=== gfx128_wbm_rr_scheduler ===
Fig. 1: gfx128_wbm_rr_scheduler, signal wires by layer
Only two layers are drawn.
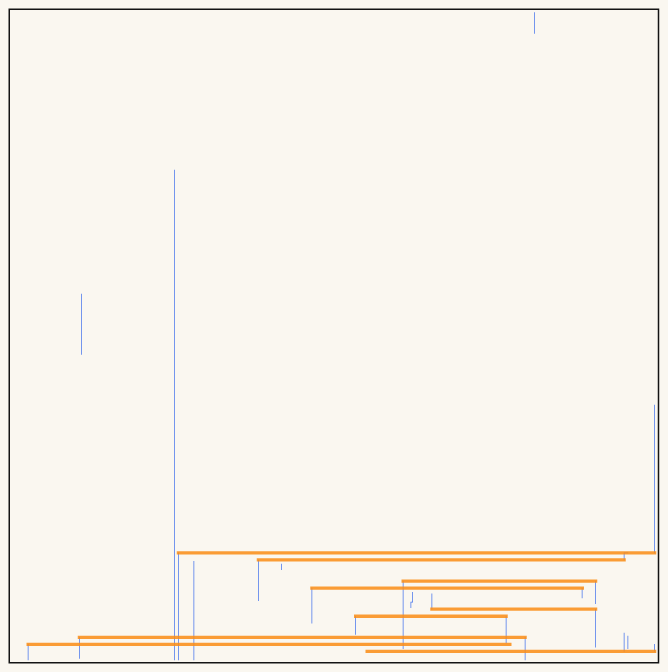

File: config.mk
export PLATFORM = sky130hd
export DESIGN_NAME = gfx128_wbm_rr_scheduler
export DESIGN_NICKNAME = d
export VERILOG_FILES = /design/src/rtl/gfx128_pkg.sv /design/src/rtl/gfx128_rr_pick.sv /design/src/rtl/gfx128_wbm_rr_scheduler.sv
export SDC_FILE = /design/constraint.sdc
export NUM_CORES = 1
export LEC_CHECK = 0
export CORE_AREA = 2 2 311 313
export CTS_BUF_LIST = sky130_fd_sc_hd__clkbuf_16
export DETAILED_ROUTE_END_ITERATION = 12
export DIE_AREA = 0 0 313 315
export REMOVE_ABC_BUFFERS = 1
export SLEW_MARGIN = 5
export SYNTH_ARGS = -nofsm -noshare
export SYNTH_HDL_FRONTEND = slang
export SYNTH_HIERARCHICAL = 1
export SYNTH_SLANG_ARGS = --single-unit
File: constraint.sdc
create_clock -name clk_i -period 15.7 [get_ports clk_i]
set_input_delay 3.14 -clock clk_i [delete_from_list [all_inputs] [get_ports clk_i]]
set_output_delay 3.14 -clock clk_i [all_outputs]
set_load 0.03 [all_outputs]
File: src/rtl/gfx128_pkg.sv
// Shared constants, requester indices and FSM state type
// for the gfx128 wishbone-master round-robin scheduler.
package gfx128_pkg;

  localparam int NM = 5;

  localparam int IDX_CLIP     = 0;
  localparam int IDX_FRAGMENT = 1;
  localparam int IDX_BLENDER  = 2;
  localparam int IDX_TEXTBLIT = 3;
  localparam int IDX_WRITER   = 4;

  typedef enum logic [1:0] {
    ST_IDLE,
    ST_GRANT,
    ST_GAP
  } state_t;

  function automatic logic [2:0] oh2idx(
    input logic [7:0] oh
  );
    logic [2:0] idx;
    idx = '0;
    for (int i = 0; i < 8; i++) begin
      if (oh[i]) idx = 3'(i);
    end
    return idx;
  endfunction

endpackage

File: src/rtl/gfx128_rr_pick.sv
// Combinational round-robin picker: searches last+1 .. last
// (modulo NM) and returns the first requester as a one-hot winner.
module gfx128_rr_pick #(
  parameter int NM = 5
) (
  input  logic [NM-1:0] req,
  input  logic [2:0]    last,
  output logic [NM-1:0] win,
  output logic          valid
);

  // Walk farthest-first so the nearest hit overwrites the rest.
  always_comb begin
    win = '0;
    for (int k = NM; k >= 1; k--) begin
      if (req[(int'(last) + k) % NM]) begin
        win = '0;
        win[(int'(last) + k) % NM] = 1'b1;
      end
    end
  end

  assign valid = |req;

endmodule

File: src/rtl/gfx128_wbm_rr_scheduler.sv
// Round-robin scheduler that shares one wishbone master engine
// between the gfx128 clip/fragment/blender/textblit/writer units.
module gfx128_wbm_rr_scheduler #(
  parameter int TIMEOUT = 1023,
  parameter int NM      = gfx128_pkg::NM
) (
  input  logic                 clk_i,
  input  logic                 rst_ni,
  input  logic [NM-1:0]        req_i,
  input  logic [NM-1:0][31:4]  addr_i,
  input  logic [NM-1:0][15:0]  sel_i,
  input  logic [127:0]         wdat_i,
  output logic                 read_request_o,
  output logic                 write_request_o,
  output logic [31:4]          addr_o,
  output logic [15:0]          sel_o,
  output logic                 we_o,
  output logic [127:0]         dat_o,
  input  logic [127:0]         dat_i,
  input  logic                 ack_i,
  output logic [127:0]         rdat_o,
  output logic [NM-1:0]        ack_o,
  output logic [NM-1:0]        err_o,
  output logic [NM-1:0]        grant_o,
  output logic                 busy_o
);

  import gfx128_pkg::*;

  localparam int CW = $clog2(TIMEOUT + 1);

  state_t        state, state_nx;
  logic [NM-1:0] grant, grant_nx;
  logic [2:0]    last, last_nx;
  logic [CW-1:0] cnt, cnt_nx;
  logic [NM-1:0] win;
  logic          win_vld;
  logic          in_grant;
  logic          gnt_req;
  logic          tmo;
  logic [31:4]   addr_mux;
  logic [15:0]   sel_mux;

  gfx128_rr_pick #(
    .NM (NM)
  ) u_pick (
    .req   (req_i),
    .last  (last),
    .win   (win),
    .valid (win_vld)
  );

  assign in_grant = (state == ST_GRANT);
  assign gnt_req  = |(grant & req_i);
  assign tmo      = in_grant && !ack_i && gnt_req
                    && (cnt == CW'(TIMEOUT));

  always_ff @(posedge clk_i or negedge rst_ni) begin
    if (!rst_ni) begin
      state <= ST_IDLE;
      grant <= '0;
      last  <= 3'(NM - 1);
      cnt   <= '0;
    end else begin
      state <= state_nx;
      grant <= grant_nx;
      last  <= last_nx;
      cnt   <= cnt_nx;
    end
  end

  always_comb begin
    state_nx = state;
    grant_nx = grant;
    last_nx  = last;
    cnt_nx   = cnt;
    unique case (state)
      ST_IDLE: begin
        if (win_vld) begin
          state_nx = ST_GRANT;
          grant_nx = win;
          last_nx  = oh2idx(8'(win));
          cnt_nx   = '0;
        end
      end
      ST_GRANT: begin
        // Ack, requester withdrawal and timeout all close the grant.
        if (ack_i || !gnt_req || tmo) begin
          state_nx = ST_GAP;
          grant_nx = '0;
          cnt_nx   = '0;
        end else begin
          cnt_nx = cnt + 1'b1;
        end
      end
      ST_GAP: begin
        state_nx = ST_IDLE;
      end
      default: begin
        state_nx = ST_IDLE;
        grant_nx = '0;
      end
    endcase
  end

  always_comb begin
    addr_mux = '0;
    sel_mux  = '0;
    for (int i = 0; i < NM; i++) begin
      if (grant[i]) begin
        addr_mux |= addr_i[i];
        sel_mux  |= sel_i[i];
      end
    end
  end

  assign write_request_o = in_grant && grant[IDX_WRITER];
  assign read_request_o  = in_grant && !grant[IDX_WRITER];
  assign we_o            = write_request_o;
  assign addr_o          = in_grant ? addr_mux : '0;
  assign sel_o           = in_grant ? sel_mux : '0;
  assign dat_o           = wdat_i;
  assign rdat_o          = dat_i;

  assign ack_o   = (ack_i && in_grant) ? grant : '0;
  assign err_o   = tmo ? grant : '0;
  assign grant_o = grant;
  assign busy_o  = |req_i;

endmodule

=== rr_arbiter8 ===
--- src/rtl/rr_arbiter8.sv ---
// Eight-requester round-robin arbiter with a registered one-hot grant held
// until done, plus a watchdog that revokes grants held for TIMEOUT cycles.
module rr_arbiter8 #(
  parameter int TIMEOUT = 16
) (
  input  logic       clk,
  input  logic       rst,
  input  logic [7:0] req,
  input  logic       done,
  output logic [7:0] gnt,
  output logic       gnt_valid,
  output logic       timeout
);

  typedef enum logic {
    ST_IDLE  = 1'b0,
    ST_GRANT = 1'b1
  } state_t;

  localparam logic [7:0] HOLD_MAX = 8'(TIMEOUT);

  state_t     r_state, w_state_next;
  logic [2:0] r_ptr, w_ptr_next;
  logic [7:0] r_hold_cnt, w_hold_cnt_next;
  logic [7:0] r_gnt, w_gnt_next;
  logic       r_timeout, w_timeout_next;

  logic [2:0] w_idx;
  logic [2:0] w_winner;
  logic [2:0] w_owner;
  logic       w_expired;

  // Scan downward from ptr+7 to ptr so the last hit is the first requester
  // at or after ptr in circular order.
  always_comb begin
    w_idx    = 3'd0;
    w_winner = 3'd0;
    for (int i = 7; i >= 0; i--) begin
      w_idx = r_ptr + 3'(i);
      if (req[w_idx]) begin
        w_winner = w_idx;
      end
    end
  end

  always_comb begin
    w_owner = 3'd0;
    for (int i = 0; i < 8; i++) begin
      if (r_gnt[i]) begin
        w_owner = 3'(i);
      end
    end
  end

  assign w_expired = (r_hold_cnt == HOLD_MAX);

  always_comb begin
    w_state_next    = r_state;
    w_ptr_next      = r_ptr;
    w_hold_cnt_next = r_hold_cnt;
    w_gnt_next      = r_gnt;
    w_timeout_next  = 1'b0;
    case (r_state)
      ST_IDLE: begin
        if (|req) begin
          w_gnt_next      = 8'd1 << w_winner;
          w_hold_cnt_next = 8'd1;
          w_state_next    = ST_GRANT;
        end
      end
      ST_GRANT: begin
        if (done || w_expired) begin
          // done takes precedence, so the watchdog pulse only fires without it
          w_gnt_next      = 8'd0;
          w_hold_cnt_next = 8'd0;
          w_ptr_next      = w_owner + 3'd1;
          w_state_next    = ST_IDLE;
          w_timeout_next  = !done;
        end else begin
          w_hold_cnt_next = r_hold_cnt + 8'd1;
        end
      end
      default: begin
        w_state_next = ST_IDLE;
        w_gnt_next   = 8'd0;
      end
    endcase
  end

  always_ff @(posedge clk or posedge rst) begin
    if (rst) begin
      r_state    <= ST_IDLE;
      r_ptr      <= 3'd0;
      r_hold_cnt <= 8'd0;
      r_gnt      <= 8'd0;
      r_timeout  <= 1'b0;
    end else begin
      r_state    <= w_state_next;
      r_ptr      <= w_ptr_next;
      r_hold_cnt <= w_hold_cnt_next;
      r_gnt      <= w_gnt_next;
      r_timeout  <= w_timeout_next;
    end
  end

  assign gnt       = r_gnt;
  assign gnt_valid = |r_gnt;
  assign timeout   = r_timeout;

endmodule

--- config.mk ---
export PLATFORM = sky130hd
export DESIGN_NAME = rr_arbiter8
export DESIGN_NICKNAME = d
export VERILOG_FILES = /design/src/rtl/rr_arbiter8.sv
export SDC_FILE = /design/constraint.sdc
export NUM_CORES = 1
export LEC_CHECK = 0
export CORE_MARGIN = 4
export CORE_UTILIZATION = 57
export DETAILED_ROUTE_END_ITERATION = 10
export PLACE_DENSITY = 0.8
export REMOVE_ABC_BUFFERS = 1
export SETUP_SLACK_MARGIN = 0.15
export SLEW_MARGIN = 20
export SYNTH_ARGS = -nofsm -noshare
export SYNTH_HDL_FRONTEND = slang
export SYNTH_SLANG_ARGS = --single-unit
--- constraint.sdc ---
create_clock -name clk -period 4.4 [get_ports clk]
set_input_delay 1.1 -clock clk [delete_from_list [all_inputs] [get_ports clk]]
set_output_delay 1.1 -clock clk [all_outputs]
set_load 0.02 [all_outputs]
=== if_fetch_stage ===
--- src/rtl/if_fetch_stage.sv ---
// Instruction-fetch stage: owns the PC, feeds the IF/ID register and handles
// stall, branch redirect/flush, end-of-program and misaligned-target faults.
module if_fetch_stage #(
  parameter logic [63:0] RESET_PC   = 64'd0,
  parameter int unsigned IMEM_BYTES = 160,
  parameter logic [31:0] NOP_INST   = 32'h00000013
) (
  input  logic        clk,
  input  logic        reset_n,
  input  logic        stall,
  input  logic        branch_taken,
  input  logic [63:0] branch_target,
  output logic [63:0] Inst_Address,
  input  logic [31:0] imem_instruction,
  output logic [63:0] if_id_pc,
  output logic [31:0] if_id_instruction,
  output logic        if_id_valid,
  output logic        fetch_done,
  output logic        fetch_fault,
  output logic [31:0] fetch_count
);

  typedef enum logic [1:0] {RUN, DONE, FAULT} state_t;

  localparam logic [63:0] LAST_PC = 64'(IMEM_BYTES) - 64'd4;

  state_t      state, state_n;
  logic [63:0] pc, pc_n;
  logic [63:0] if_id_pc_n;
  logic [31:0] if_id_instruction_n;
  logic        if_id_valid_n;
  logic [31:0] fetch_count_n;

  always_ff @(posedge clk or negedge reset_n) begin
    if (!reset_n) begin
      state             <= RUN;
      pc                <= RESET_PC;
      if_id_pc          <= '0;
      if_id_instruction <= NOP_INST;
      if_id_valid       <= 1'b0;
      fetch_count       <= '0;
    end else begin
      state             <= state_n;
      pc                <= pc_n;
      if_id_pc          <= if_id_pc_n;
      if_id_instruction <= if_id_instruction_n;
      if_id_valid       <= if_id_valid_n;
      fetch_count       <= fetch_count_n;
    end
  end

  always_comb begin
    state_n             = state;
    pc_n                = pc;
    if_id_pc_n          = if_id_pc;
    if_id_instruction_n = if_id_instruction;
    if_id_valid_n       = if_id_valid;
    fetch_count_n       = fetch_count;

    if (state == FAULT) begin
      if_id_pc_n          = '0;
      if_id_instruction_n = NOP_INST;
      if_id_valid_n       = 1'b0;
    end else if (branch_taken) begin
      // Redirect wins over stall; the flush happens even for a faulting target.
      if_id_pc_n          = '0;
      if_id_instruction_n = NOP_INST;
      if_id_valid_n       = 1'b0;
      if (branch_target[1:0] != 2'b00) begin
        state_n = FAULT;
      end else begin
        pc_n    = branch_target;
        state_n = (branch_target <= LAST_PC) ? RUN : DONE;
      end
    end else if (stall) begin
      state_n = state;
    end else if (state == RUN && pc <= LAST_PC) begin
      if_id_pc_n          = pc;
      if_id_instruction_n = imem_instruction;
      if_id_valid_n       = 1'b1;
      pc_n                = pc + 64'd4;
      fetch_count_n       = (fetch_count == '1) ? fetch_count : fetch_count + 32'd1;
    end else begin
      state_n             = DONE;
      if_id_pc_n          = '0;
      if_id_instruction_n = NOP_INST;
      if_id_valid_n       = 1'b0;
    end
  end

  assign Inst_Address = pc;
  assign fetch_done   = (state == DONE);
  assign fetch_fault  = (state == FAULT);

endmodule

--- config.mk ---
export PLATFORM = sky130hd
export DESIGN_NAME = if_fetch_stage
export DESIGN_NICKNAME = d
export VERILOG_FILES = /design/src/rtl/if_fetch_stage.sv
export SDC_FILE = /design/constraint.sdc
export NUM_CORES = 1
export LEC_CHECK = 0
export ABC_AREA = 0
export CAP_MARGIN = 0
export CORE_UTILIZATION = 23
export CTS_CLUSTER_SIZE = 16
export DETAILED_ROUTE_END_ITERATION = 16
export GPL_TIMING_DRIVEN = 0
export PLACE_DENSITY = 0.46
export SLEW_MARGIN = 5
export SYNTH_ARGS = -nofsm -noshare
export SYNTH_HDL_FRONTEND = slang
export SYNTH_SLANG_ARGS = --single-unit
--- constraint.sdc ---
create_clock -name clk -period 2.5 [get_ports clk]
set_input_delay 0.5 -clock clk [delete_from_list [all_inputs] [get_ports clk]]
set_output_delay 0.5 -clock clk [all_outputs]
set_load 0.02 [all_outputs]
=== frame_tx_101 ===
==> config.mk <==
export PLATFORM = sky130hd
export DESIGN_NAME = frame_tx_101
export DESIGN_NICKNAME = d
export VERILOG_FILES = /design/src/rtl/frame_tx_pkg.sv /design/src/rtl/piso_shift.sv /design/src/rtl/frame_tx_101.sv
export SDC_FILE = /design/constraint.sdc
export NUM_CORES = 1
export LEC_CHECK = 0
export ABC_AREA = 1
export CORE_MARGIN = 4
export CORE_UTILIZATION = 35
export CTS_CLUSTER_DIAMETER = 60
export CTS_CLUSTER_SIZE = 8
export DETAILED_ROUTE_END_ITERATION = 10
export PLACE_DENSITY = 0.62
export SYNTH_ARGS = -nofsm -noshare
export SYNTH_HDL_FRONTEND = slang
export SYNTH_HIERARCHICAL = 1
export SYNTH_SLANG_ARGS = --single-unit
==> constraint.sdc <==
create_clock -name clk -period 1.5 [get_ports clk]
set_input_delay 0.3 -clock clk [delete_from_list [all_inputs] [get_ports clk]]
set_output_delay 0.3 -clock clk [all_outputs]
set_load 0.02 [all_outputs]
==> src/rtl/frame_tx_pkg.sv <==
//------------------------------------------------------------------------------
// Module      : frame_tx_pkg
// Description : Shared state encodings and sync-marker constants for 101 framing.
// Revision    : 1.0
//------------------------------------------------------------------------------
`default_nettype none

package frame_tx_pkg;

    typedef enum logic [2:0] {
        ST_IDLE = 3'd0,
        ST_PRE  = 3'd1,
        ST_DATA = 3'd2,
        ST_PAR  = 3'd3,
        ST_GAP  = 3'd4
    } tx_state_t;

    localparam logic [2:0] c_sync_marker = 3'b101;
    localparam int         c_sync_len    = 3;

    // Marker bit at position idx, counted from the first bit on the line.
    function automatic logic sync_bit(input logic [1:0] idx);
        case (idx)
            2'd0:    return c_sync_marker[2];
            2'd1:    return c_sync_marker[1];
            default: return c_sync_marker[0];
        endcase
    endfunction

endpackage

`default_nettype wire

==> src/rtl/piso_shift.sv <==
//------------------------------------------------------------------------------
// Module      : piso_shift
// Description : Parallel-load shift register presenting its MSB first.
// Revision    : 1.0
//------------------------------------------------------------------------------
`default_nettype none

module piso_shift #(
    parameter int WIDTH = 8
) (
    input  logic             clk,
    input  logic             rst,
    input  logic             i_load,
    input  logic             i_shift,
    input  logic [WIDTH-1:0] i_din,
    output logic             o_msb
);

    logic [WIDTH-1:0] r_sr;

    always_ff @(posedge clk or negedge rst) begin
        if (!rst) begin
            r_sr <= '0;
        end else if (i_load) begin
            r_sr <= i_din;
        end else if (i_shift) begin
            r_sr <= r_sr << 1;
        end
    end

    assign o_msb = r_sr[WIDTH-1];

endmodule

`default_nettype wire

==> src/rtl/frame_tx_101.sv <==
//------------------------------------------------------------------------------
// Module      : frame_tx_101
// Description : Serial frame transmitter: 101 marker, payload MSB first, parity, guard.
// Revision    : 1.0
//------------------------------------------------------------------------------
`default_nettype none

module frame_tx_101
    import frame_tx_pkg::*;
#(
    parameter int DATA_W    = 8,
    parameter int PARITY_EN = 1
) (
    input  logic              clk,
    input  logic              rst,
    input  logic              start,
    input  logic [DATA_W-1:0] data,
    output logic              OP,
    output logic              busy,
    output logic              done,
    output logic [2:0]        state
);

    localparam int                 c_cnt_w     = $clog2(DATA_W + 1);
    localparam logic [c_cnt_w-1:0] c_last_bit  = c_cnt_w'(DATA_W - 1);
    localparam logic [1:0]         c_mark_last = 2'(c_sync_len - 1);

    tx_state_t          r_state;
    logic [1:0]         r_mark_cnt;
    logic [c_cnt_w-1:0] r_bit_cnt;
    logic               r_parity;
    logic               r_op;
    logic               r_busy;
    logic               r_done;
    logic               w_load;
    logic               w_shift;
    logic               w_msb;

    assign w_load  = (r_state == ST_IDLE) && start;
    // Advance the payload whenever its current MSB has just been moved onto OP.
    assign w_shift = ((r_state == ST_PRE) && (r_mark_cnt == c_mark_last)) ||
                     ((r_state == ST_DATA) && (r_bit_cnt != c_last_bit));

    piso_shift #(
        .WIDTH (DATA_W)
    ) u_piso (
        .clk     (clk),
        .rst     (rst),
        .i_load  (w_load),
        .i_shift (w_shift),
        .i_din   (data),
        .o_msb   (w_msb)
    );

    always_ff @(posedge clk or negedge rst) begin
        if (!rst) begin
            r_state    <= ST_IDLE;
            r_mark_cnt <= '0;
            r_bit_cnt  <= '0;
            r_parity   <= 1'b0;
            r_op       <= 1'b0;
            r_busy     <= 1'b0;
            r_done     <= 1'b0;
        end else begin
            r_done <= 1'b0;
            case (r_state)
                ST_IDLE: begin
                    if (start) begin
                        r_state    <= ST_PRE;
                        r_mark_cnt <= '0;
                        r_bit_cnt  <= '0;
                        r_parity   <= ^data;
                        r_op       <= sync_bit(2'd0);
                        r_busy     <= 1'b1;
                    end
                end
                ST_PRE: begin
                    if (r_mark_cnt == c_mark_last) begin
                        r_state <= ST_DATA;
                        r_op    <= w_msb;
                    end else begin
                        r_mark_cnt <= r_mark_cnt + 2'd1;
                        r_op       <= sync_bit(r_mark_cnt + 2'd1);
                    end
                end
                ST_DATA: begin
                    if (r_bit_cnt == c_last_bit) begin
                        if (PARITY_EN != 0) begin
                            r_state <= ST_PAR;
                            r_op    <= r_parity;
                        end else begin
                            r_state <= ST_GAP;
                            r_op    <= 1'b0;
                        end
                    end else begin
                        r_bit_cnt <= r_bit_cnt + 1'b1;
                        r_op      <= w_msb;
                    end
                end
                ST_PAR: begin
                    r_state <= ST_GAP;
                    r_op    <= 1'b0;
                end
                ST_GAP: begin
                    r_state <= ST_IDLE;
                    r_busy  <= 1'b0;
                    r_done  <= 1'b1;
                end
                default: begin
                    r_state <= ST_IDLE;
                    r_op    <= 1'b0;
                    r_busy  <= 1'b0;
                end
            endcase
        end
    end

    assign OP    = r_op;
    assign busy  = r_busy;
    assign done  = r_done;
    assign state = r_state;

endmodule

`default_nettype wire
=== regfile_wb_arbiter_flat ===
==> src/rtl/cpu_pkg.sv <==
// Register-file geometry and writeback source IDs shared by the core's
// writeback path and future bypass logic.
package cpu_pkg;

    localparam int REG_AW = 5;
    localparam int REG_DW = 32;
    localparam logic [REG_AW-1:0] REG_ZERO = 5'd0;

    typedef enum logic {
        SRC_ALU = 1'b0,
        SRC_MEM = 1'b1
    } src_e;

    // Round-robin tie-break: the source not granted most recently wins.
    function automatic src_e tie_winner(input src_e last);
        return (last == SRC_ALU) ? SRC_MEM : SRC_ALU;
    endfunction

endpackage

==> src/rtl/regfile_wb_arbiter_if.sv <==
// Writeback request, issue-interlock and regFile write-port signals between
// the execute/memory stages and regfile_wb_arbiter.
interface regfile_wb_arbiter_if #(
    parameter int DW = 32,
    parameter int AW = 5
);
    logic          alu_valid;
    logic [AW-1:0] alu_rd;
    logic [DW-1:0] alu_data;
    logic          alu_ready;

    logic          mem_valid;
    logic [AW-1:0] mem_rd;
    logic [DW-1:0] mem_data;
    logic          mem_ready;

    logic          iss_valid;
    logic [AW-1:0] iss_rd;
    logic          iss_stall;
    logic [AW-1:0] qa;
    logic [AW-1:0] qb;
    logic          busy_a;
    logic          busy_b;

    logic          wb_we;
    logic [AW-1:0] wb_rw;
    logic [DW-1:0] wb_data;

    modport master (
        output alu_valid, alu_rd, alu_data,
        input  alu_ready,
        output mem_valid, mem_rd, mem_data,
        input  mem_ready,
        output iss_valid, iss_rd, qa, qb,
        input  iss_stall, busy_a, busy_b,
        input  wb_we, wb_rw, wb_data
    );

    modport slave (
        input  alu_valid, alu_rd, alu_data,
        output alu_ready,
        input  mem_valid, mem_rd, mem_data,
        output mem_ready,
        input  iss_valid, iss_rd, qa, qb,
        output iss_stall, busy_a, busy_b,
        output wb_we, wb_rw, wb_data
    );

endinterface

==> src/rtl/regfile_wb_arbiter_scoreboard.sv <==
// Pending-write scoreboard: one bit per register with an in-flight write,
// looked up combinationally for RAW (qa/qb) and WAW (iss_rd) interlocks.
module wb_scoreboard
    import cpu_pkg::*;
#(
    parameter int AW = REG_AW
) (
    input  logic          clk,
    input  logic          rst,
    input  logic          iss_valid_i,
    input  logic [AW-1:0] iss_rd_i,
    input  logic          clr_en_i,
    input  logic [AW-1:0] clr_idx_i,
    input  logic [AW-1:0] qa_i,
    input  logic [AW-1:0] qb_i,
    output logic          iss_stall_o,
    output logic          busy_a_o,
    output logic          busy_b_o
);

    localparam int NREG = 1 << AW;

    logic [NREG-1:0] pending_q;
    logic [NREG-1:0] pending_d;
    logic            set_en;

    assign iss_stall_o = pending_q[iss_rd_i];
    assign busy_a_o    = pending_q[qa_i];
    assign busy_b_o    = pending_q[qb_i];

    assign set_en = iss_valid_i && !pending_q[iss_rd_i] && (iss_rd_i != '0);

    // Set is applied after clear so a new owner survives a same-edge retire.
    always_comb begin
        pending_d = pending_q;
        if (clr_en_i) begin
            pending_d[clr_idx_i] = 1'b0;
        end
        if (set_en) begin
            pending_d[iss_rd_i] = 1'b1;
        end
        pending_d[0] = 1'b0;
    end

    always_ff @(posedge clk) begin
        if (rst) begin
            pending_q <= '0;
        end else begin
            pending_q <= pending_d;
        end
    end

endmodule

==> src/rtl/regfile_wb_arbiter.sv <==
// Round-robin arbiter sharing the regFile write port between ALU and load
// writeback, with registered write-port outputs and a pending-write scoreboard.
//
// state (last_q) | meaning
// SRC_ALU        | ALU granted most recently; MEM wins the next tie
// SRC_MEM        | MEM granted most recently; ALU wins the next tie
module regfile_wb_arbiter
    import cpu_pkg::*;
#(
    parameter int DW = REG_DW,
    parameter int AW = REG_AW
) (
    input logic                 clk,
    input logic                 rst,
    regfile_wb_arbiter_if.slave bus
);

    src_e          last_q;
    src_e          last_d;
    logic          wb_we_q;
    logic          wb_we_d;
    logic [AW-1:0] wb_rw_q;
    logic [AW-1:0] wb_rw_d;
    logic [DW-1:0] wb_data_q;
    logic [DW-1:0] wb_data_d;

    logic          alu_gnt;
    logic          mem_gnt;

    always_ff @(posedge clk) begin
        if (rst) begin
            last_q    <= SRC_ALU;
            wb_we_q   <= 1'b0;
            wb_rw_q   <= '0;
            wb_data_q <= '0;
        end else begin
            last_q    <= last_d;
            wb_we_q   <= wb_we_d;
            wb_rw_q   <= wb_rw_d;
            wb_data_q <= wb_data_d;
        end
    end

    // Grants are a pure function of the valids and last_q; a granted valid
    // is by definition a handshake, so the winner is captured unconditionally.
    always_comb begin
        last_d    = last_q;
        wb_we_d   = 1'b0;
        wb_rw_d   = wb_rw_q;
        wb_data_d = wb_data_q;
        if (mem_gnt) begin
            last_d    = SRC_MEM;
            wb_rw_d   = bus.mem_rd;
            wb_data_d = bus.mem_data;
            wb_we_d   = (bus.mem_rd != REG_ZERO);
        end else if (alu_gnt) begin
            last_d    = SRC_ALU;
            wb_rw_d   = bus.alu_rd;
            wb_data_d = bus.alu_data;
            wb_we_d   = (bus.alu_rd != REG_ZERO);
        end
    end

    always_comb begin
        alu_gnt = 1'b0;
        mem_gnt = 1'b0;
        if (bus.alu_valid && bus.mem_valid) begin
            if (tie_winner(last_q) == SRC_MEM) begin
                mem_gnt = 1'b1;
            end else begin
                alu_gnt = 1'b1;
            end
        end else begin
            alu_gnt = bus.alu_valid;
            mem_gnt = bus.mem_valid;
        end
    end

    assign bus.alu_ready = alu_gnt;
    assign bus.mem_ready = mem_gnt;
    assign bus.wb_we     = wb_we_q;
    assign bus.wb_rw     = wb_rw_q;
    assign bus.wb_data   = wb_data_q;

    wb_scoreboard #(
        .AW (AW)
    ) u_scoreboard (
        .clk         (clk),
        .rst         (rst),
        .iss_valid_i (bus.iss_valid),
        .iss_rd_i    (bus.iss_rd),
        .clr_en_i    (wb_we_q),
        .clr_idx_i   (wb_rw_q),
        .qa_i        (bus.qa),
        .qb_i        (bus.qb),
        .iss_stall_o (bus.iss_stall),
        .busy_a_o    (bus.busy_a),
        .busy_b_o    (bus.busy_b)
    );

endmodule
==> src/flat_wrapper.sv <==
// flat-port wrapper written by rule: the top's interface ports become plain ports
module regfile_wb_arbiter_flat import cpu_pkg::*;
#(
    parameter int DW = REG_DW,
    parameter int AW = REG_AW
)
  (clk, rst, bus_alu_valid, bus_alu_rd, bus_alu_data, bus_alu_ready, bus_mem_valid, bus_mem_rd, bus_mem_data, bus_mem_ready, bus_iss_valid, bus_iss_rd, bus_qa, bus_qb, bus_iss_stall, bus_busy_a, bus_busy_b, bus_wb_we, bus_wb_rw, bus_wb_data);
  regfile_wb_arbiter_if #(.DW(DW), .AW(AW)) bus_i ();
  input logic clk;
  input logic rst;
  input wire logic [$bits(bus_i.alu_valid)-1:0] bus_alu_valid;
  input wire logic [$bits(bus_i.alu_rd)-1:0] bus_alu_rd;
  input wire logic [$bits(bus_i.alu_data)-1:0] bus_alu_data;
  output wire logic [$bits(bus_i.alu_ready)-1:0] bus_alu_ready;
  input wire logic [$bits(bus_i.mem_valid)-1:0] bus_mem_valid;
  input wire logic [$bits(bus_i.mem_rd)-1:0] bus_mem_rd;
  input wire logic [$bits(bus_i.mem_data)-1:0] bus_mem_data;
  output wire logic [$bits(bus_i.mem_ready)-1:0] bus_mem_ready;
  input wire logic [$bits(bus_i.iss_valid)-1:0] bus_iss_valid;
  input wire logic [$bits(bus_i.iss_rd)-1:0] bus_iss_rd;
  input wire logic [$bits(bus_i.qa)-1:0] bus_qa;
  input wire logic [$bits(bus_i.qb)-1:0] bus_qb;
  output wire logic [$bits(bus_i.iss_stall)-1:0] bus_iss_stall;
  output wire logic [$bits(bus_i.busy_a)-1:0] bus_busy_a;
  output wire logic [$bits(bus_i.busy_b)-1:0] bus_busy_b;
  output wire logic [$bits(bus_i.wb_we)-1:0] bus_wb_we;
  output wire logic [$bits(bus_i.wb_rw)-1:0] bus_wb_rw;
  output wire logic [$bits(bus_i.wb_data)-1:0] bus_wb_data;
  assign bus_i.alu_valid = bus_alu_valid;
  assign bus_i.alu_rd = bus_alu_rd;
  assign bus_i.alu_data = bus_alu_data;
  assign bus_alu_ready = bus_i.alu_ready;
  assign bus_i.mem_valid = bus_mem_valid;
  assign bus_i.mem_rd = bus_mem_rd;
  assign bus_i.mem_data = bus_mem_data;
  assign bus_mem_ready = bus_i.mem_ready;
  assign bus_i.iss_valid = bus_iss_valid;
  assign bus_i.iss_rd = bus_iss_rd;
  assign bus_i.qa = bus_qa;
  assign bus_i.qb = bus_qb;
  assign bus_iss_stall = bus_i.iss_stall;
  assign bus_busy_a = bus_i.busy_a;
  assign bus_busy_b = bus_i.busy_b;
  assign bus_wb_we = bus_i.wb_we;
  assign bus_wb_rw = bus_i.wb_rw;
  assign bus_wb_data = bus_i.wb_data;
  regfile_wb_arbiter #(.DW(DW), .AW(AW)) u_core (.clk(clk), .rst(rst), .bus(bus_i));
endmodule
==> config.mk <==
export PLATFORM = sky130hd
export DESIGN_NAME = regfile_wb_arbiter_flat
export DESIGN_NICKNAME = d
export VERILOG_FILES = /design/src/rtl/cpu_pkg.sv /design/src/rtl/regfile_wb_arbiter_if.sv /design/src/rtl/regfile_wb_arbiter_scoreboard.sv /design/src/rtl/regfile_wb_arbiter.sv /design/src/flat_wrapper.sv
export SDC_FILE = /design/constraint.sdc
export NUM_CORES = 1
export LEC_CHECK = 0
export CAP_MARGIN = 20
export CELL_PAD_IN_SITES_DETAIL_PLACEMENT = 0
export CELL_PAD_IN_SITES_GLOBAL_PLACEMENT = 1
export CORE_UTILIZATION = 37
export DETAILED_ROUTE_END_ITERATION = 8
export GPL_TIMING_DRIVEN = 0
export PLACE_DENSITY_LB_ADDON = 0.1
export SLEW_MARGIN = 40
export SYNTH_ARGS = -nofsm -noshare
export SYNTH_HDL_FRONTEND = slang
export SYNTH_SLANG_ARGS = --single-unit
export TNS_END_PERCENT = 100
==> constraint.sdc <==
create_clock -name clk -period 4.9 [get_ports clk]
set_clock_uncertainty 0.05 [all_clocks]
set_input_delay 0.735 -clock clk [delete_from_list [all_inputs] [get_ports clk]]
set_output_delay 0.735 -clock clk [all_outputs]
set_load 0.02 [all_outputs]
Fig. 2: regfile_wb_arbiter_flat, register map, names as in the netlist
Other sequential cells in the stronger grey, the rest of the logic in the fainter grey.
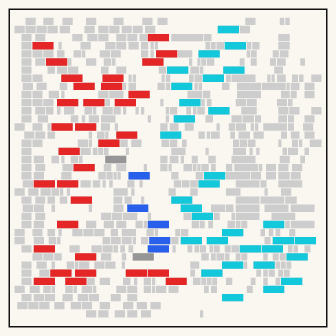
`u_core.u_scoreboard.pending_q` -> cyan  # sequential cells 31
`u_core.bus.wb_data` -> red  # sequential cells 32
`u_core.bus.wb_rw` -> blue  # sequential cells 5
not coloured = 2
sequential portion of the cell area: 24.9%
power in sequential cells: 0.622 mW
sequential standard cell area: 1400 um2

Fig. 3: regfile_wb_arbiter_flat, ports around the boundary
Pins as bars across the die edge, other pins in grey.
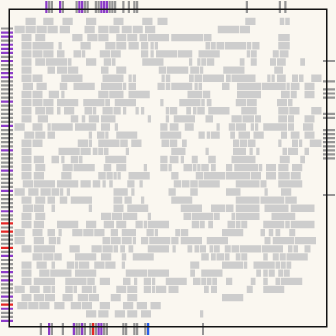
`bus_wb_we` -> blue  # pins 1, direction output, edge bottom
`bus_alu_data` -> purple  # pins 32, direction input, edge 20 left, 7 top, 5 bottom
`bus_mem_rd` -> red  # pins 5, direction input, edge 4 left, 1 bottom
all pins by edge = 73 left, 25 top, 23 bottom, 16 right
Die W: 106 um
Chip Height: 106 um

==> impl_results.rst, regfile_wb_arbiter_flat <==
Run summary
-----------

.. list-table::
   :header-rows: 1

   * - Metric
     - Value
   * - Area delta synth->final
     - 41.3%
   * - Count of warning messages emitted by the tools
     - 26
   * - Worst Max-Slew Pin Slew
     - 0.581 ns
   * - Critical path class
     - in2out
   * - M1 GR Usage
     - 27.0%
   * - Outcome
     - completed
   * - Cell taking the most area after synthesis
     - sky130_fd_sc_hd__dfxtp_1
   * - Logic share of the area
     - 42.8%
   * - Wire length on met3
     - 1.11 mm
   * - Core area
     - a little over 10000 um2
   * - Total clock sinks
     - 70
   * - WHS
     - 0.451 ns
   * - Worst hold path endpoint
     - u_core.bus.wb_data[13]
   * - Chip area
     - 11200 um2
   * - Placement row count
     - 37
   * - Post-placement cell count
     - 686
   * - Clock buf count
     - 10
==> regfile_wb_arbiter_flat: synthesized netlist by cell type (3+ instances only) <==
| library cell | number |
|---|---|
| sky130_fd_sc_hd__nand3_1 | 6 |
| sky130_fd_sc_hd__o21ai_0 | 40 |
| sky130_fd_sc_hd__nor3b_1 | 5 |
| sky130_fd_sc_hd__nor2b_1 | 21 |
| sky130_fd_sc_hd__inv_1 | 3 |
| sky130_fd_sc_hd__mux2_2 | 4 |
| sky130_fd_sc_hd__or4_1 | 3 |
| sky130_fd_sc_hd__or2_2 | 4 |
| sky130_fd_sc_hd__clkbuf_1 | 22 |
| sky130_fd_sc_hd__nand3b_1 | 23 |
| sky130_fd_sc_hd__mux4_2 | 18 |
| sky130_fd_sc_hd__buf_2 | 10 |
| sky130_fd_sc_hd__a211oi_1 | 38 |
| sky130_fd_sc_hd__nand2_1 | 20 |
| sky130_fd_sc_hd__or3_1 | 3 |
| sky130_fd_sc_hd__nand2b_1 | 3 |
| sky130_fd_sc_hd__o31ai_1 | 8 |
| sky130_fd_sc_hd__mux2i_1 | 49 |
| sky130_fd_sc_hd__dfxtp_1 | 70 |
| sky130_fd_sc_hd__nor2_1 | 42 |
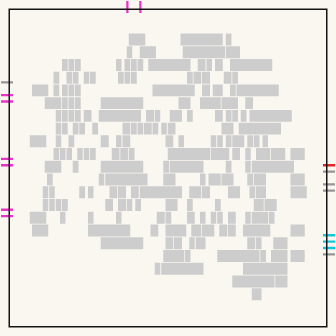
Fig. 4. Ports around the boundary (frame_tx_101).
Pins as bars across the die edge, other pins in grey.
`state` -> cyan  # pins 3, direction output, edge right
`busy` -> red  # pins 1, direction output, edge right
`data` -> magenta  # pins 8, direction input, edge 6 left, 2 top
all pins by edge = 8 right, 7 left, 2 top
port bufs: 16
Die W: 67.5 um
Chip Height: 67.5 um

==> impl_results.rst, frame_tx_101 <==
Run summary
-----------

.. list-table::
   :header-rows: 1

   * - Metric
     - Value
   * - Outcome
     - completed
   * - Chip area
     - 4550 um2
   * - Post-placement worst setup slack
     - 0.00425 ns
   * - Cell resize tally after clock tree synthesis
     - 6
   * - Total of endpoints with negative setup slack in the final report
     - 0
   * - Instance count of the mapped netlist
     - 172
   * - Final critical delay including setup and external delays
     - 1.41 ns
   * - Leakage
     - ~0.83 nW
   * - Worst-path clk slew
     - 0.12 ns
   * - Post-synth EDFFs
     - 0
   * - Fmax
     - 710 MHz
   * - Post-CTS setup-driven buffer insertion count
     - 0
   * - Synthesized chip area reported by yosys
     - approximately 1200 um2
   * - Max-Slew Margin vs Limit
     - 82.2%
   * - Final HPWL DP
     - 1.97 mm
-- frame_tx_101: sequential cells by signal, indices dropped and copies added, names as in the netlist --
signal / flops
busy: 1
state: 3
u_piso/r_sr: 8
r_mark_cnt: 2
OP: 1
r_parity: 1
done: 1
r_bit_cnt: 4
-- frame_tx_101: path summary, 6_finish.rpt --
kind / depth (start not counted) / endpoint / slack [ns]
setup reg to reg: 8 / u_piso/r_sr[5] / 0.14
min in group clk: 2 / busy / 0.49
max in group asynchronous: 2 / state[2] / 0.94
hold / removal: 2 / state[0] / 0.33
setup / recovery: 1 / state[1] / 0.09
hold reg to reg: 2 / busy / 0.49
-- frame_tx_101: Yosys cell counts, types with 3 or more instances --
cell,number
sky130_fd_sc_hd__dfrtp_1,21
sky130_fd_sc_hd__ha_1,3
sky130_fd_sc_hd__inv_1,20
sky130_fd_sc_hd__inv_2,4
sky130_fd_sc_hd__nand2_1,71
sky130_fd_sc_hd__nand2_2,5
sky130_fd_sc_hd__nand3_1,26
sky130_fd_sc_hd__nor2_1,3
sky130_fd_sc_hd__o21ai_0,4
sky130_fd_sc_hd__o21ai_1,4
Fig. 5: gfx128_wbm_rr_scheduler, routing congestion
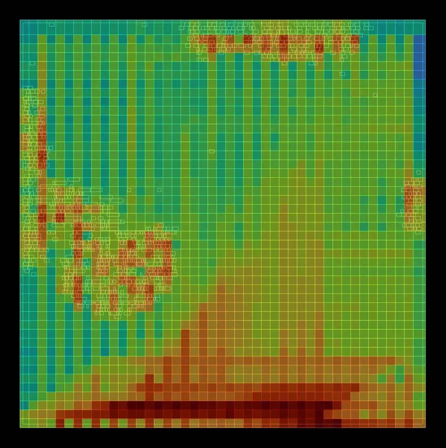
core utilization of the finished layout: 9.83%
all-layer global routing usage: 19.5%
met2 global-route usage: 26.4%
most used routing layer: met3
global routing met3 resource utilization: 30.5%

## Picture notes: Fig. 1
M4 -> blue  # wire length 643 um
M5 -> orange  # wire length 1370 um
drt wl/cell: 46.1 um
total vias in the final route: 7838
sum of routed wire length over all layers: 101 mm

==> impl_results.rst, gfx128_wbm_rr_scheduler <==
Run summary
-----------

.. list-table::
   :header-rows: 1

   * - Metric
     - Value
   * - Power consumption
     - 1.70 mW
   * - Mean area per synthesized cell
     - approximately 7.5 um2
   * - Top library cells by usage in the layout, fill and taps aside
     - 290 x sky130_fd_sc_hd__clkdlybuf4s50_1, 73 x sky130_fd_sc_hd__a21oi_1, 47 x sky130_fd_sc_hd__a22oi_1, 45 x sky130_fd_sc_hd__a222oi_1, 39 x sky130_fd_sc_hd__nand2_1
   * - Instance count of the mapped netlist
     - just over 900
   * - Yosys xor share
     - about 1.7%
   * - Proportion of synthesized area in mux cells
     - 3.28%
   * - Reg-to-reg startpoint
     - last[1]
   * - Classification of the worst-slack hold path
     - reg2reg
   * - H-tree depth
     - 1
   * - Worst Max-Slew Pin Slew
     - 0.945 ns
   * - Total clock sinks
     - 20
   * - Chip Height
     - between 300 and 400 um
   * - Clock Latency Late Sink
     - 0.25 ns
   * - Outcome
     - completed
   * - Logic depth of the worst path, buffers included
     - 6
   * - Part of the total power dissipated in combinational logic
     - 89.4%
   * - Main synth FF type
     - sky130_fd_sc_hd__dfrtp_1
   * - Maximum number of pins on one net before global-route repair
     - 48
==> gfx128_wbm_rr_scheduler: flip-flops by register name (all words and copies together) (netlist names) <==
signal and count:
grant_o 5, cnt 10, last 3, state 2
==> gfx128_wbm_rr_scheduler: layout make-up <==
type	instances	area, um2	area share (%)
well taps	1276	1600	17.0
repair buffers	299	2970	31.6
inverters	35	134	1.42
clock buffers	3	75.1	0.798
diodes	3	7.51	0.0798
multi-input cells	551	4090	43.5
flip-flops and latches	20	508	5.40
clock inverters	1	30.0	0.319
==> gfx128_wbm_rr_scheduler: synth_stat cells (all sizes together), types with 7 or more instances <==
master / instances
clkbuf: 31
nand2: 39
ha: 35
o21ai: 17
nor3: 11
mux2: 9
a31oi: 10
nand3: 19
dfrtp: 19
xnor2: 9
a211oi: 15
nand4: 8
a31o: 8
inv: 35
a22oi: 47
and2: 10
a21oi: 76
buf: 275
a222oi: 45
mux2i: 12
o31ai: 7
and3: 12
nor2: 30
nand2b: 19
==> gfx128_wbm_rr_scheduler: metal layers <==
| layer | wire (um) | vias up |
|---|---|---|
| li1 | - | 3162 |
| met1 | 26200 | 3546 |
| met2 | 39000 | 1078 |
| met3 | 33700 | 34 |
| met4 | 642 | 18 |
| met5 | 1370 | - |
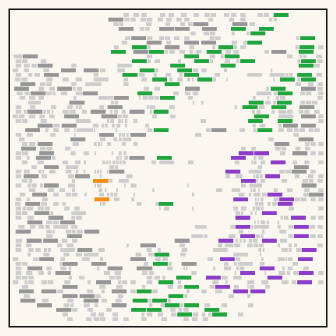
Fig. 6. Register map, names as in the netlist (if_fetch_stage).
Other sequential cells in the stronger grey, the rest of the logic in the fainter grey.
`state` -> orange  # sequential cells 2
`if_id_pc` -> green  # sequential cells 64
`fetch_count` -> purple  # sequential cells 32
not coloured = 97
core utilization of the finished layout: 36.4%
sequential standard cell area: 4890 um2

==> impl_results.rst, if_fetch_stage <==
Run summary
-----------

.. list-table::
   :header-rows: 1

   * - Metric
     - Value
   * - Share of async-settable or async-resettable flops after synthesis
     - 100%
   * - M1 GR Usage
     - 19.7%
   * - CTS tree
     - done
   * - Final number of hold-violating endpoints
     - 0
   * - Layout inverter count without the clock tree
     - 4
   * - Arrival time of the worst setup path
     - 2.72 ns
   * - Outcome
     - completed
   * - Worst Setup EP
     - fetch_count[1]
   * - Part of the total power dissipated in combinational logic
     - under 10%
   * - Count of antenna-violating nets left after detailed routing
     - 0
   * - Met2 Wirelength
     - about 12 mm
   * - Sequential portion of the cell area
     - 40.1%
   * - Total vias in the final route
     - between 5000 and 6000
   * - Sum of routed wire length over all layers
     - 25.5 mm
   * - Number of buffer and inverter stages on the critical path
     - 2
   * - WL met1
     - 11.4 mm
   * - AND-OR/OR-AND share of the synthesized area
     - 6.56%
   * - Worst stage delay on the critical path
     - 0.42 ns
   * - Part of the Yosys area used for sequential elements
     - between 60 and 70%
   * - Worst-path clk slew
     - 0.08 ns
   * - Clock buf count
     - 21
   * - Top library cells by usage in the layout, fill and taps aside
     - 292 x sky130_fd_sc_hd__clkdlybuf4s50_1, 189 x sky130_fd_sc_hd__dfrtp_1, 62 x sky130_fd_sc_hd__and2_1, 55 x sky130_fd_sc_hd__mux2_2, 36 x sky130_fd_sc_hd__a22o_1
   * - Final worst-path cycle share
     - 95.5%
## if_fetch_stage: registers in the layout (all words and copies together) (netlist names)
signal,flops
Inst_Address,64
fetch_count,32
if_id_instruction,32
if_id_pc,64
if_id_valid,1
state,2
## if_fetch_stage: power by group through the flow
stage                     registers [mW]  clock network [mW]  logic (mW)
final                               3.15                2.72       0.267
after floorplan                     3.21                   0      0.0144
after CTS                           3.15                2.83       0.273
after global placement              3.22                   0       0.266
after global routing                3.15                2.94       0.295
after detailed placement            3.21                   0       0.271
## if_fetch_stage: worst register-to-register path, stage by stage (launching register included)
cell and delay, ns:
sky130_fd_sc_hd__dfrtp_1 0.42, sky130_fd_sc_hd__nor4_1 0.36, sky130_fd_sc_hd__nand2_1 0.15, sky130_fd_sc_hd__a2111oi_4 0.40
sky130_fd_sc_hd__buf_4 0.21, sky130_fd_sc_hd__nand3_4 0.10, sky130_fd_sc_hd__buf_6 0.19, sky130_fd_sc_hd__nor2_4 0.14
sky130_fd_sc_hd__mux2_1 0.32
## if_fetch_stage: what timing repair did
action | 4_1_cts | 5_1_grt
gates cloned | 0 | 0
endpoints found under the setup margin | 162 | 105
pin swaps | 2 | 6
gates resized | 16 | 22
buffers inserted | 3 | 12
Fig. 7: rr_arbiter8, the metal 3 layer
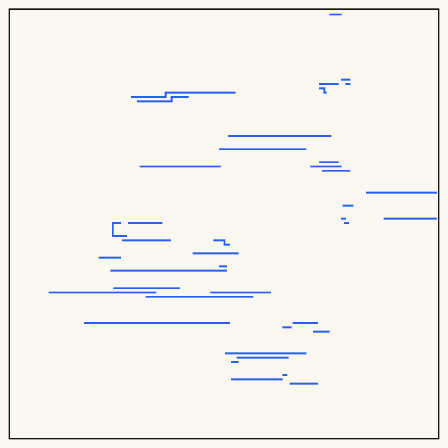
share of all routed wire = 5.5%
main direction = horizontal
nets with wire on the layer = 32
longest straight run = 22.5 um
wire length on this layer = 272 um
total vias in the final route: 1868
sum of routed wire length over all layers: 4.91 mm
global routing met3 resource utilization: 3.04%

==> impl_results.rst, rr_arbiter8 <==
Run summary
-----------

.. list-table::
   :header-rows: 1

   * - Metric
     - Value
   * - Outcome
     - completed
   * - Most frequent cell after synthesis
     - sky130_fd_sc_hd__dfrtp_1
   * - DR pass1 iterations
     - 5
   * - Chip area
     - 4490 um2
   * - Number of global-route vias before repair
     - approximately 1800
   * - Total clock sinks
     - 21
   * - Critical path fanouts, max
     - 9
   * - Max-Slew Margin vs Limit
     - between 30% and 40%
   * - Initial detailed-routing violation count
     - 161
   * - Proportion of synthesized area in mux cells
     - 23.7%
   * - Max-slew violation total from the final report
     - 0
   * - Finished Cell Area
     - 2270 um2
   * - Count of sequential standard cells
     - 21
   * - Post-synthesis simple-gate area fraction
     - 15.8%
   * - Top library cells by usage in the layout, fill and taps aside
     - 21 x sky130_fd_sc_hd__dfrtp_1, 20 x sky130_fd_sc_hd__clkdlybuf4s50_1, 17 x sky130_fd_sc_hd__nand2_1, 17 x sky130_fd_sc_hd__mux2i_1, 17 x sky130_fd_sc_hd__nor2_1
   * - Final worst-path cycle share
     - 88.2%
   * - Clock buf count
     - 3
   * - All-layer global routing usage
     - 24.1%
-- rr_arbiter8: power by group --
| part | internal (mW) | switching (mW) |
|---|---|---|
| Combinational | 0.486 | 0.605 |
| Clock | 0.0339 | 0.0579 |
| Sequential | 0.227 | 0.0512 |
| Total | 0.748 | 0.714 |
-- rr_arbiter8: routing by layer --
layer,wire (um),track usage (%)
met5,0,0
met3,271,3.04
met1,2050,32.4
met4,70,4.81
met2,2520,41.2
-- rr_arbiter8: worst register-to-register path: cells and delay by family (launching register included) --
family / cells / cell delay, ns
AND-OR/OR-AND: 4 / 1.08
multiplexers: 2 / 0.91
flip-flops: 1 / 0.82
AND/OR/NAND/NOR: 1 / 0.54
-- rr_arbiter8: cell families (layout without fill, tap and decap cells) --
family / count (synthesis) / count (layout)
and+or+nand+nor: 63 / 63
AOI/OAI and AO/OA: 62 / 62
muxes: 32 / 32
buffers and inverters: 23 / 43
DFF: 21 / 21
xor gates and xnor gates: 6 / 6
adders and majority gates: 5 / 5
-- rr_arbiter8: registers in the layout (all words and copies together), names as in the netlist --
| name | cells |
|---|---|
| r_hold_cnt | 8 |
| timeout | 1 |
| gnt | 8 |
| r_state | 1 |
| r_ptr | 3 |

=== stripe_tx_sched ===
Fig. 8: stripe_tx_sched, the metal 3 layer
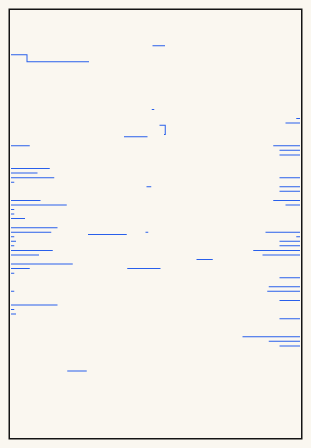

===== config.mk =====
export PLATFORM = sky130hd
export DESIGN_NAME = stripe_tx_sched
export DESIGN_NICKNAME = d
export VERILOG_FILES = /design/src/rtl/stripe_tx_sched.sv
export SDC_FILE = /design/constraint.sdc
export NUM_CORES = 1
export LEC_CHECK = 0
export CORE_AREA = 4 4 83 124
export DETAILED_ROUTE_END_ITERATION = 7
export DIE_AREA = 0 0 87 128
export PLACE_DENSITY = 0.52
export SLEW_MARGIN = 5
export SYNTH_ARGS = -nofsm -noshare
export SYNTH_HDL_FRONTEND = slang
export SYNTH_SLANG_ARGS = --single-unit

===== constraint.sdc =====
create_clock -name clk -period 5.91 [get_ports clk]
set_input_delay 1.773 -clock clk [delete_from_list [all_inputs] [get_ports clk]]
set_output_delay 1.773 -clock clk [all_outputs]
set_load 0.02 [all_outputs]

===== src/rtl/stripe_tx_sched.sv =====
// stripe_tx_sched: transmit-side scheduler for the byte-striping datapath.
// Collects a serial byte stream (valid/ready) into a word of 1, 2 or 4 bytes,
// one byte per active lane. It issues that word to the four lanes as a single
// handshaked transfer. Handles end-of-packet padding and lane-count
// configuration, and counts transmitted words.
//
// Ports:
//   clk          clock, rising edge
//   reset        asynchronous active-low reset
//   cfg_lanes    lane-count request (00=1, 01=2, 10=4, 11=illegal -> 4)
//   in_valid     upstream byte valid
//   in_data      upstream byte
//   in_last      last byte of packet (qualified by in_valid)
//   in_ready     byte accepted this cycle
//   out_valid    assembled word valid
//   out_data     lane0=[7:0] .. lane3=[31:24]
//   out_lane_en  per-lane enable of the current word
//   out_ready    lanes accept the word
//   word_count   transferred words, wraps
//   cfg_err      sticky illegal-configuration flag
module stripe_tx_sched #(
  parameter logic [7:0] PAD_BYTE = 8'hBC,
  parameter int         CNT_W    = 16
) (
  input  logic             clk,
  input  logic             reset,
  input  logic [1:0]       cfg_lanes,
  input  logic             in_valid,
  input  logic [7:0]       in_data,
  input  logic             in_last,
  output logic             in_ready,
  output logic             out_valid,
  output logic [31:0]      out_data,
  output logic [3:0]       out_lane_en,
  input  logic             out_ready,
  output logic [CNT_W-1:0] word_count,
  output logic             cfg_err
);

  typedef enum logic {FILL, SEND} state_t;

  state_t      state, state_nx;
  logic        started;
  logic [1:0]  idx, idx_nx;
  logic [1:0]  lanes, lanes_nx;     // latched lane code: 0=1, 1=2, 2=4 lanes
  logic        err_nx;
  logic [31:0] word, word_nx;
  logic [1:0]  lim;
  logic        acc;

  // Index of the highest active lane for a lane code.
  function automatic logic [1:0] last_lane(input logic [1:0] code);
    case (code)
      2'b00:   last_lane = 2'd0;
      2'b01:   last_lane = 2'd1;
      default: last_lane = 2'd3;
    endcase
  endfunction

  function automatic logic [3:0] lane_mask(input logic [1:0] code);
    case (code)
      2'b00:   lane_mask = 4'b0001;
      2'b01:   lane_mask = 4'b0011;
      default: lane_mask = 4'b1111;
    endcase
  endfunction

  assign lim = last_lane(lanes);

  // in_ready is held low until the first edge after reset release.
  assign in_ready    = (state == FILL) && started;
  assign acc         = in_valid && in_ready;
  assign out_valid   = (state == SEND);
  assign out_data    = (state == SEND) ? word : 32'h0;
  assign out_lane_en = (state == SEND) ? lane_mask(lanes) : 4'b0000;

  always_comb begin
    state_nx = state;
    idx_nx   = idx;
    lanes_nx = lanes;
    err_nx   = cfg_err;
    word_nx  = word;
    case (state)
      FILL: begin
        if (acc) begin
          // First byte of a word clears the buffer so inactive lanes carry 00.
          if (idx == 2'd0) word_nx = 32'h0;
          word_nx[{idx, 3'b000} +: 8] = in_data;
          if ((idx == lim) || in_last) begin
            state_nx = SEND;
            idx_nx   = 2'd0;
            if (in_last) begin
              for (int i = 1; i < 4; i++) begin
                if ((i > int'(idx)) && (i <= int'(lim))) word_nx[i*8 +: 8] = PAD_BYTE;
              end
            end
          end else begin
            idx_nx = idx + 2'd1;
          end
        end else if (idx == 2'd0) begin
          // Word boundary with no byte arriving: take the new lane count.
          if (cfg_lanes == 2'b11) begin
            lanes_nx = 2'b10;
            err_nx   = 1'b1;
          end else begin
            lanes_nx = cfg_lanes;
          end
        end
      end
      SEND: begin
        if (out_ready) state_nx = FILL;
      end
      default: state_nx = FILL;
    endcase
  end

  always_ff @(posedge clk or negedge reset) begin
    if (!reset) begin
      state      <= FILL;
      started    <= 1'b0;
      idx        <= 2'd0;
      lanes      <= 2'b00;
      cfg_err    <= 1'b0;
      word_count <= '0;
    end else begin
      state   <= state_nx;
      started <= 1'b1;
      idx     <= idx_nx;
      lanes   <= lanes_nx;
      cfg_err <= err_nx;
      if (out_valid && out_ready) word_count <= word_count + 1'b1;
    end
  end

  // Word buffer is data only; it is masked on out_data outside SEND.
  always_ff @(posedge clk) begin
    word <= word_nx;
  end

endmodule


=== pc_sequencer ===
==> src/rtl/pc_pkg.sv <==
// Shared types and helpers for the fetch program counter and its redirect arbiter.
package pc_pkg;

    typedef enum logic [1:0] {
        BOOT  = 2'd0,
        ISSUE = 2'd1,
        STALL = 2'd2
    } pc_state_e;

    typedef enum logic [1:0] {
        RD_NONE   = 2'd0,
        RD_BRANCH = 2'd1,
        RD_TRAP   = 2'd2
    } redirect_cause_e;

    // Number of always-zero low PC bits for a given instruction size.
    function automatic int align_bits(input int inst_bytes);
        return $clog2(inst_bytes);
    endfunction

endpackage

==> src/rtl/pc_redirect_arb.sv <==
// Picks the redirect to apply this cycle: pending trap > live trap > pending branch > live branch.
module pc_redirect_arb
    import pc_pkg::*;
#(
    parameter int XLEN  = 64,
    parameter int ALIGN = 2
) (
    input  redirect_cause_e   pend_cause,
    input  logic [XLEN-1:0]   pend_target,
    input  logic              trap_req,
    input  logic [XLEN-1:0]   trap_vector,
    input  logic              branch_taken,
    input  logic [XLEN-1:0]   branch_target,
    output logic [XLEN-1:0]   sel_target,
    output redirect_cause_e   sel_cause,
    output logic              sel_misalign
);

    logic [XLEN-1:0] raw_target_s;

    // Priority select of the raw (unaligned) redirect target and its cause.
    always_comb begin
        raw_target_s = '0;
        sel_cause    = RD_NONE;
        if (pend_cause == RD_TRAP) begin
            raw_target_s = pend_target;
            sel_cause    = RD_TRAP;
        end else if (trap_req) begin
            raw_target_s = trap_vector;
            sel_cause    = RD_TRAP;
        end else if (pend_cause == RD_BRANCH) begin
            raw_target_s = pend_target;
            sel_cause    = RD_BRANCH;
        end else if (branch_taken) begin
            raw_target_s = branch_target;
            sel_cause    = RD_BRANCH;
        end else begin
            raw_target_s = '0;
            sel_cause    = RD_NONE;
        end
    end

    assign sel_target   = {raw_target_s[XLEN-1:ALIGN], {ALIGN{1'b0}}};
    assign sel_misalign = (sel_cause != RD_NONE) && (raw_target_s[ALIGN-1:0] != '0);

endmodule

==> src/rtl/pc_sequencer.sv <==
// Fetch PC register with valid/ready imem request, trap/branch redirect capture and boot bubble.
module pc_sequencer
    import pc_pkg::*;
#(
    parameter int              XLEN         = 64,
    parameter logic [XLEN-1:0] RESET_VECTOR = '0,
    parameter int              INST_BYTES   = 4
) (
    input  logic            clk,
    input  logic            reset,
    input  logic            pc_write,
    input  logic            branch_taken,
    input  logic [XLEN-1:0] branch_target,
    input  logic            trap_req,
    input  logic [XLEN-1:0] trap_vector,
    input  logic            fetch_ready,
    output logic            fetch_valid,
    output logic [XLEN-1:0] pc_out,
    output logic [XLEN-1:0] pc_plus_inc,
    output logic            redirect_pending,
    output logic            misalign_err
);

    localparam int ALIGN = align_bits(INST_BYTES);

    pc_state_e        state_r;
    logic [XLEN-1:0]  pc_r;
    redirect_cause_e  pend_cause_r;
    logic [XLEN-1:0]  pend_target_r;
    logic             misalign_r;

    logic [XLEN-1:0]  sel_target_s;
    redirect_cause_e  sel_cause_s;
    logic             sel_misalign_s;
    logic             redirect_s;

    pc_redirect_arb #(
        .XLEN  (XLEN),
        .ALIGN (ALIGN)
    ) u_arb (
        .pend_cause    (pend_cause_r),
        .pend_target   (pend_target_r),
        .trap_req      (trap_req),
        .trap_vector   (trap_vector),
        .branch_taken  (branch_taken),
        .branch_target (branch_target),
        .sel_target    (sel_target_s),
        .sel_cause     (sel_cause_s),
        .sel_misalign  (sel_misalign_s)
    );

    assign redirect_s       = (sel_cause_s != RD_NONE);
    assign pc_out           = pc_r;
    assign pc_plus_inc      = pc_r + XLEN'(INST_BYTES);
    assign fetch_valid      = (state_r == ISSUE);
    assign redirect_pending = (pend_cause_r != RD_NONE);
    assign misalign_err     = misalign_r;

    // Fetch FSM, PC register and pending-redirect capture.
    always_ff @(posedge clk or negedge reset) begin
        if (!reset) begin
            state_r       <= BOOT;
            pc_r          <= RESET_VECTOR;
            pend_cause_r  <= RD_NONE;
            pend_target_r <= '0;
            misalign_r    <= 1'b0;
        end else begin
            misalign_r <= 1'b0;
            case (state_r)
                BOOT: begin
                    if (redirect_s) begin
                        pc_r       <= sel_target_s;
                        misalign_r <= sel_misalign_s;
                    end else begin
                        pc_r <= pc_r;
                    end
                    state_r <= pc_write ? ISSUE : STALL;
                end
                ISSUE: begin
                    if (fetch_ready) begin
                        if (redirect_s) begin
                            pc_r       <= sel_target_s;
                            misalign_r <= sel_misalign_s;
                        end else begin
                            pc_r <= pc_plus_inc;
                        end
                        pend_cause_r <= RD_NONE;
                        state_r      <= pc_write ? ISSUE : STALL;
                    end else if (trap_req) begin
                        // A trap always replaces whatever was waiting.
                        pend_cause_r  <= RD_TRAP;
                        pend_target_r <= trap_vector;
                    end else if (branch_taken && (pend_cause_r != RD_TRAP)) begin
                        pend_cause_r  <= RD_BRANCH;
                        pend_target_r <= branch_target;
                    end else begin
                        pend_cause_r <= pend_cause_r;
                    end
                end
                STALL: begin
                    if (redirect_s) begin
                        pc_r         <= sel_target_s;
                        misalign_r   <= sel_misalign_s;
                        pend_cause_r <= RD_NONE;
                    end else begin
                        pc_r <= pc_r;
                    end
                    state_r <= pc_write ? ISSUE : STALL;
                end
                default: begin
                    state_r      <= BOOT;
                    pend_cause_r <= RD_NONE;
                end
            endcase
        end
    end

endmodule

==> config.mk <==
export PLATFORM = sky130hd
export DESIGN_NAME = pc_sequencer
export DESIGN_NICKNAME = d
export VERILOG_FILES = /design/src/rtl/pc_pkg.sv /design/src/rtl/pc_redirect_arb.sv /design/src/rtl/pc_sequencer.sv
export SDC_FILE = /design/constraint.sdc
export NUM_CORES = 1
export LEC_CHECK = 0
export ABC_AREA = 0
export CORE_ASPECT_RATIO = 1.75
export CORE_MARGIN = 3
export CORE_UTILIZATION = 49
export CTS_CLUSTER_SIZE = 24
export DETAILED_ROUTE_END_ITERATION = 7
export GPL_TIMING_DRIVEN = 1
export PLACE_DENSITY = 0.93
export SLEW_MARGIN = 20
export SYNTH_ARGS = -nofsm -noshare
export SYNTH_HDL_FRONTEND = slang
export SYNTH_SLANG_ARGS = --single-unit
==> constraint.sdc <==
create_clock -name clk -period 4.3 [get_ports clk]
set_clock_uncertainty 0.15 [all_clocks]
set_input_delay 1.075 -clock clk [delete_from_list [all_inputs] [get_ports clk]]
set_output_delay 1.075 -clock clk [all_outputs]
set_load 0.01 [all_outputs]
=== hex_entry ===
===== src/rtl/hex_entry.sv =====
// Hex operand entry: builds two operands one hex digit at a time from slide switches and two buttons.
// Optional macro HEX_ENTRY_BACKSPACE_EN turns clear into a one-digit backspace while entering.
module hex_entry #(
   parameter int DEBOUNCE_CYCLES = 500000,
   parameter int DIGITS          = 8
) (
   input  logic        clk,
   input  logic        rst_n,
   input  logic [3:0]  digit_in,
   input  logic        key_enter_n,
   input  logic        key_clear_n,
   output logic [31:0] bus_a,
   output logic [31:0] bus_b,
   output logic [1:0]  state,
   output logic [3:0]  digit_count,
   output logic        valid
);

   typedef enum logic [1:0] {
      ENTER_A = 2'd0,
      ENTER_B = 2'd1,
      DONE    = 2'd2,
      ILLEGAL = 2'd3
   } state_t;

   localparam int              CW         = $clog2(DEBOUNCE_CYCLES);
   localparam logic [CW-1:0]   CNT_LAST   = CW'(DEBOUNCE_CYCLES - 1);
   localparam logic [3:0]      LAST_DIGIT = 4'(DIGITS - 1);
   localparam logic [31:0]     OP_MASK    = 32'hFFFF_FFFF >> (32 - 4 * DIGITS);

   // Index 0 is the enter key, index 1 the clear key.
   logic [1:0]    key_s1, key_s2, key_db, key_ev;
   logic [CW-1:0] key_cnt [2];
   logic [3:0]    digit_s1, digit_s2;
   state_t        st;

   logic enter_ev, clear_ev;
   assign enter_ev = key_ev[0];
   assign clear_ev = key_ev[1];
   assign state    = st;

   function automatic logic [31:0] shift_in(input logic [31:0] v, input logic [3:0] d);
      return {v[27:0], d} & OP_MASK;
   endfunction

   always_ff @(posedge clk or negedge rst_n) begin
      if (!rst_n) begin
         key_s1     <= 2'b11;
         key_s2     <= 2'b11;
         key_db     <= 2'b11;
         key_ev     <= 2'b00;
         key_cnt[0] <= '0;
         key_cnt[1] <= '0;
         digit_s1   <= 4'h0;
         digit_s2   <= 4'h0;
      end else begin
         key_s1   <= {key_clear_n, key_enter_n};
         key_s2   <= key_s1;
         digit_s1 <= digit_in;
         digit_s2 <= digit_s1;
         for (int k = 0; k < 2; k++) begin
            key_ev[k] <= 1'b0;
            if (key_s2[k] == key_db[k]) begin
               key_cnt[k] <= '0;
            end else if (key_cnt[k] == CNT_LAST) begin
               // Accept the new level; only a 1->0 transition is a press.
               key_db[k]  <= key_s2[k];
               key_cnt[k] <= '0;
               key_ev[k]  <= ~key_s2[k];
            end else begin
               key_cnt[k] <= key_cnt[k] + 1'b1;
            end
         end
      end
   end

   always_ff @(posedge clk or negedge rst_n) begin
      if (!rst_n) begin
         st          <= ENTER_A;
         bus_a       <= 32'h0;
         bus_b       <= 32'h0;
         digit_count <= 4'h0;
         valid       <= 1'b0;
      end else begin
         valid <= 1'b0;
         case (st)
            ENTER_A: begin
               if (clear_ev) begin
`ifdef HEX_ENTRY_BACKSPACE_EN
                  bus_a       <= bus_a >> 4;
                  digit_count <= (digit_count == 4'h0) ? 4'h0 : digit_count - 4'h1;
`else
                  bus_a       <= 32'h0;
                  digit_count <= 4'h0;
`endif
               end else if (enter_ev) begin
                  bus_a <= shift_in(bus_a, digit_s2);
                  if (digit_count == LAST_DIGIT) begin
                     st          <= ENTER_B;
                     digit_count <= 4'h0;
                  end else begin
                     digit_count <= digit_count + 4'h1;
                  end
               end
            end
            ENTER_B: begin
               if (clear_ev) begin
`ifdef HEX_ENTRY_BACKSPACE_EN
                  bus_b       <= bus_b >> 4;
                  digit_count <= (digit_count == 4'h0) ? 4'h0 : digit_count - 4'h1;
`else
                  bus_b       <= 32'h0;
                  digit_count <= 4'h0;
`endif
               end else if (enter_ev) begin
                  bus_b <= shift_in(bus_b, digit_s2);
                  if (digit_count == LAST_DIGIT) begin
                     st          <= DONE;
                     digit_count <= 4'h0;
                     valid       <= 1'b1;
                  end else begin
                     digit_count <= digit_count + 4'h1;
                  end
               end
            end
            DONE: begin
               // Either key starts a fresh pair; the digit on the switches is not consumed.
               if (clear_ev || enter_ev) begin
                  st          <= ENTER_A;
                  bus_a       <= 32'h0;
                  bus_b       <= 32'h0;
                  digit_count <= 4'h0;
               end
            end
            default: begin
               st          <= ENTER_A;
               bus_a       <= 32'h0;
               bus_b       <= 32'h0;
               digit_count <= 4'h0;
            end
         endcase
      end
   end

endmodule


===== config.mk =====
export PLATFORM = sky130hd
export DESIGN_NAME = hex_entry
export DESIGN_NICKNAME = d
export VERILOG_FILES = /design/src/rtl/hex_entry.sv
export SDC_FILE = /design/constraint.sdc
export NUM_CORES = 1
export LEC_CHECK = 0
export CAP_MARGIN = 40
export CORE_ASPECT_RATIO = 2
export CORE_MARGIN = 10
export CORE_UTILIZATION = 56
export CTS_BUF_LIST = sky130_fd_sc_hd__clkbuf_4
export DETAILED_ROUTE_END_ITERATION = 8
export MAX_ROUTING_LAYER = met4
export PLACE_DENSITY = 0.87
export SLEW_MARGIN = 15
export SYNTH_ARGS = -nofsm -noshare
export SYNTH_HDL_FRONTEND = slang
export SYNTH_SLANG_ARGS = --single-unit

===== constraint.sdc =====
create_clock -name clk -period 2.26 [get_ports clk]
set_input_delay 0.226 -clock clk [delete_from_list [all_inputs] [get_ports clk]]
set_output_delay 0.226 -clock clk [all_outputs]
set_load 0.1 [all_outputs]

=== serdes_tx_scheduler ===
<file path="src/rtl/serdes_sched_pkg.sv">
// serdes_sched_pkg
//   Shared types and constants for the SerDes transmit scheduler.
//   state_t         : scheduler FSM states (S_ARB, S_LOAD, S_WAIT)
//   SCHED_TX_WORD_W : width of one transmit word (one byte per lane, 4 lanes)
//   SCHED_IDLE_WORD : default fill word sent when no requester is ready
//   rr_next()       : round-robin successor of an index, modulo n

package serdes_sched_pkg;

    localparam int SCHED_TX_WORD_W = 32;
    localparam logic [SCHED_TX_WORD_W-1:0] SCHED_IDLE_WORD = 32'hBCBC_BCBC;

    typedef enum logic [1:0] {
        S_ARB  = 2'd0,
        S_LOAD = 2'd1,
        S_WAIT = 2'd2
    } state_t;

    function automatic int rr_next(input int idx, input int n);
        return (idx + 1 >= n) ? 0 : idx + 1;
    endfunction

endpackage

</file>
<file path="src/rtl/rr_arbiter.sv">
// rr_arbiter
//   Combinational round-robin arbiter. Picks the first asserted request at or
//   after rr_ptr, searching upward and wrapping modulo NUM_REQ.
//   Ports:
//     req       in  NUM_REQ  request vector
//     rr_ptr    in  PTR_W    highest-priority index for this decision
//     enable    in  1        gates the grant vector (winner/any_valid unaffected)
//     grant     out NUM_REQ  one-hot grant, all-zero when disabled or no request
//     winner    out PTR_W    index of the selected request (0 when none)
//     any_valid out 1        at least one request is asserted

module rr_arbiter #(
    parameter int NUM_REQ = 4,
    parameter int PTR_W   = $clog2(NUM_REQ)
) (
    input  logic [NUM_REQ-1:0] req,
    input  logic [PTR_W-1:0]   rr_ptr,
    input  logic               enable,
    output logic [NUM_REQ-1:0] grant,
    output logic [PTR_W-1:0]   winner,
    output logic               any_valid
);

    logic [PTR_W-1:0] cand;

    always_comb begin
        grant     = '0;
        winner    = '0;
        any_valid = 1'b0;
        cand      = '0;
        for (int k = 0; k < NUM_REQ; k++) begin
            cand = PTR_W'((int'(rr_ptr) + k) % NUM_REQ);
            if (!any_valid && req[cand]) begin
                any_valid = 1'b1;
                winner    = cand;
            end
        end
        if (enable && any_valid) begin
            grant[winner] = 1'b1;
        end
    end

endmodule

</file>
<file path="src/rtl/serdes_tx_scheduler.sv">
// serdes_tx_scheduler
//   Shares the single 32-bit SerDes transmit slot among NUM_REQ requesters.
//   One word (data or idle fill) is issued every FRAME_CYCLES clocks:
//   1 arbitrate + 1 load + (FRAME_CYCLES-2) shift cycles.
//   Ports:
//     clk        in   clock
//     rst        in   synchronous, active-high reset
//     link_en    in   0 parks the scheduler in S_ARB (no grants, no loads)
//     req_valid  in   per-requester word available
//     req_data   in   requester i on bits [32i+31:32i]
//     req_ready  out  one-hot grant, combinational, only in S_ARB
//     tx_data    out  word for the SerDes data_in, held between loads
//     tx_load    out  one-cycle strobe, tx_data is new
//     tx_idle    out  tx_data is idle fill
//     tx_src     out  requester index that supplied tx_data (0 for fill)
//     frame_cnt  out  words issued, wrapping
//     idle_cnt   out  idle words issued, wrapping
//
//   state  | meaning
//   S_ARB  | arbitrate; capture winner word (or fill) when link_en=1
//   S_LOAD | tx_load high for one cycle, encoders latch tx_data
//   S_WAIT | serializers shift; tx_data frozen

module serdes_tx_scheduler
    import serdes_sched_pkg::*;
#(
    parameter int                          NUM_REQ      = 4,
    parameter int                          FRAME_CYCLES = 12,
    parameter logic [SCHED_TX_WORD_W-1:0]  IDLE_WORD    = SCHED_IDLE_WORD
) (
    input  logic                                clk,
    input  logic                                rst,
    input  logic                                link_en,
    input  logic [NUM_REQ-1:0]                  req_valid,
    input  logic [NUM_REQ*SCHED_TX_WORD_W-1:0]  req_data,
    output logic [NUM_REQ-1:0]                  req_ready,
    output logic [SCHED_TX_WORD_W-1:0]          tx_data,
    output logic                                tx_load,
    output logic                                tx_idle,
    output logic [2:0]                          tx_src,
    output logic [15:0]                         frame_cnt,
    output logic [15:0]                         idle_cnt
);

    localparam int PTR_W  = $clog2(NUM_REQ);
    localparam int WAIT_W = $clog2(FRAME_CYCLES);
    localparam logic [WAIT_W-1:0] WAIT_LAST = WAIT_W'(FRAME_CYCLES - 3);

    state_t                        state_q;
    logic [PTR_W-1:0]              rr_ptr_q;
    logic [PTR_W-1:0]              rr_ptr_d;
    logic [WAIT_W-1:0]             wait_cnt_q;
    logic [SCHED_TX_WORD_W-1:0]    tx_data_q;
    logic                          tx_load_q;
    logic                          tx_idle_q;
    logic [2:0]                    tx_src_q;
    logic [15:0]                   frame_cnt_q;
    logic [15:0]                   idle_cnt_q;

    logic                          arb_en;
    logic [PTR_W-1:0]              winner;
    logic                          any_valid;
    logic [SCHED_TX_WORD_W-1:0]    req_word [NUM_REQ];

    for (genvar g = 0; g < NUM_REQ; g++) begin : g_unpack
        assign req_word[g] = req_data[g*SCHED_TX_WORD_W +: SCHED_TX_WORD_W];
    end

    // Grants are only offered while arbitrating on an enabled link; the rst
    // term keeps req_ready low during the reset cycle itself.
    assign arb_en = (state_q == S_ARB) && link_en && !rst;

    rr_arbiter #(
        .NUM_REQ (NUM_REQ),
        .PTR_W   (PTR_W)
    ) u_arb (
        .req       (req_valid),
        .rr_ptr    (rr_ptr_q),
        .enable    (arb_en),
        .grant     (req_ready),
        .winner    (winner),
        .any_valid (any_valid)
    );

    assign rr_ptr_d = PTR_W'(rr_next(int'(winner), NUM_REQ));

    // Counters advance on the same edge that raises tx_load, so they read
    // consistently with the word being loaded.
    always_ff @(posedge clk) begin
        if (rst) begin
            state_q     <= S_ARB;
            rr_ptr_q    <= '0;
            wait_cnt_q  <= '0;
            tx_data_q   <= '0;
            tx_load_q   <= 1'b0;
            tx_idle_q   <= 1'b0;
            tx_src_q    <= '0;
            frame_cnt_q <= '0;
            idle_cnt_q  <= '0;
        end else begin
            case (state_q)
                S_ARB: begin
                    if (link_en) begin
                        state_q     <= S_LOAD;
                        tx_load_q   <= 1'b1;
                        frame_cnt_q <= frame_cnt_q + 16'd1;
                        if (any_valid) begin
                            tx_data_q <= req_word[winner];
                            tx_idle_q <= 1'b0;
                            tx_src_q  <= 3'(winner);
                            rr_ptr_q  <= rr_ptr_d;
                        end else begin
                            tx_data_q  <= IDLE_WORD;
                            tx_idle_q  <= 1'b1;
                            tx_src_q   <= '0;
                            idle_cnt_q <= idle_cnt_q + 16'd1;
                        end
                    end
                end
                S_LOAD: begin
                    state_q    <= S_WAIT;
                    tx_load_q  <= 1'b0;
                    wait_cnt_q <= '0;
                end
                S_WAIT: begin
                    if (wait_cnt_q == WAIT_LAST) begin
                        state_q <= S_ARB;
                    end else begin
                        wait_cnt_q <= wait_cnt_q + 1'b1;
                    end
                end
                default: begin
                    state_q   <= S_ARB;
                    tx_load_q <= 1'b0;
                end
            endcase
        end
    end

    assign tx_data   = tx_data_q;
    assign tx_load   = tx_load_q;
    assign tx_idle   = tx_idle_q;
    assign tx_src    = tx_src_q;
    assign frame_cnt = frame_cnt_q;
    assign idle_cnt  = idle_cnt_q;

endmodule

</file>
<file path="config.mk">
export PLATFORM = sky130hd
export DESIGN_NAME = serdes_tx_scheduler
export DESIGN_NICKNAME = d
export VERILOG_FILES = /design/src/rtl/serdes_sched_pkg.sv /design/src/rtl/rr_arbiter.sv /design/src/rtl/serdes_tx_scheduler.sv
export SDC_FILE = /design/constraint.sdc
export NUM_CORES = 1
export LEC_CHECK = 0
export ABC_AREA = 1
export CAP_MARGIN = 30
export CORE_ASPECT_RATIO = 0.9
export CORE_MARGIN = 10
export CORE_UTILIZATION = 43
export CTS_BUF_LIST = sky130_fd_sc_hd__clkbuf_8 sky130_fd_sc_hd__clkbuf_16
export DETAILED_ROUTE_END_ITERATION = 10
export GPL_TIMING_DRIVEN = 0
export PLACE_DENSITY = 0.82
export SKIP_LAST_GASP = 1
export SYNTH_ARGS = -nofsm -noshare
export SYNTH_HDL_FRONTEND = slang
export SYNTH_SLANG_ARGS = --single-unit
export TNS_END_PERCENT = 30
</file>
<file path="constraint.sdc">
create_clock -name clk -period 2.5 [get_ports clk]
set_input_delay 0.5 -clock clk [delete_from_list [all_inputs] [get_ports clk]]
set_output_delay 0.5 -clock clk [all_outputs]
set_load 0.005 [all_outputs]
</file>
Fig. 9: stripe_tx_sched, routing congestion
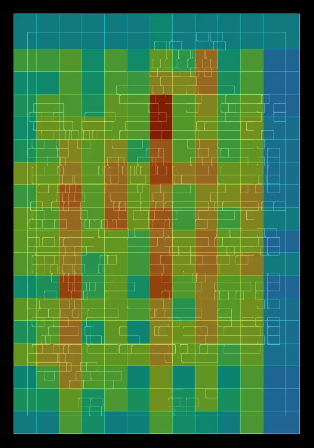
met2 global-route usage: 20.9%
core utilization of the finished layout: 39.5%
all-layer global routing usage: 12.3%

## Picture notes: Fig. 8
share of all routed wire = 6.1%
longest straight run = 18.4 um
nets with wire on the layer = 53
main direction = horizontal
wire length on this layer = 397 um
global routing met3 resource utilization: 2.89%
total vias in the final route: 1938
sum of routed wire length over all layers: 6.50 mm

==> impl_results.rst, stripe_tx_sched <==
Run summary
-----------

.. list-table::
   :header-rows: 1

   * - Metric
     - Value
   * - Total clock sinks
     - 55
   * - Worst hold stages
     - 1
   * - Count of antenna-violating nets left after detailed routing
     - 0
   * - Total of endpoints with negative setup slack in the final report
     - 0
   * - Hold Startpoint
     - word_count[15]
   * - Logic share of the area
     - 30.4%
   * - Dominant logic cell type in the layout
     - sky130_fd_sc_hd__clkdlybuf4s50_1
   * - Outcome
     - completed
   * - Final worst-path cycle share
     - approximately two thirds
   * - Die W
     - just under 90 um
   * - Sequential portion of the cell area
     - 42.3%
   * - Main synth FF type
     - sky130_fd_sc_hd__edfxtp_1
   * - Post-route clock skew
     - 0.00726 ns
   * - Bufs on Longest Clock Path
     - 2
   * - Layout inverter count without the clock tree
     - 4
   * - Maximum number of pins on one net before global-route repair
     - 43
   * - Antenna fix cells
     - 0
   * - Post-CTS setup-driven buffer insertion count
     - 0
==> stripe_tx_sched: where the power goes <==
part | internal (mW) | total, mW | switching [mW]
clock network | 0.157 | 0.286 | 0.129
registers | 0.528 | 0.610 | 0.0819
logic | 0.297 | 0.636 | 0.339
==> stripe_tx_sched: worst max-delay path by stage <==
stage | from | end | slack [ns] | cells past startpoint
6_report | out_valid | out_lane_en[1] | 1.87 | 3
5_1_grt | out_valid | out_lane_en[1] | 1.57 | 3
4_1_cts | out_valid | out_lane_en[1] | 1.77 | 3
3_5_place_dp | out_valid | out_lane_en[1] | 2.10 | 3
3_3_place_gp | out_valid | out_lane_en[1] | 2.13 | 3
2_1_floorplan | in_valid | word[0] | 2.13 | 3
==> stripe_tx_sched: registers in the layout, indices dropped and copies added, names as in the netlist <==
| name | flops |
|---|---|
| out_valid | 1 |
| word | 32 |
| lanes | 2 |
| started | 1 |
| cfg_err | 1 |
| idx | 2 |
| word_count | 16 |
==> stripe_tx_sched: cells by family after synthesis <==
kind of cell | synth area share [%]
and+or+nand+nor | 21.9
DFF | 56.9
AOI/OAI and AO/OA | 10.0
xor gates and xnor gates | 5.19
buffers and inverters | 2.27
adders and majority gates | 2.78
muxes | 0.834
other | 0.139
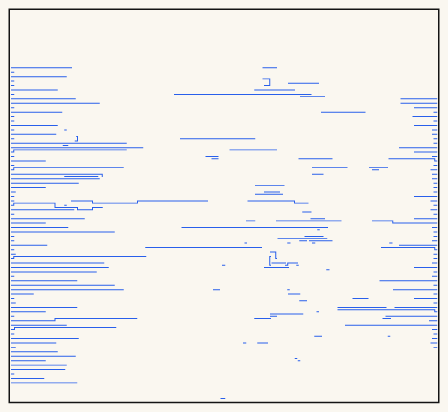
Fig. 10. The metal 3 layer (serdes_tx_scheduler).
longest straight run = 44.6 um
main direction = horizontal
share of all routed wire = 9.8%
nets with wire on the layer = 177
total vias in the final route: 5839
global routing met3 resource utilization: 9.42%
sum of routed wire length over all layers: 18.5 mm

==> impl_results.rst, serdes_tx_scheduler <==
Run summary
-----------

.. list-table::
   :header-rows: 1

   * - Metric
     - Value
   * - Outcome
     - finished, violations left
   * - Violations in the final reports
     - negative setup slack
   * - Antenna fix cells
     - 0
   * - Leakage
     - 3.64 nW
   * - Part of the Yosys area used for sequential elements
     - 31.8%
   * - Post-route clock skew
     - 0.00756 ns
   * - Post-route setup TNS
     - -0.722 ns
   * - Finished Cell Area
     - 7870 um2
   * - Maximum number of pins on one net before global-route repair
     - 14
   * - Number of nets in the layout
     - 1166
   * - Worst hold path endpoint
     - tx_data[0]
   * - Logic share of the area
     - 34.0%
   * - Core utilization of the finished layout
     - between 70% and 80%
   * - Worst Slack Setup Final
     - -0.224 ns
   * - Sequential portion of the cell area
     - 19.4%
   * - Total clock sinks
     - ~76
   * - Initial detailed-routing violation count
     - 375
   * - Final number of hold-violating endpoints
     - 0
   * - Total of endpoints with negative setup slack in the final report
     - 4
   * - Placement row count
     - 36
   * - Number of standard cells reported by yosys
     - 778
   * - Post-placement cell count
     - about 1100
-- serdes_tx_scheduler: how the worst max path moves through the flow --
stage | start | end | slack (ns)
final | req_valid[2] | req_ready[2] | -0.22
after global routing | req_valid[2] | req_ready[3] | -0.30
after CTS | rr_ptr_q[0] | req_ready[3] | -0.16
after detailed placement | req_valid[0] | req_ready[0] | -1.22
after global placement | req_valid[0] | req_ready[0] | -1.19
after floorplan | req_valid[2] | req_ready[0] | 0.16
-- serdes_tx_scheduler: cell usage in the layout, fill, tap and decap left out, drive strengths merged, types with 13 or more instances in the layout --
| cell type | instances |
|---|---|
| buf | 55 |
| nand3 | 82 |
| nor2 | 38 |
| clkdlybuf4s50 | 198 |
| nor3 | 13 |
| o21ai | 63 |
| a21oi | 77 |
| clkbuf | 19 |
| inv | 153 |
| dfxtp | 76 |
| nand2 | 205 |
-- serdes_tx_scheduler: power by group --
part	switching [mW]	leakage (nW)	internal (mW)	total [mW]
Clock	0.503	0.161	0.971	1.47
Combinational	2.01	2.86	1.72	3.73
Sequential	0.0951	0.622	1.37	1.46
Total	2.61	3.64	4.05	6.66
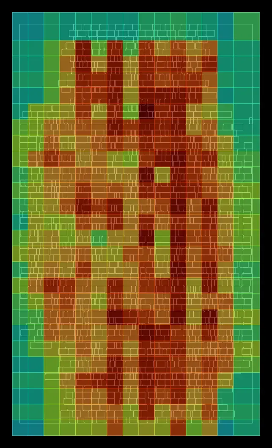
Fig. 11. Routing congestion (pc_sequencer).
most used routing layer: met2
M1 GR Usage: 40.0%
met2 global-route usage: 56.3%
core utilization of the finished layout: 72.8%

==> impl_results.rst, pc_sequencer <==
Run summary
-----------

.. list-table::
   :header-rows: 1

   * - Metric
     - Value
   * - Endpoint required time on the critical path
     - slightly above 3 ns
   * - Multi-input gate area in the final layout
     - about 5500 um2
   * - Total cell area at the placement stage
     - 11800 um2
   * - Final critical delay including setup and external delays
     - 4.29 ns
   * - Part of the Yosys area used for sequential elements
     - 36.7%
   * - Post-synthesis simple-gate area fraction
     - 20.1%
   * - Drt wl/cell
     - 22.2 um
   * - Leakage
     - approximately 5.3 nW
   * - Count of sequential standard cells
     - 131
   * - Outcome
     - completed
   * - Arrival time of the worst setup path
     - about 3.1 ns
   * - Peak supply drop
     - 0.349 mV
   * - Sum of routed wire length over all layers
     - 35.1 mm
   * - Area delta synth->final
     - 44.2%
   * - Reported max-cap violation count
     - 0
   * - Top library cells by usage in the layout, fill and taps aside
     - 243 x sky130_fd_sc_hd__clkdlybuf4s50_1, 137 x sky130_fd_sc_hd__nor2_1, 120 x sky130_fd_sc_hd__dfrtp_1, 109 x sky130_fd_sc_hd__a21oi_1, 85 x sky130_fd_sc_hd__o21ai_0
   * - Cell Chain, Critical Path
     - ha_4, nand3_4, or4_4, buf_4, nor4_2, buf_4, and3_4, xor2_1, dlygate4sd2_1
   * - Dominant logic cell type in the layout
     - sky130_fd_sc_hd__clkdlybuf4s50_1
[pc_sequencer: final timing paths]
path                                    from           endpoint  slack [ns]  cells after the start
hold / removal             pend_target_r[39]  pend_target_r[39]        0.38                      2
setup / recovery                   pc_out[2]    pc_plus_inc[38]        0.01                      9
setup reg to reg             pend_cause_r[1]         pc_out[30]        1.18                      7
hold reg to reg            pend_target_r[39]  pend_target_r[39]        0.38                      2
min in group asynchronous              reset         pc_out[49]        0.54                      1
max in group asynchronous              reset         pc_out[14]        2.52                      2
[pc_sequencer: per-layer routing]
metal  GRT usage [%]  vias up  part of all wire, %
li1                -     4509                    -
met1            40.0     4813                   34
met2            56.3      728                   50
met3            7.92      160                  9.4
met4            20.0        2                  7.0
met5               0        -                0.037
[pc_sequencer: registers in the layout (all words and copies together), names as in the netlist]
| register | count |
|---|---|
| misalign_err | 1 |
| pc_out | 62 |
| pend_cause_r | 2 |
| pend_target_r | 64 |
| state_r | 2 |
[pc_sequencer: repair_timing]
action | in CTS | in global routing
setup endpoints to repair | 31 | 26
resized | 29 | 40
pin swaps | 7 | 8
setup buffers | 11 | 10
Fig. 12: hex_entry, routing congestion
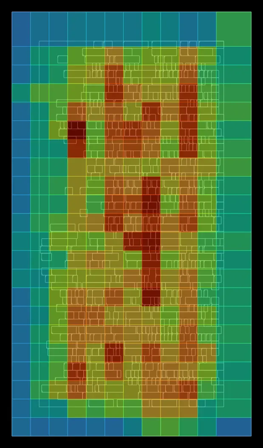
most used routing layer: met2
core utilization of the finished layout: 68.4%
M1 GR Usage: 19.0%
global routing met3 resource utilization: 6.54%

==> impl_results.rst, hex_entry <==
Run summary
-----------

.. list-table::
   :header-rows: 1

   * - Metric
     - Value
   * - Outcome
     - completed
   * - Count of antenna-violating nets left after detailed routing
     - 0
   * - Yosys adder share
     - less than 1%
   * - DR pass1 iterations
     - 4
   * - Post-route clock skew
     - 0.0181 ns
   * - Post-placement cell count
     - a little under 700
   * - Post-route setup TNS
     - 0 ns
   * - Distinct lib cells used
     - ~49
   * - Yosys Warn Count
     - 0
   * - Vias per std cell
     - 5.61
   * - Capturing element type of the critical path
     - register
   * - Met2 global-route usage
     - 30.4%
   * - Cell taking the most area after synthesis
     - sky130_fd_sc_hd__dfrtp_1
   * - Instance count of the mapped netlist
     - 530
   * - Count of warning messages emitted by the tools
     - 26
   * - Post-synthesis simple-gate area fraction
     - 24.5%
   * - Post-route insts no fill
     - 728
   * - Number of ports placed on the die boundary
     - 79
   * - Die W
     - 88.9 um
   * - Clock buffer count from CTS
     - 17
   * - Wire length of the first global-routing pass
     - 19.7 mm
==> hex_entry: sequential cells by signal, indices dropped and copies added, names as in the netlist <==
| register | count |
|---|---|
| key_cnt | 38 |
| digit_count | 4 |
| bus_b | 32 |
| digit_s2 | 4 |
| state | 2 |
| key_s2 | 2 |
| key_s1 | 2 |
| key_ev | 2 |
| digit_s1 | 4 |
| valid | 1 |
| bus_a | 32 |
| key_db | 2 |
==> hex_entry: final cells by class <==
cell class / instances / area, um2
Sequential cell: 125 / 3140
Clock buffer: 18 / 135
Tap cell: 104 / 130
Multi-Input combinational cell: 375 / 2070
Timing Repair Buffer: 90 / 746
Fill cell: 680 / 2950
Clock inverter: 13 / 149
Inverter: 3 / 11.3
==> hex_entry: power groups by stage <==
stage	Clock, mW	Combinational, mW	Sequential [mW]
after detailed placement	0	0.100	2.32
after floorplan	0	0.0271	2.31
after global routing	1.70	0.114	2.28
after global placement	0	0.0958	2.32
final	1.56	0.0980	2.27
after CTS	1.60	0.102	2.27
==> hex_entry: what timing repair did <==
action	4_1_cts	5_1_grt
hold endpoints to repair	40	0
setup endpoints to repair	0	0
resized	0	0
hold buffers	1	0


==> layout pictures side by side <==
Signal wires by layer.
Only two layers are drawn.
image #1
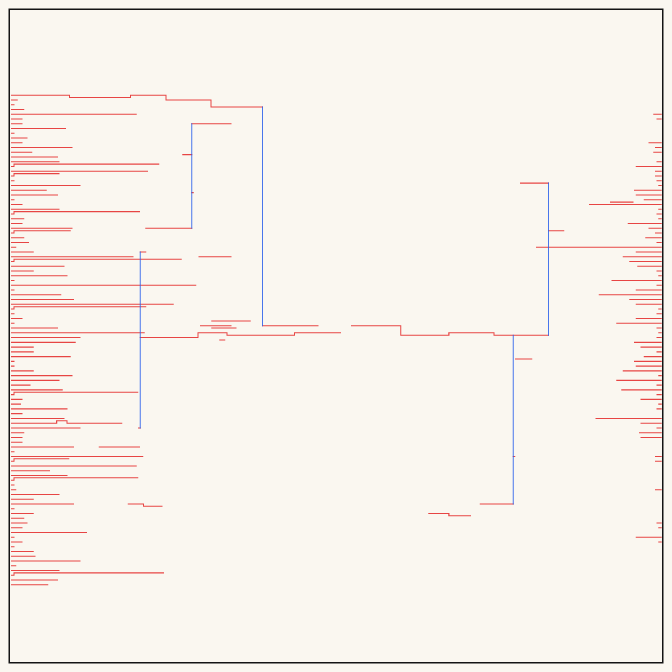
image #2
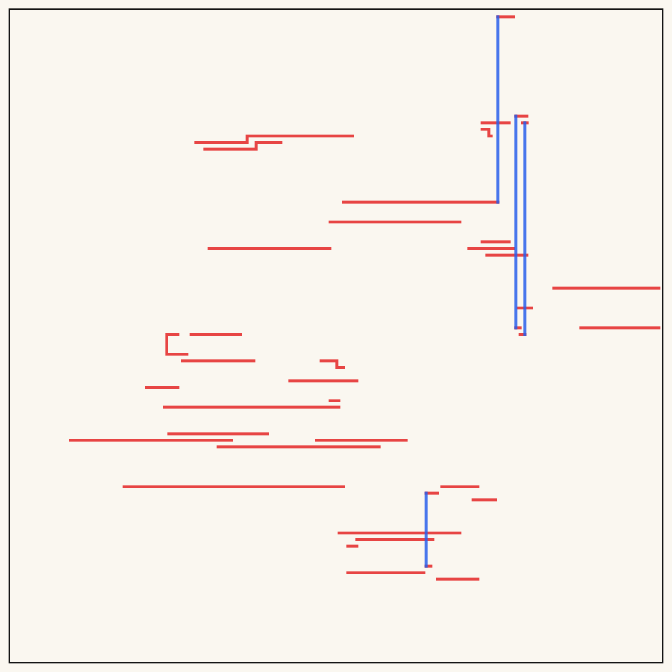
image #3
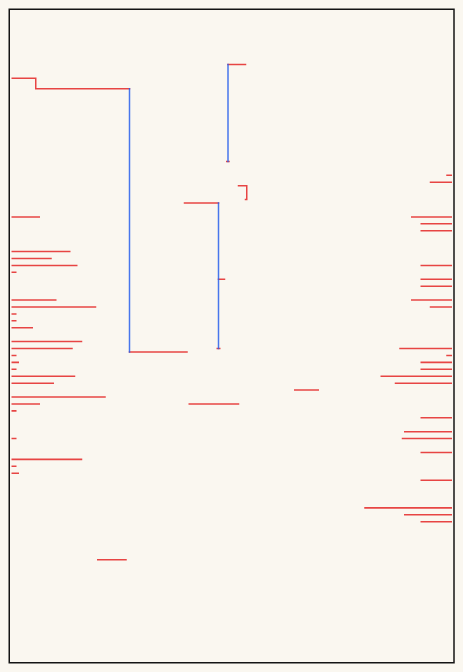
image #4
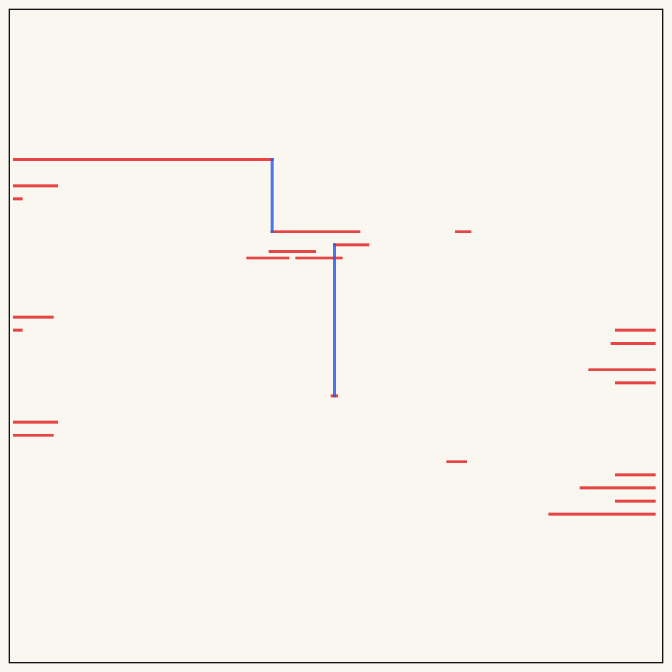
image #5
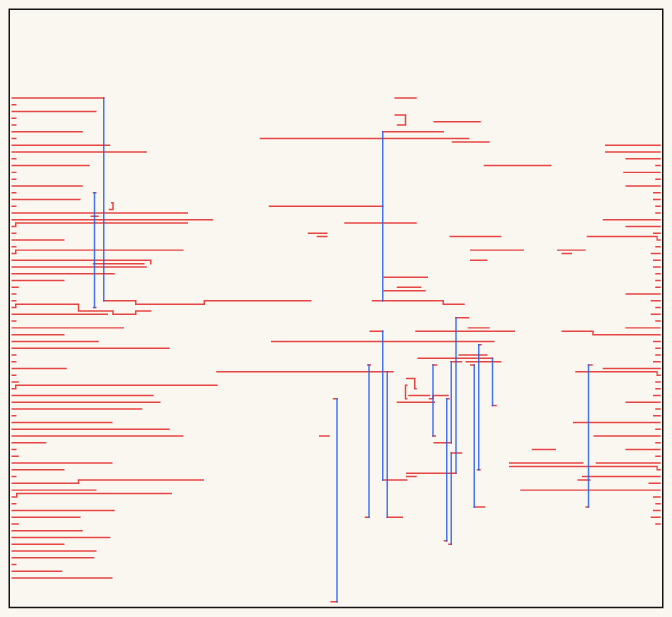
image #6
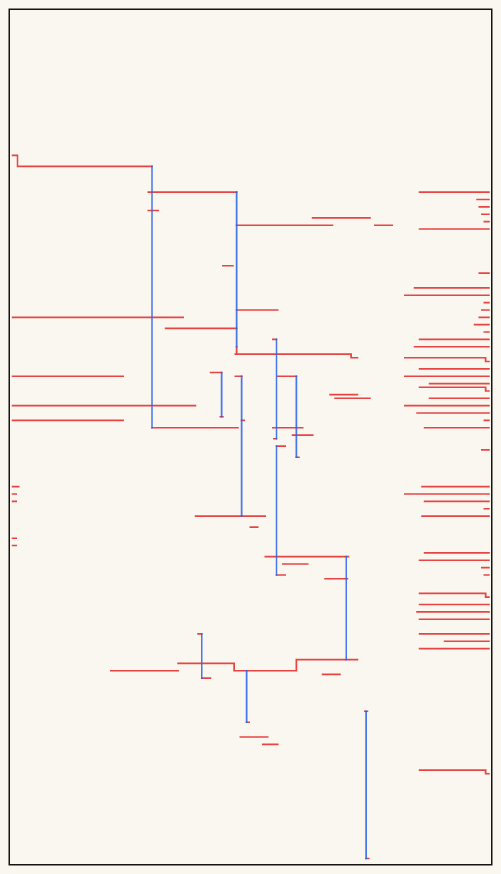
- most wire: image #1
| picture | from |
|---|---|
| image #3 | stripe_tx_sched |
| image #2 | rr_arbiter8 |
| image #4 | frame_tx_101 |
| image #6 | hex_entry |
| image #1 | if_fetch_stage |
| image #5 | serdes_tx_scheduler |


==> layout pictures side by side <==
Ports around the boundary.
Pins as bars across the die edge, other pins in grey.
(a)
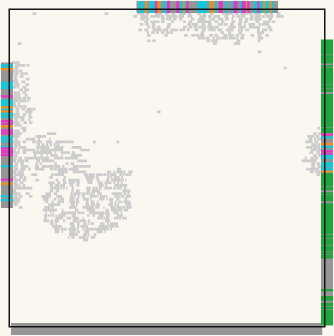
(b)
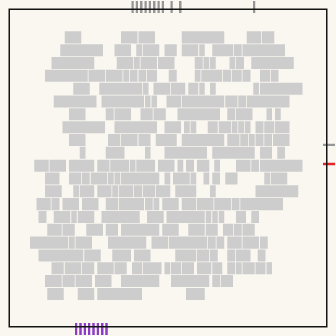
(c)
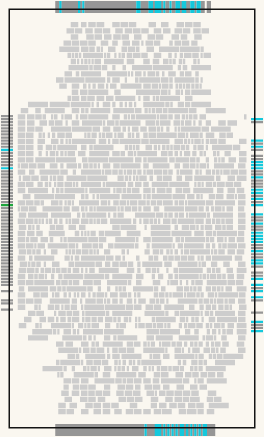
(d)
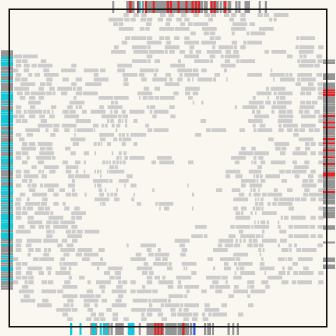
(e)
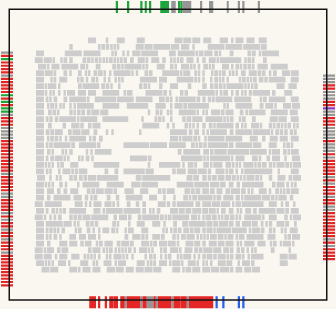
(f)
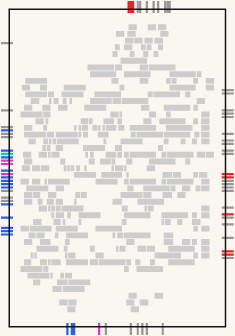
(d) comes from if_fetch_stage.
(e) comes from serdes_tx_scheduler.
(b) comes from rr_arbiter8.
(f) comes from stripe_tx_sched.
(c) comes from pc_sequencer.
(a) comes from gfx128_wbm_rr_scheduler.
- most pins: (a)

Power figures rest on the tool's default switching activity, not on a simulated workload.
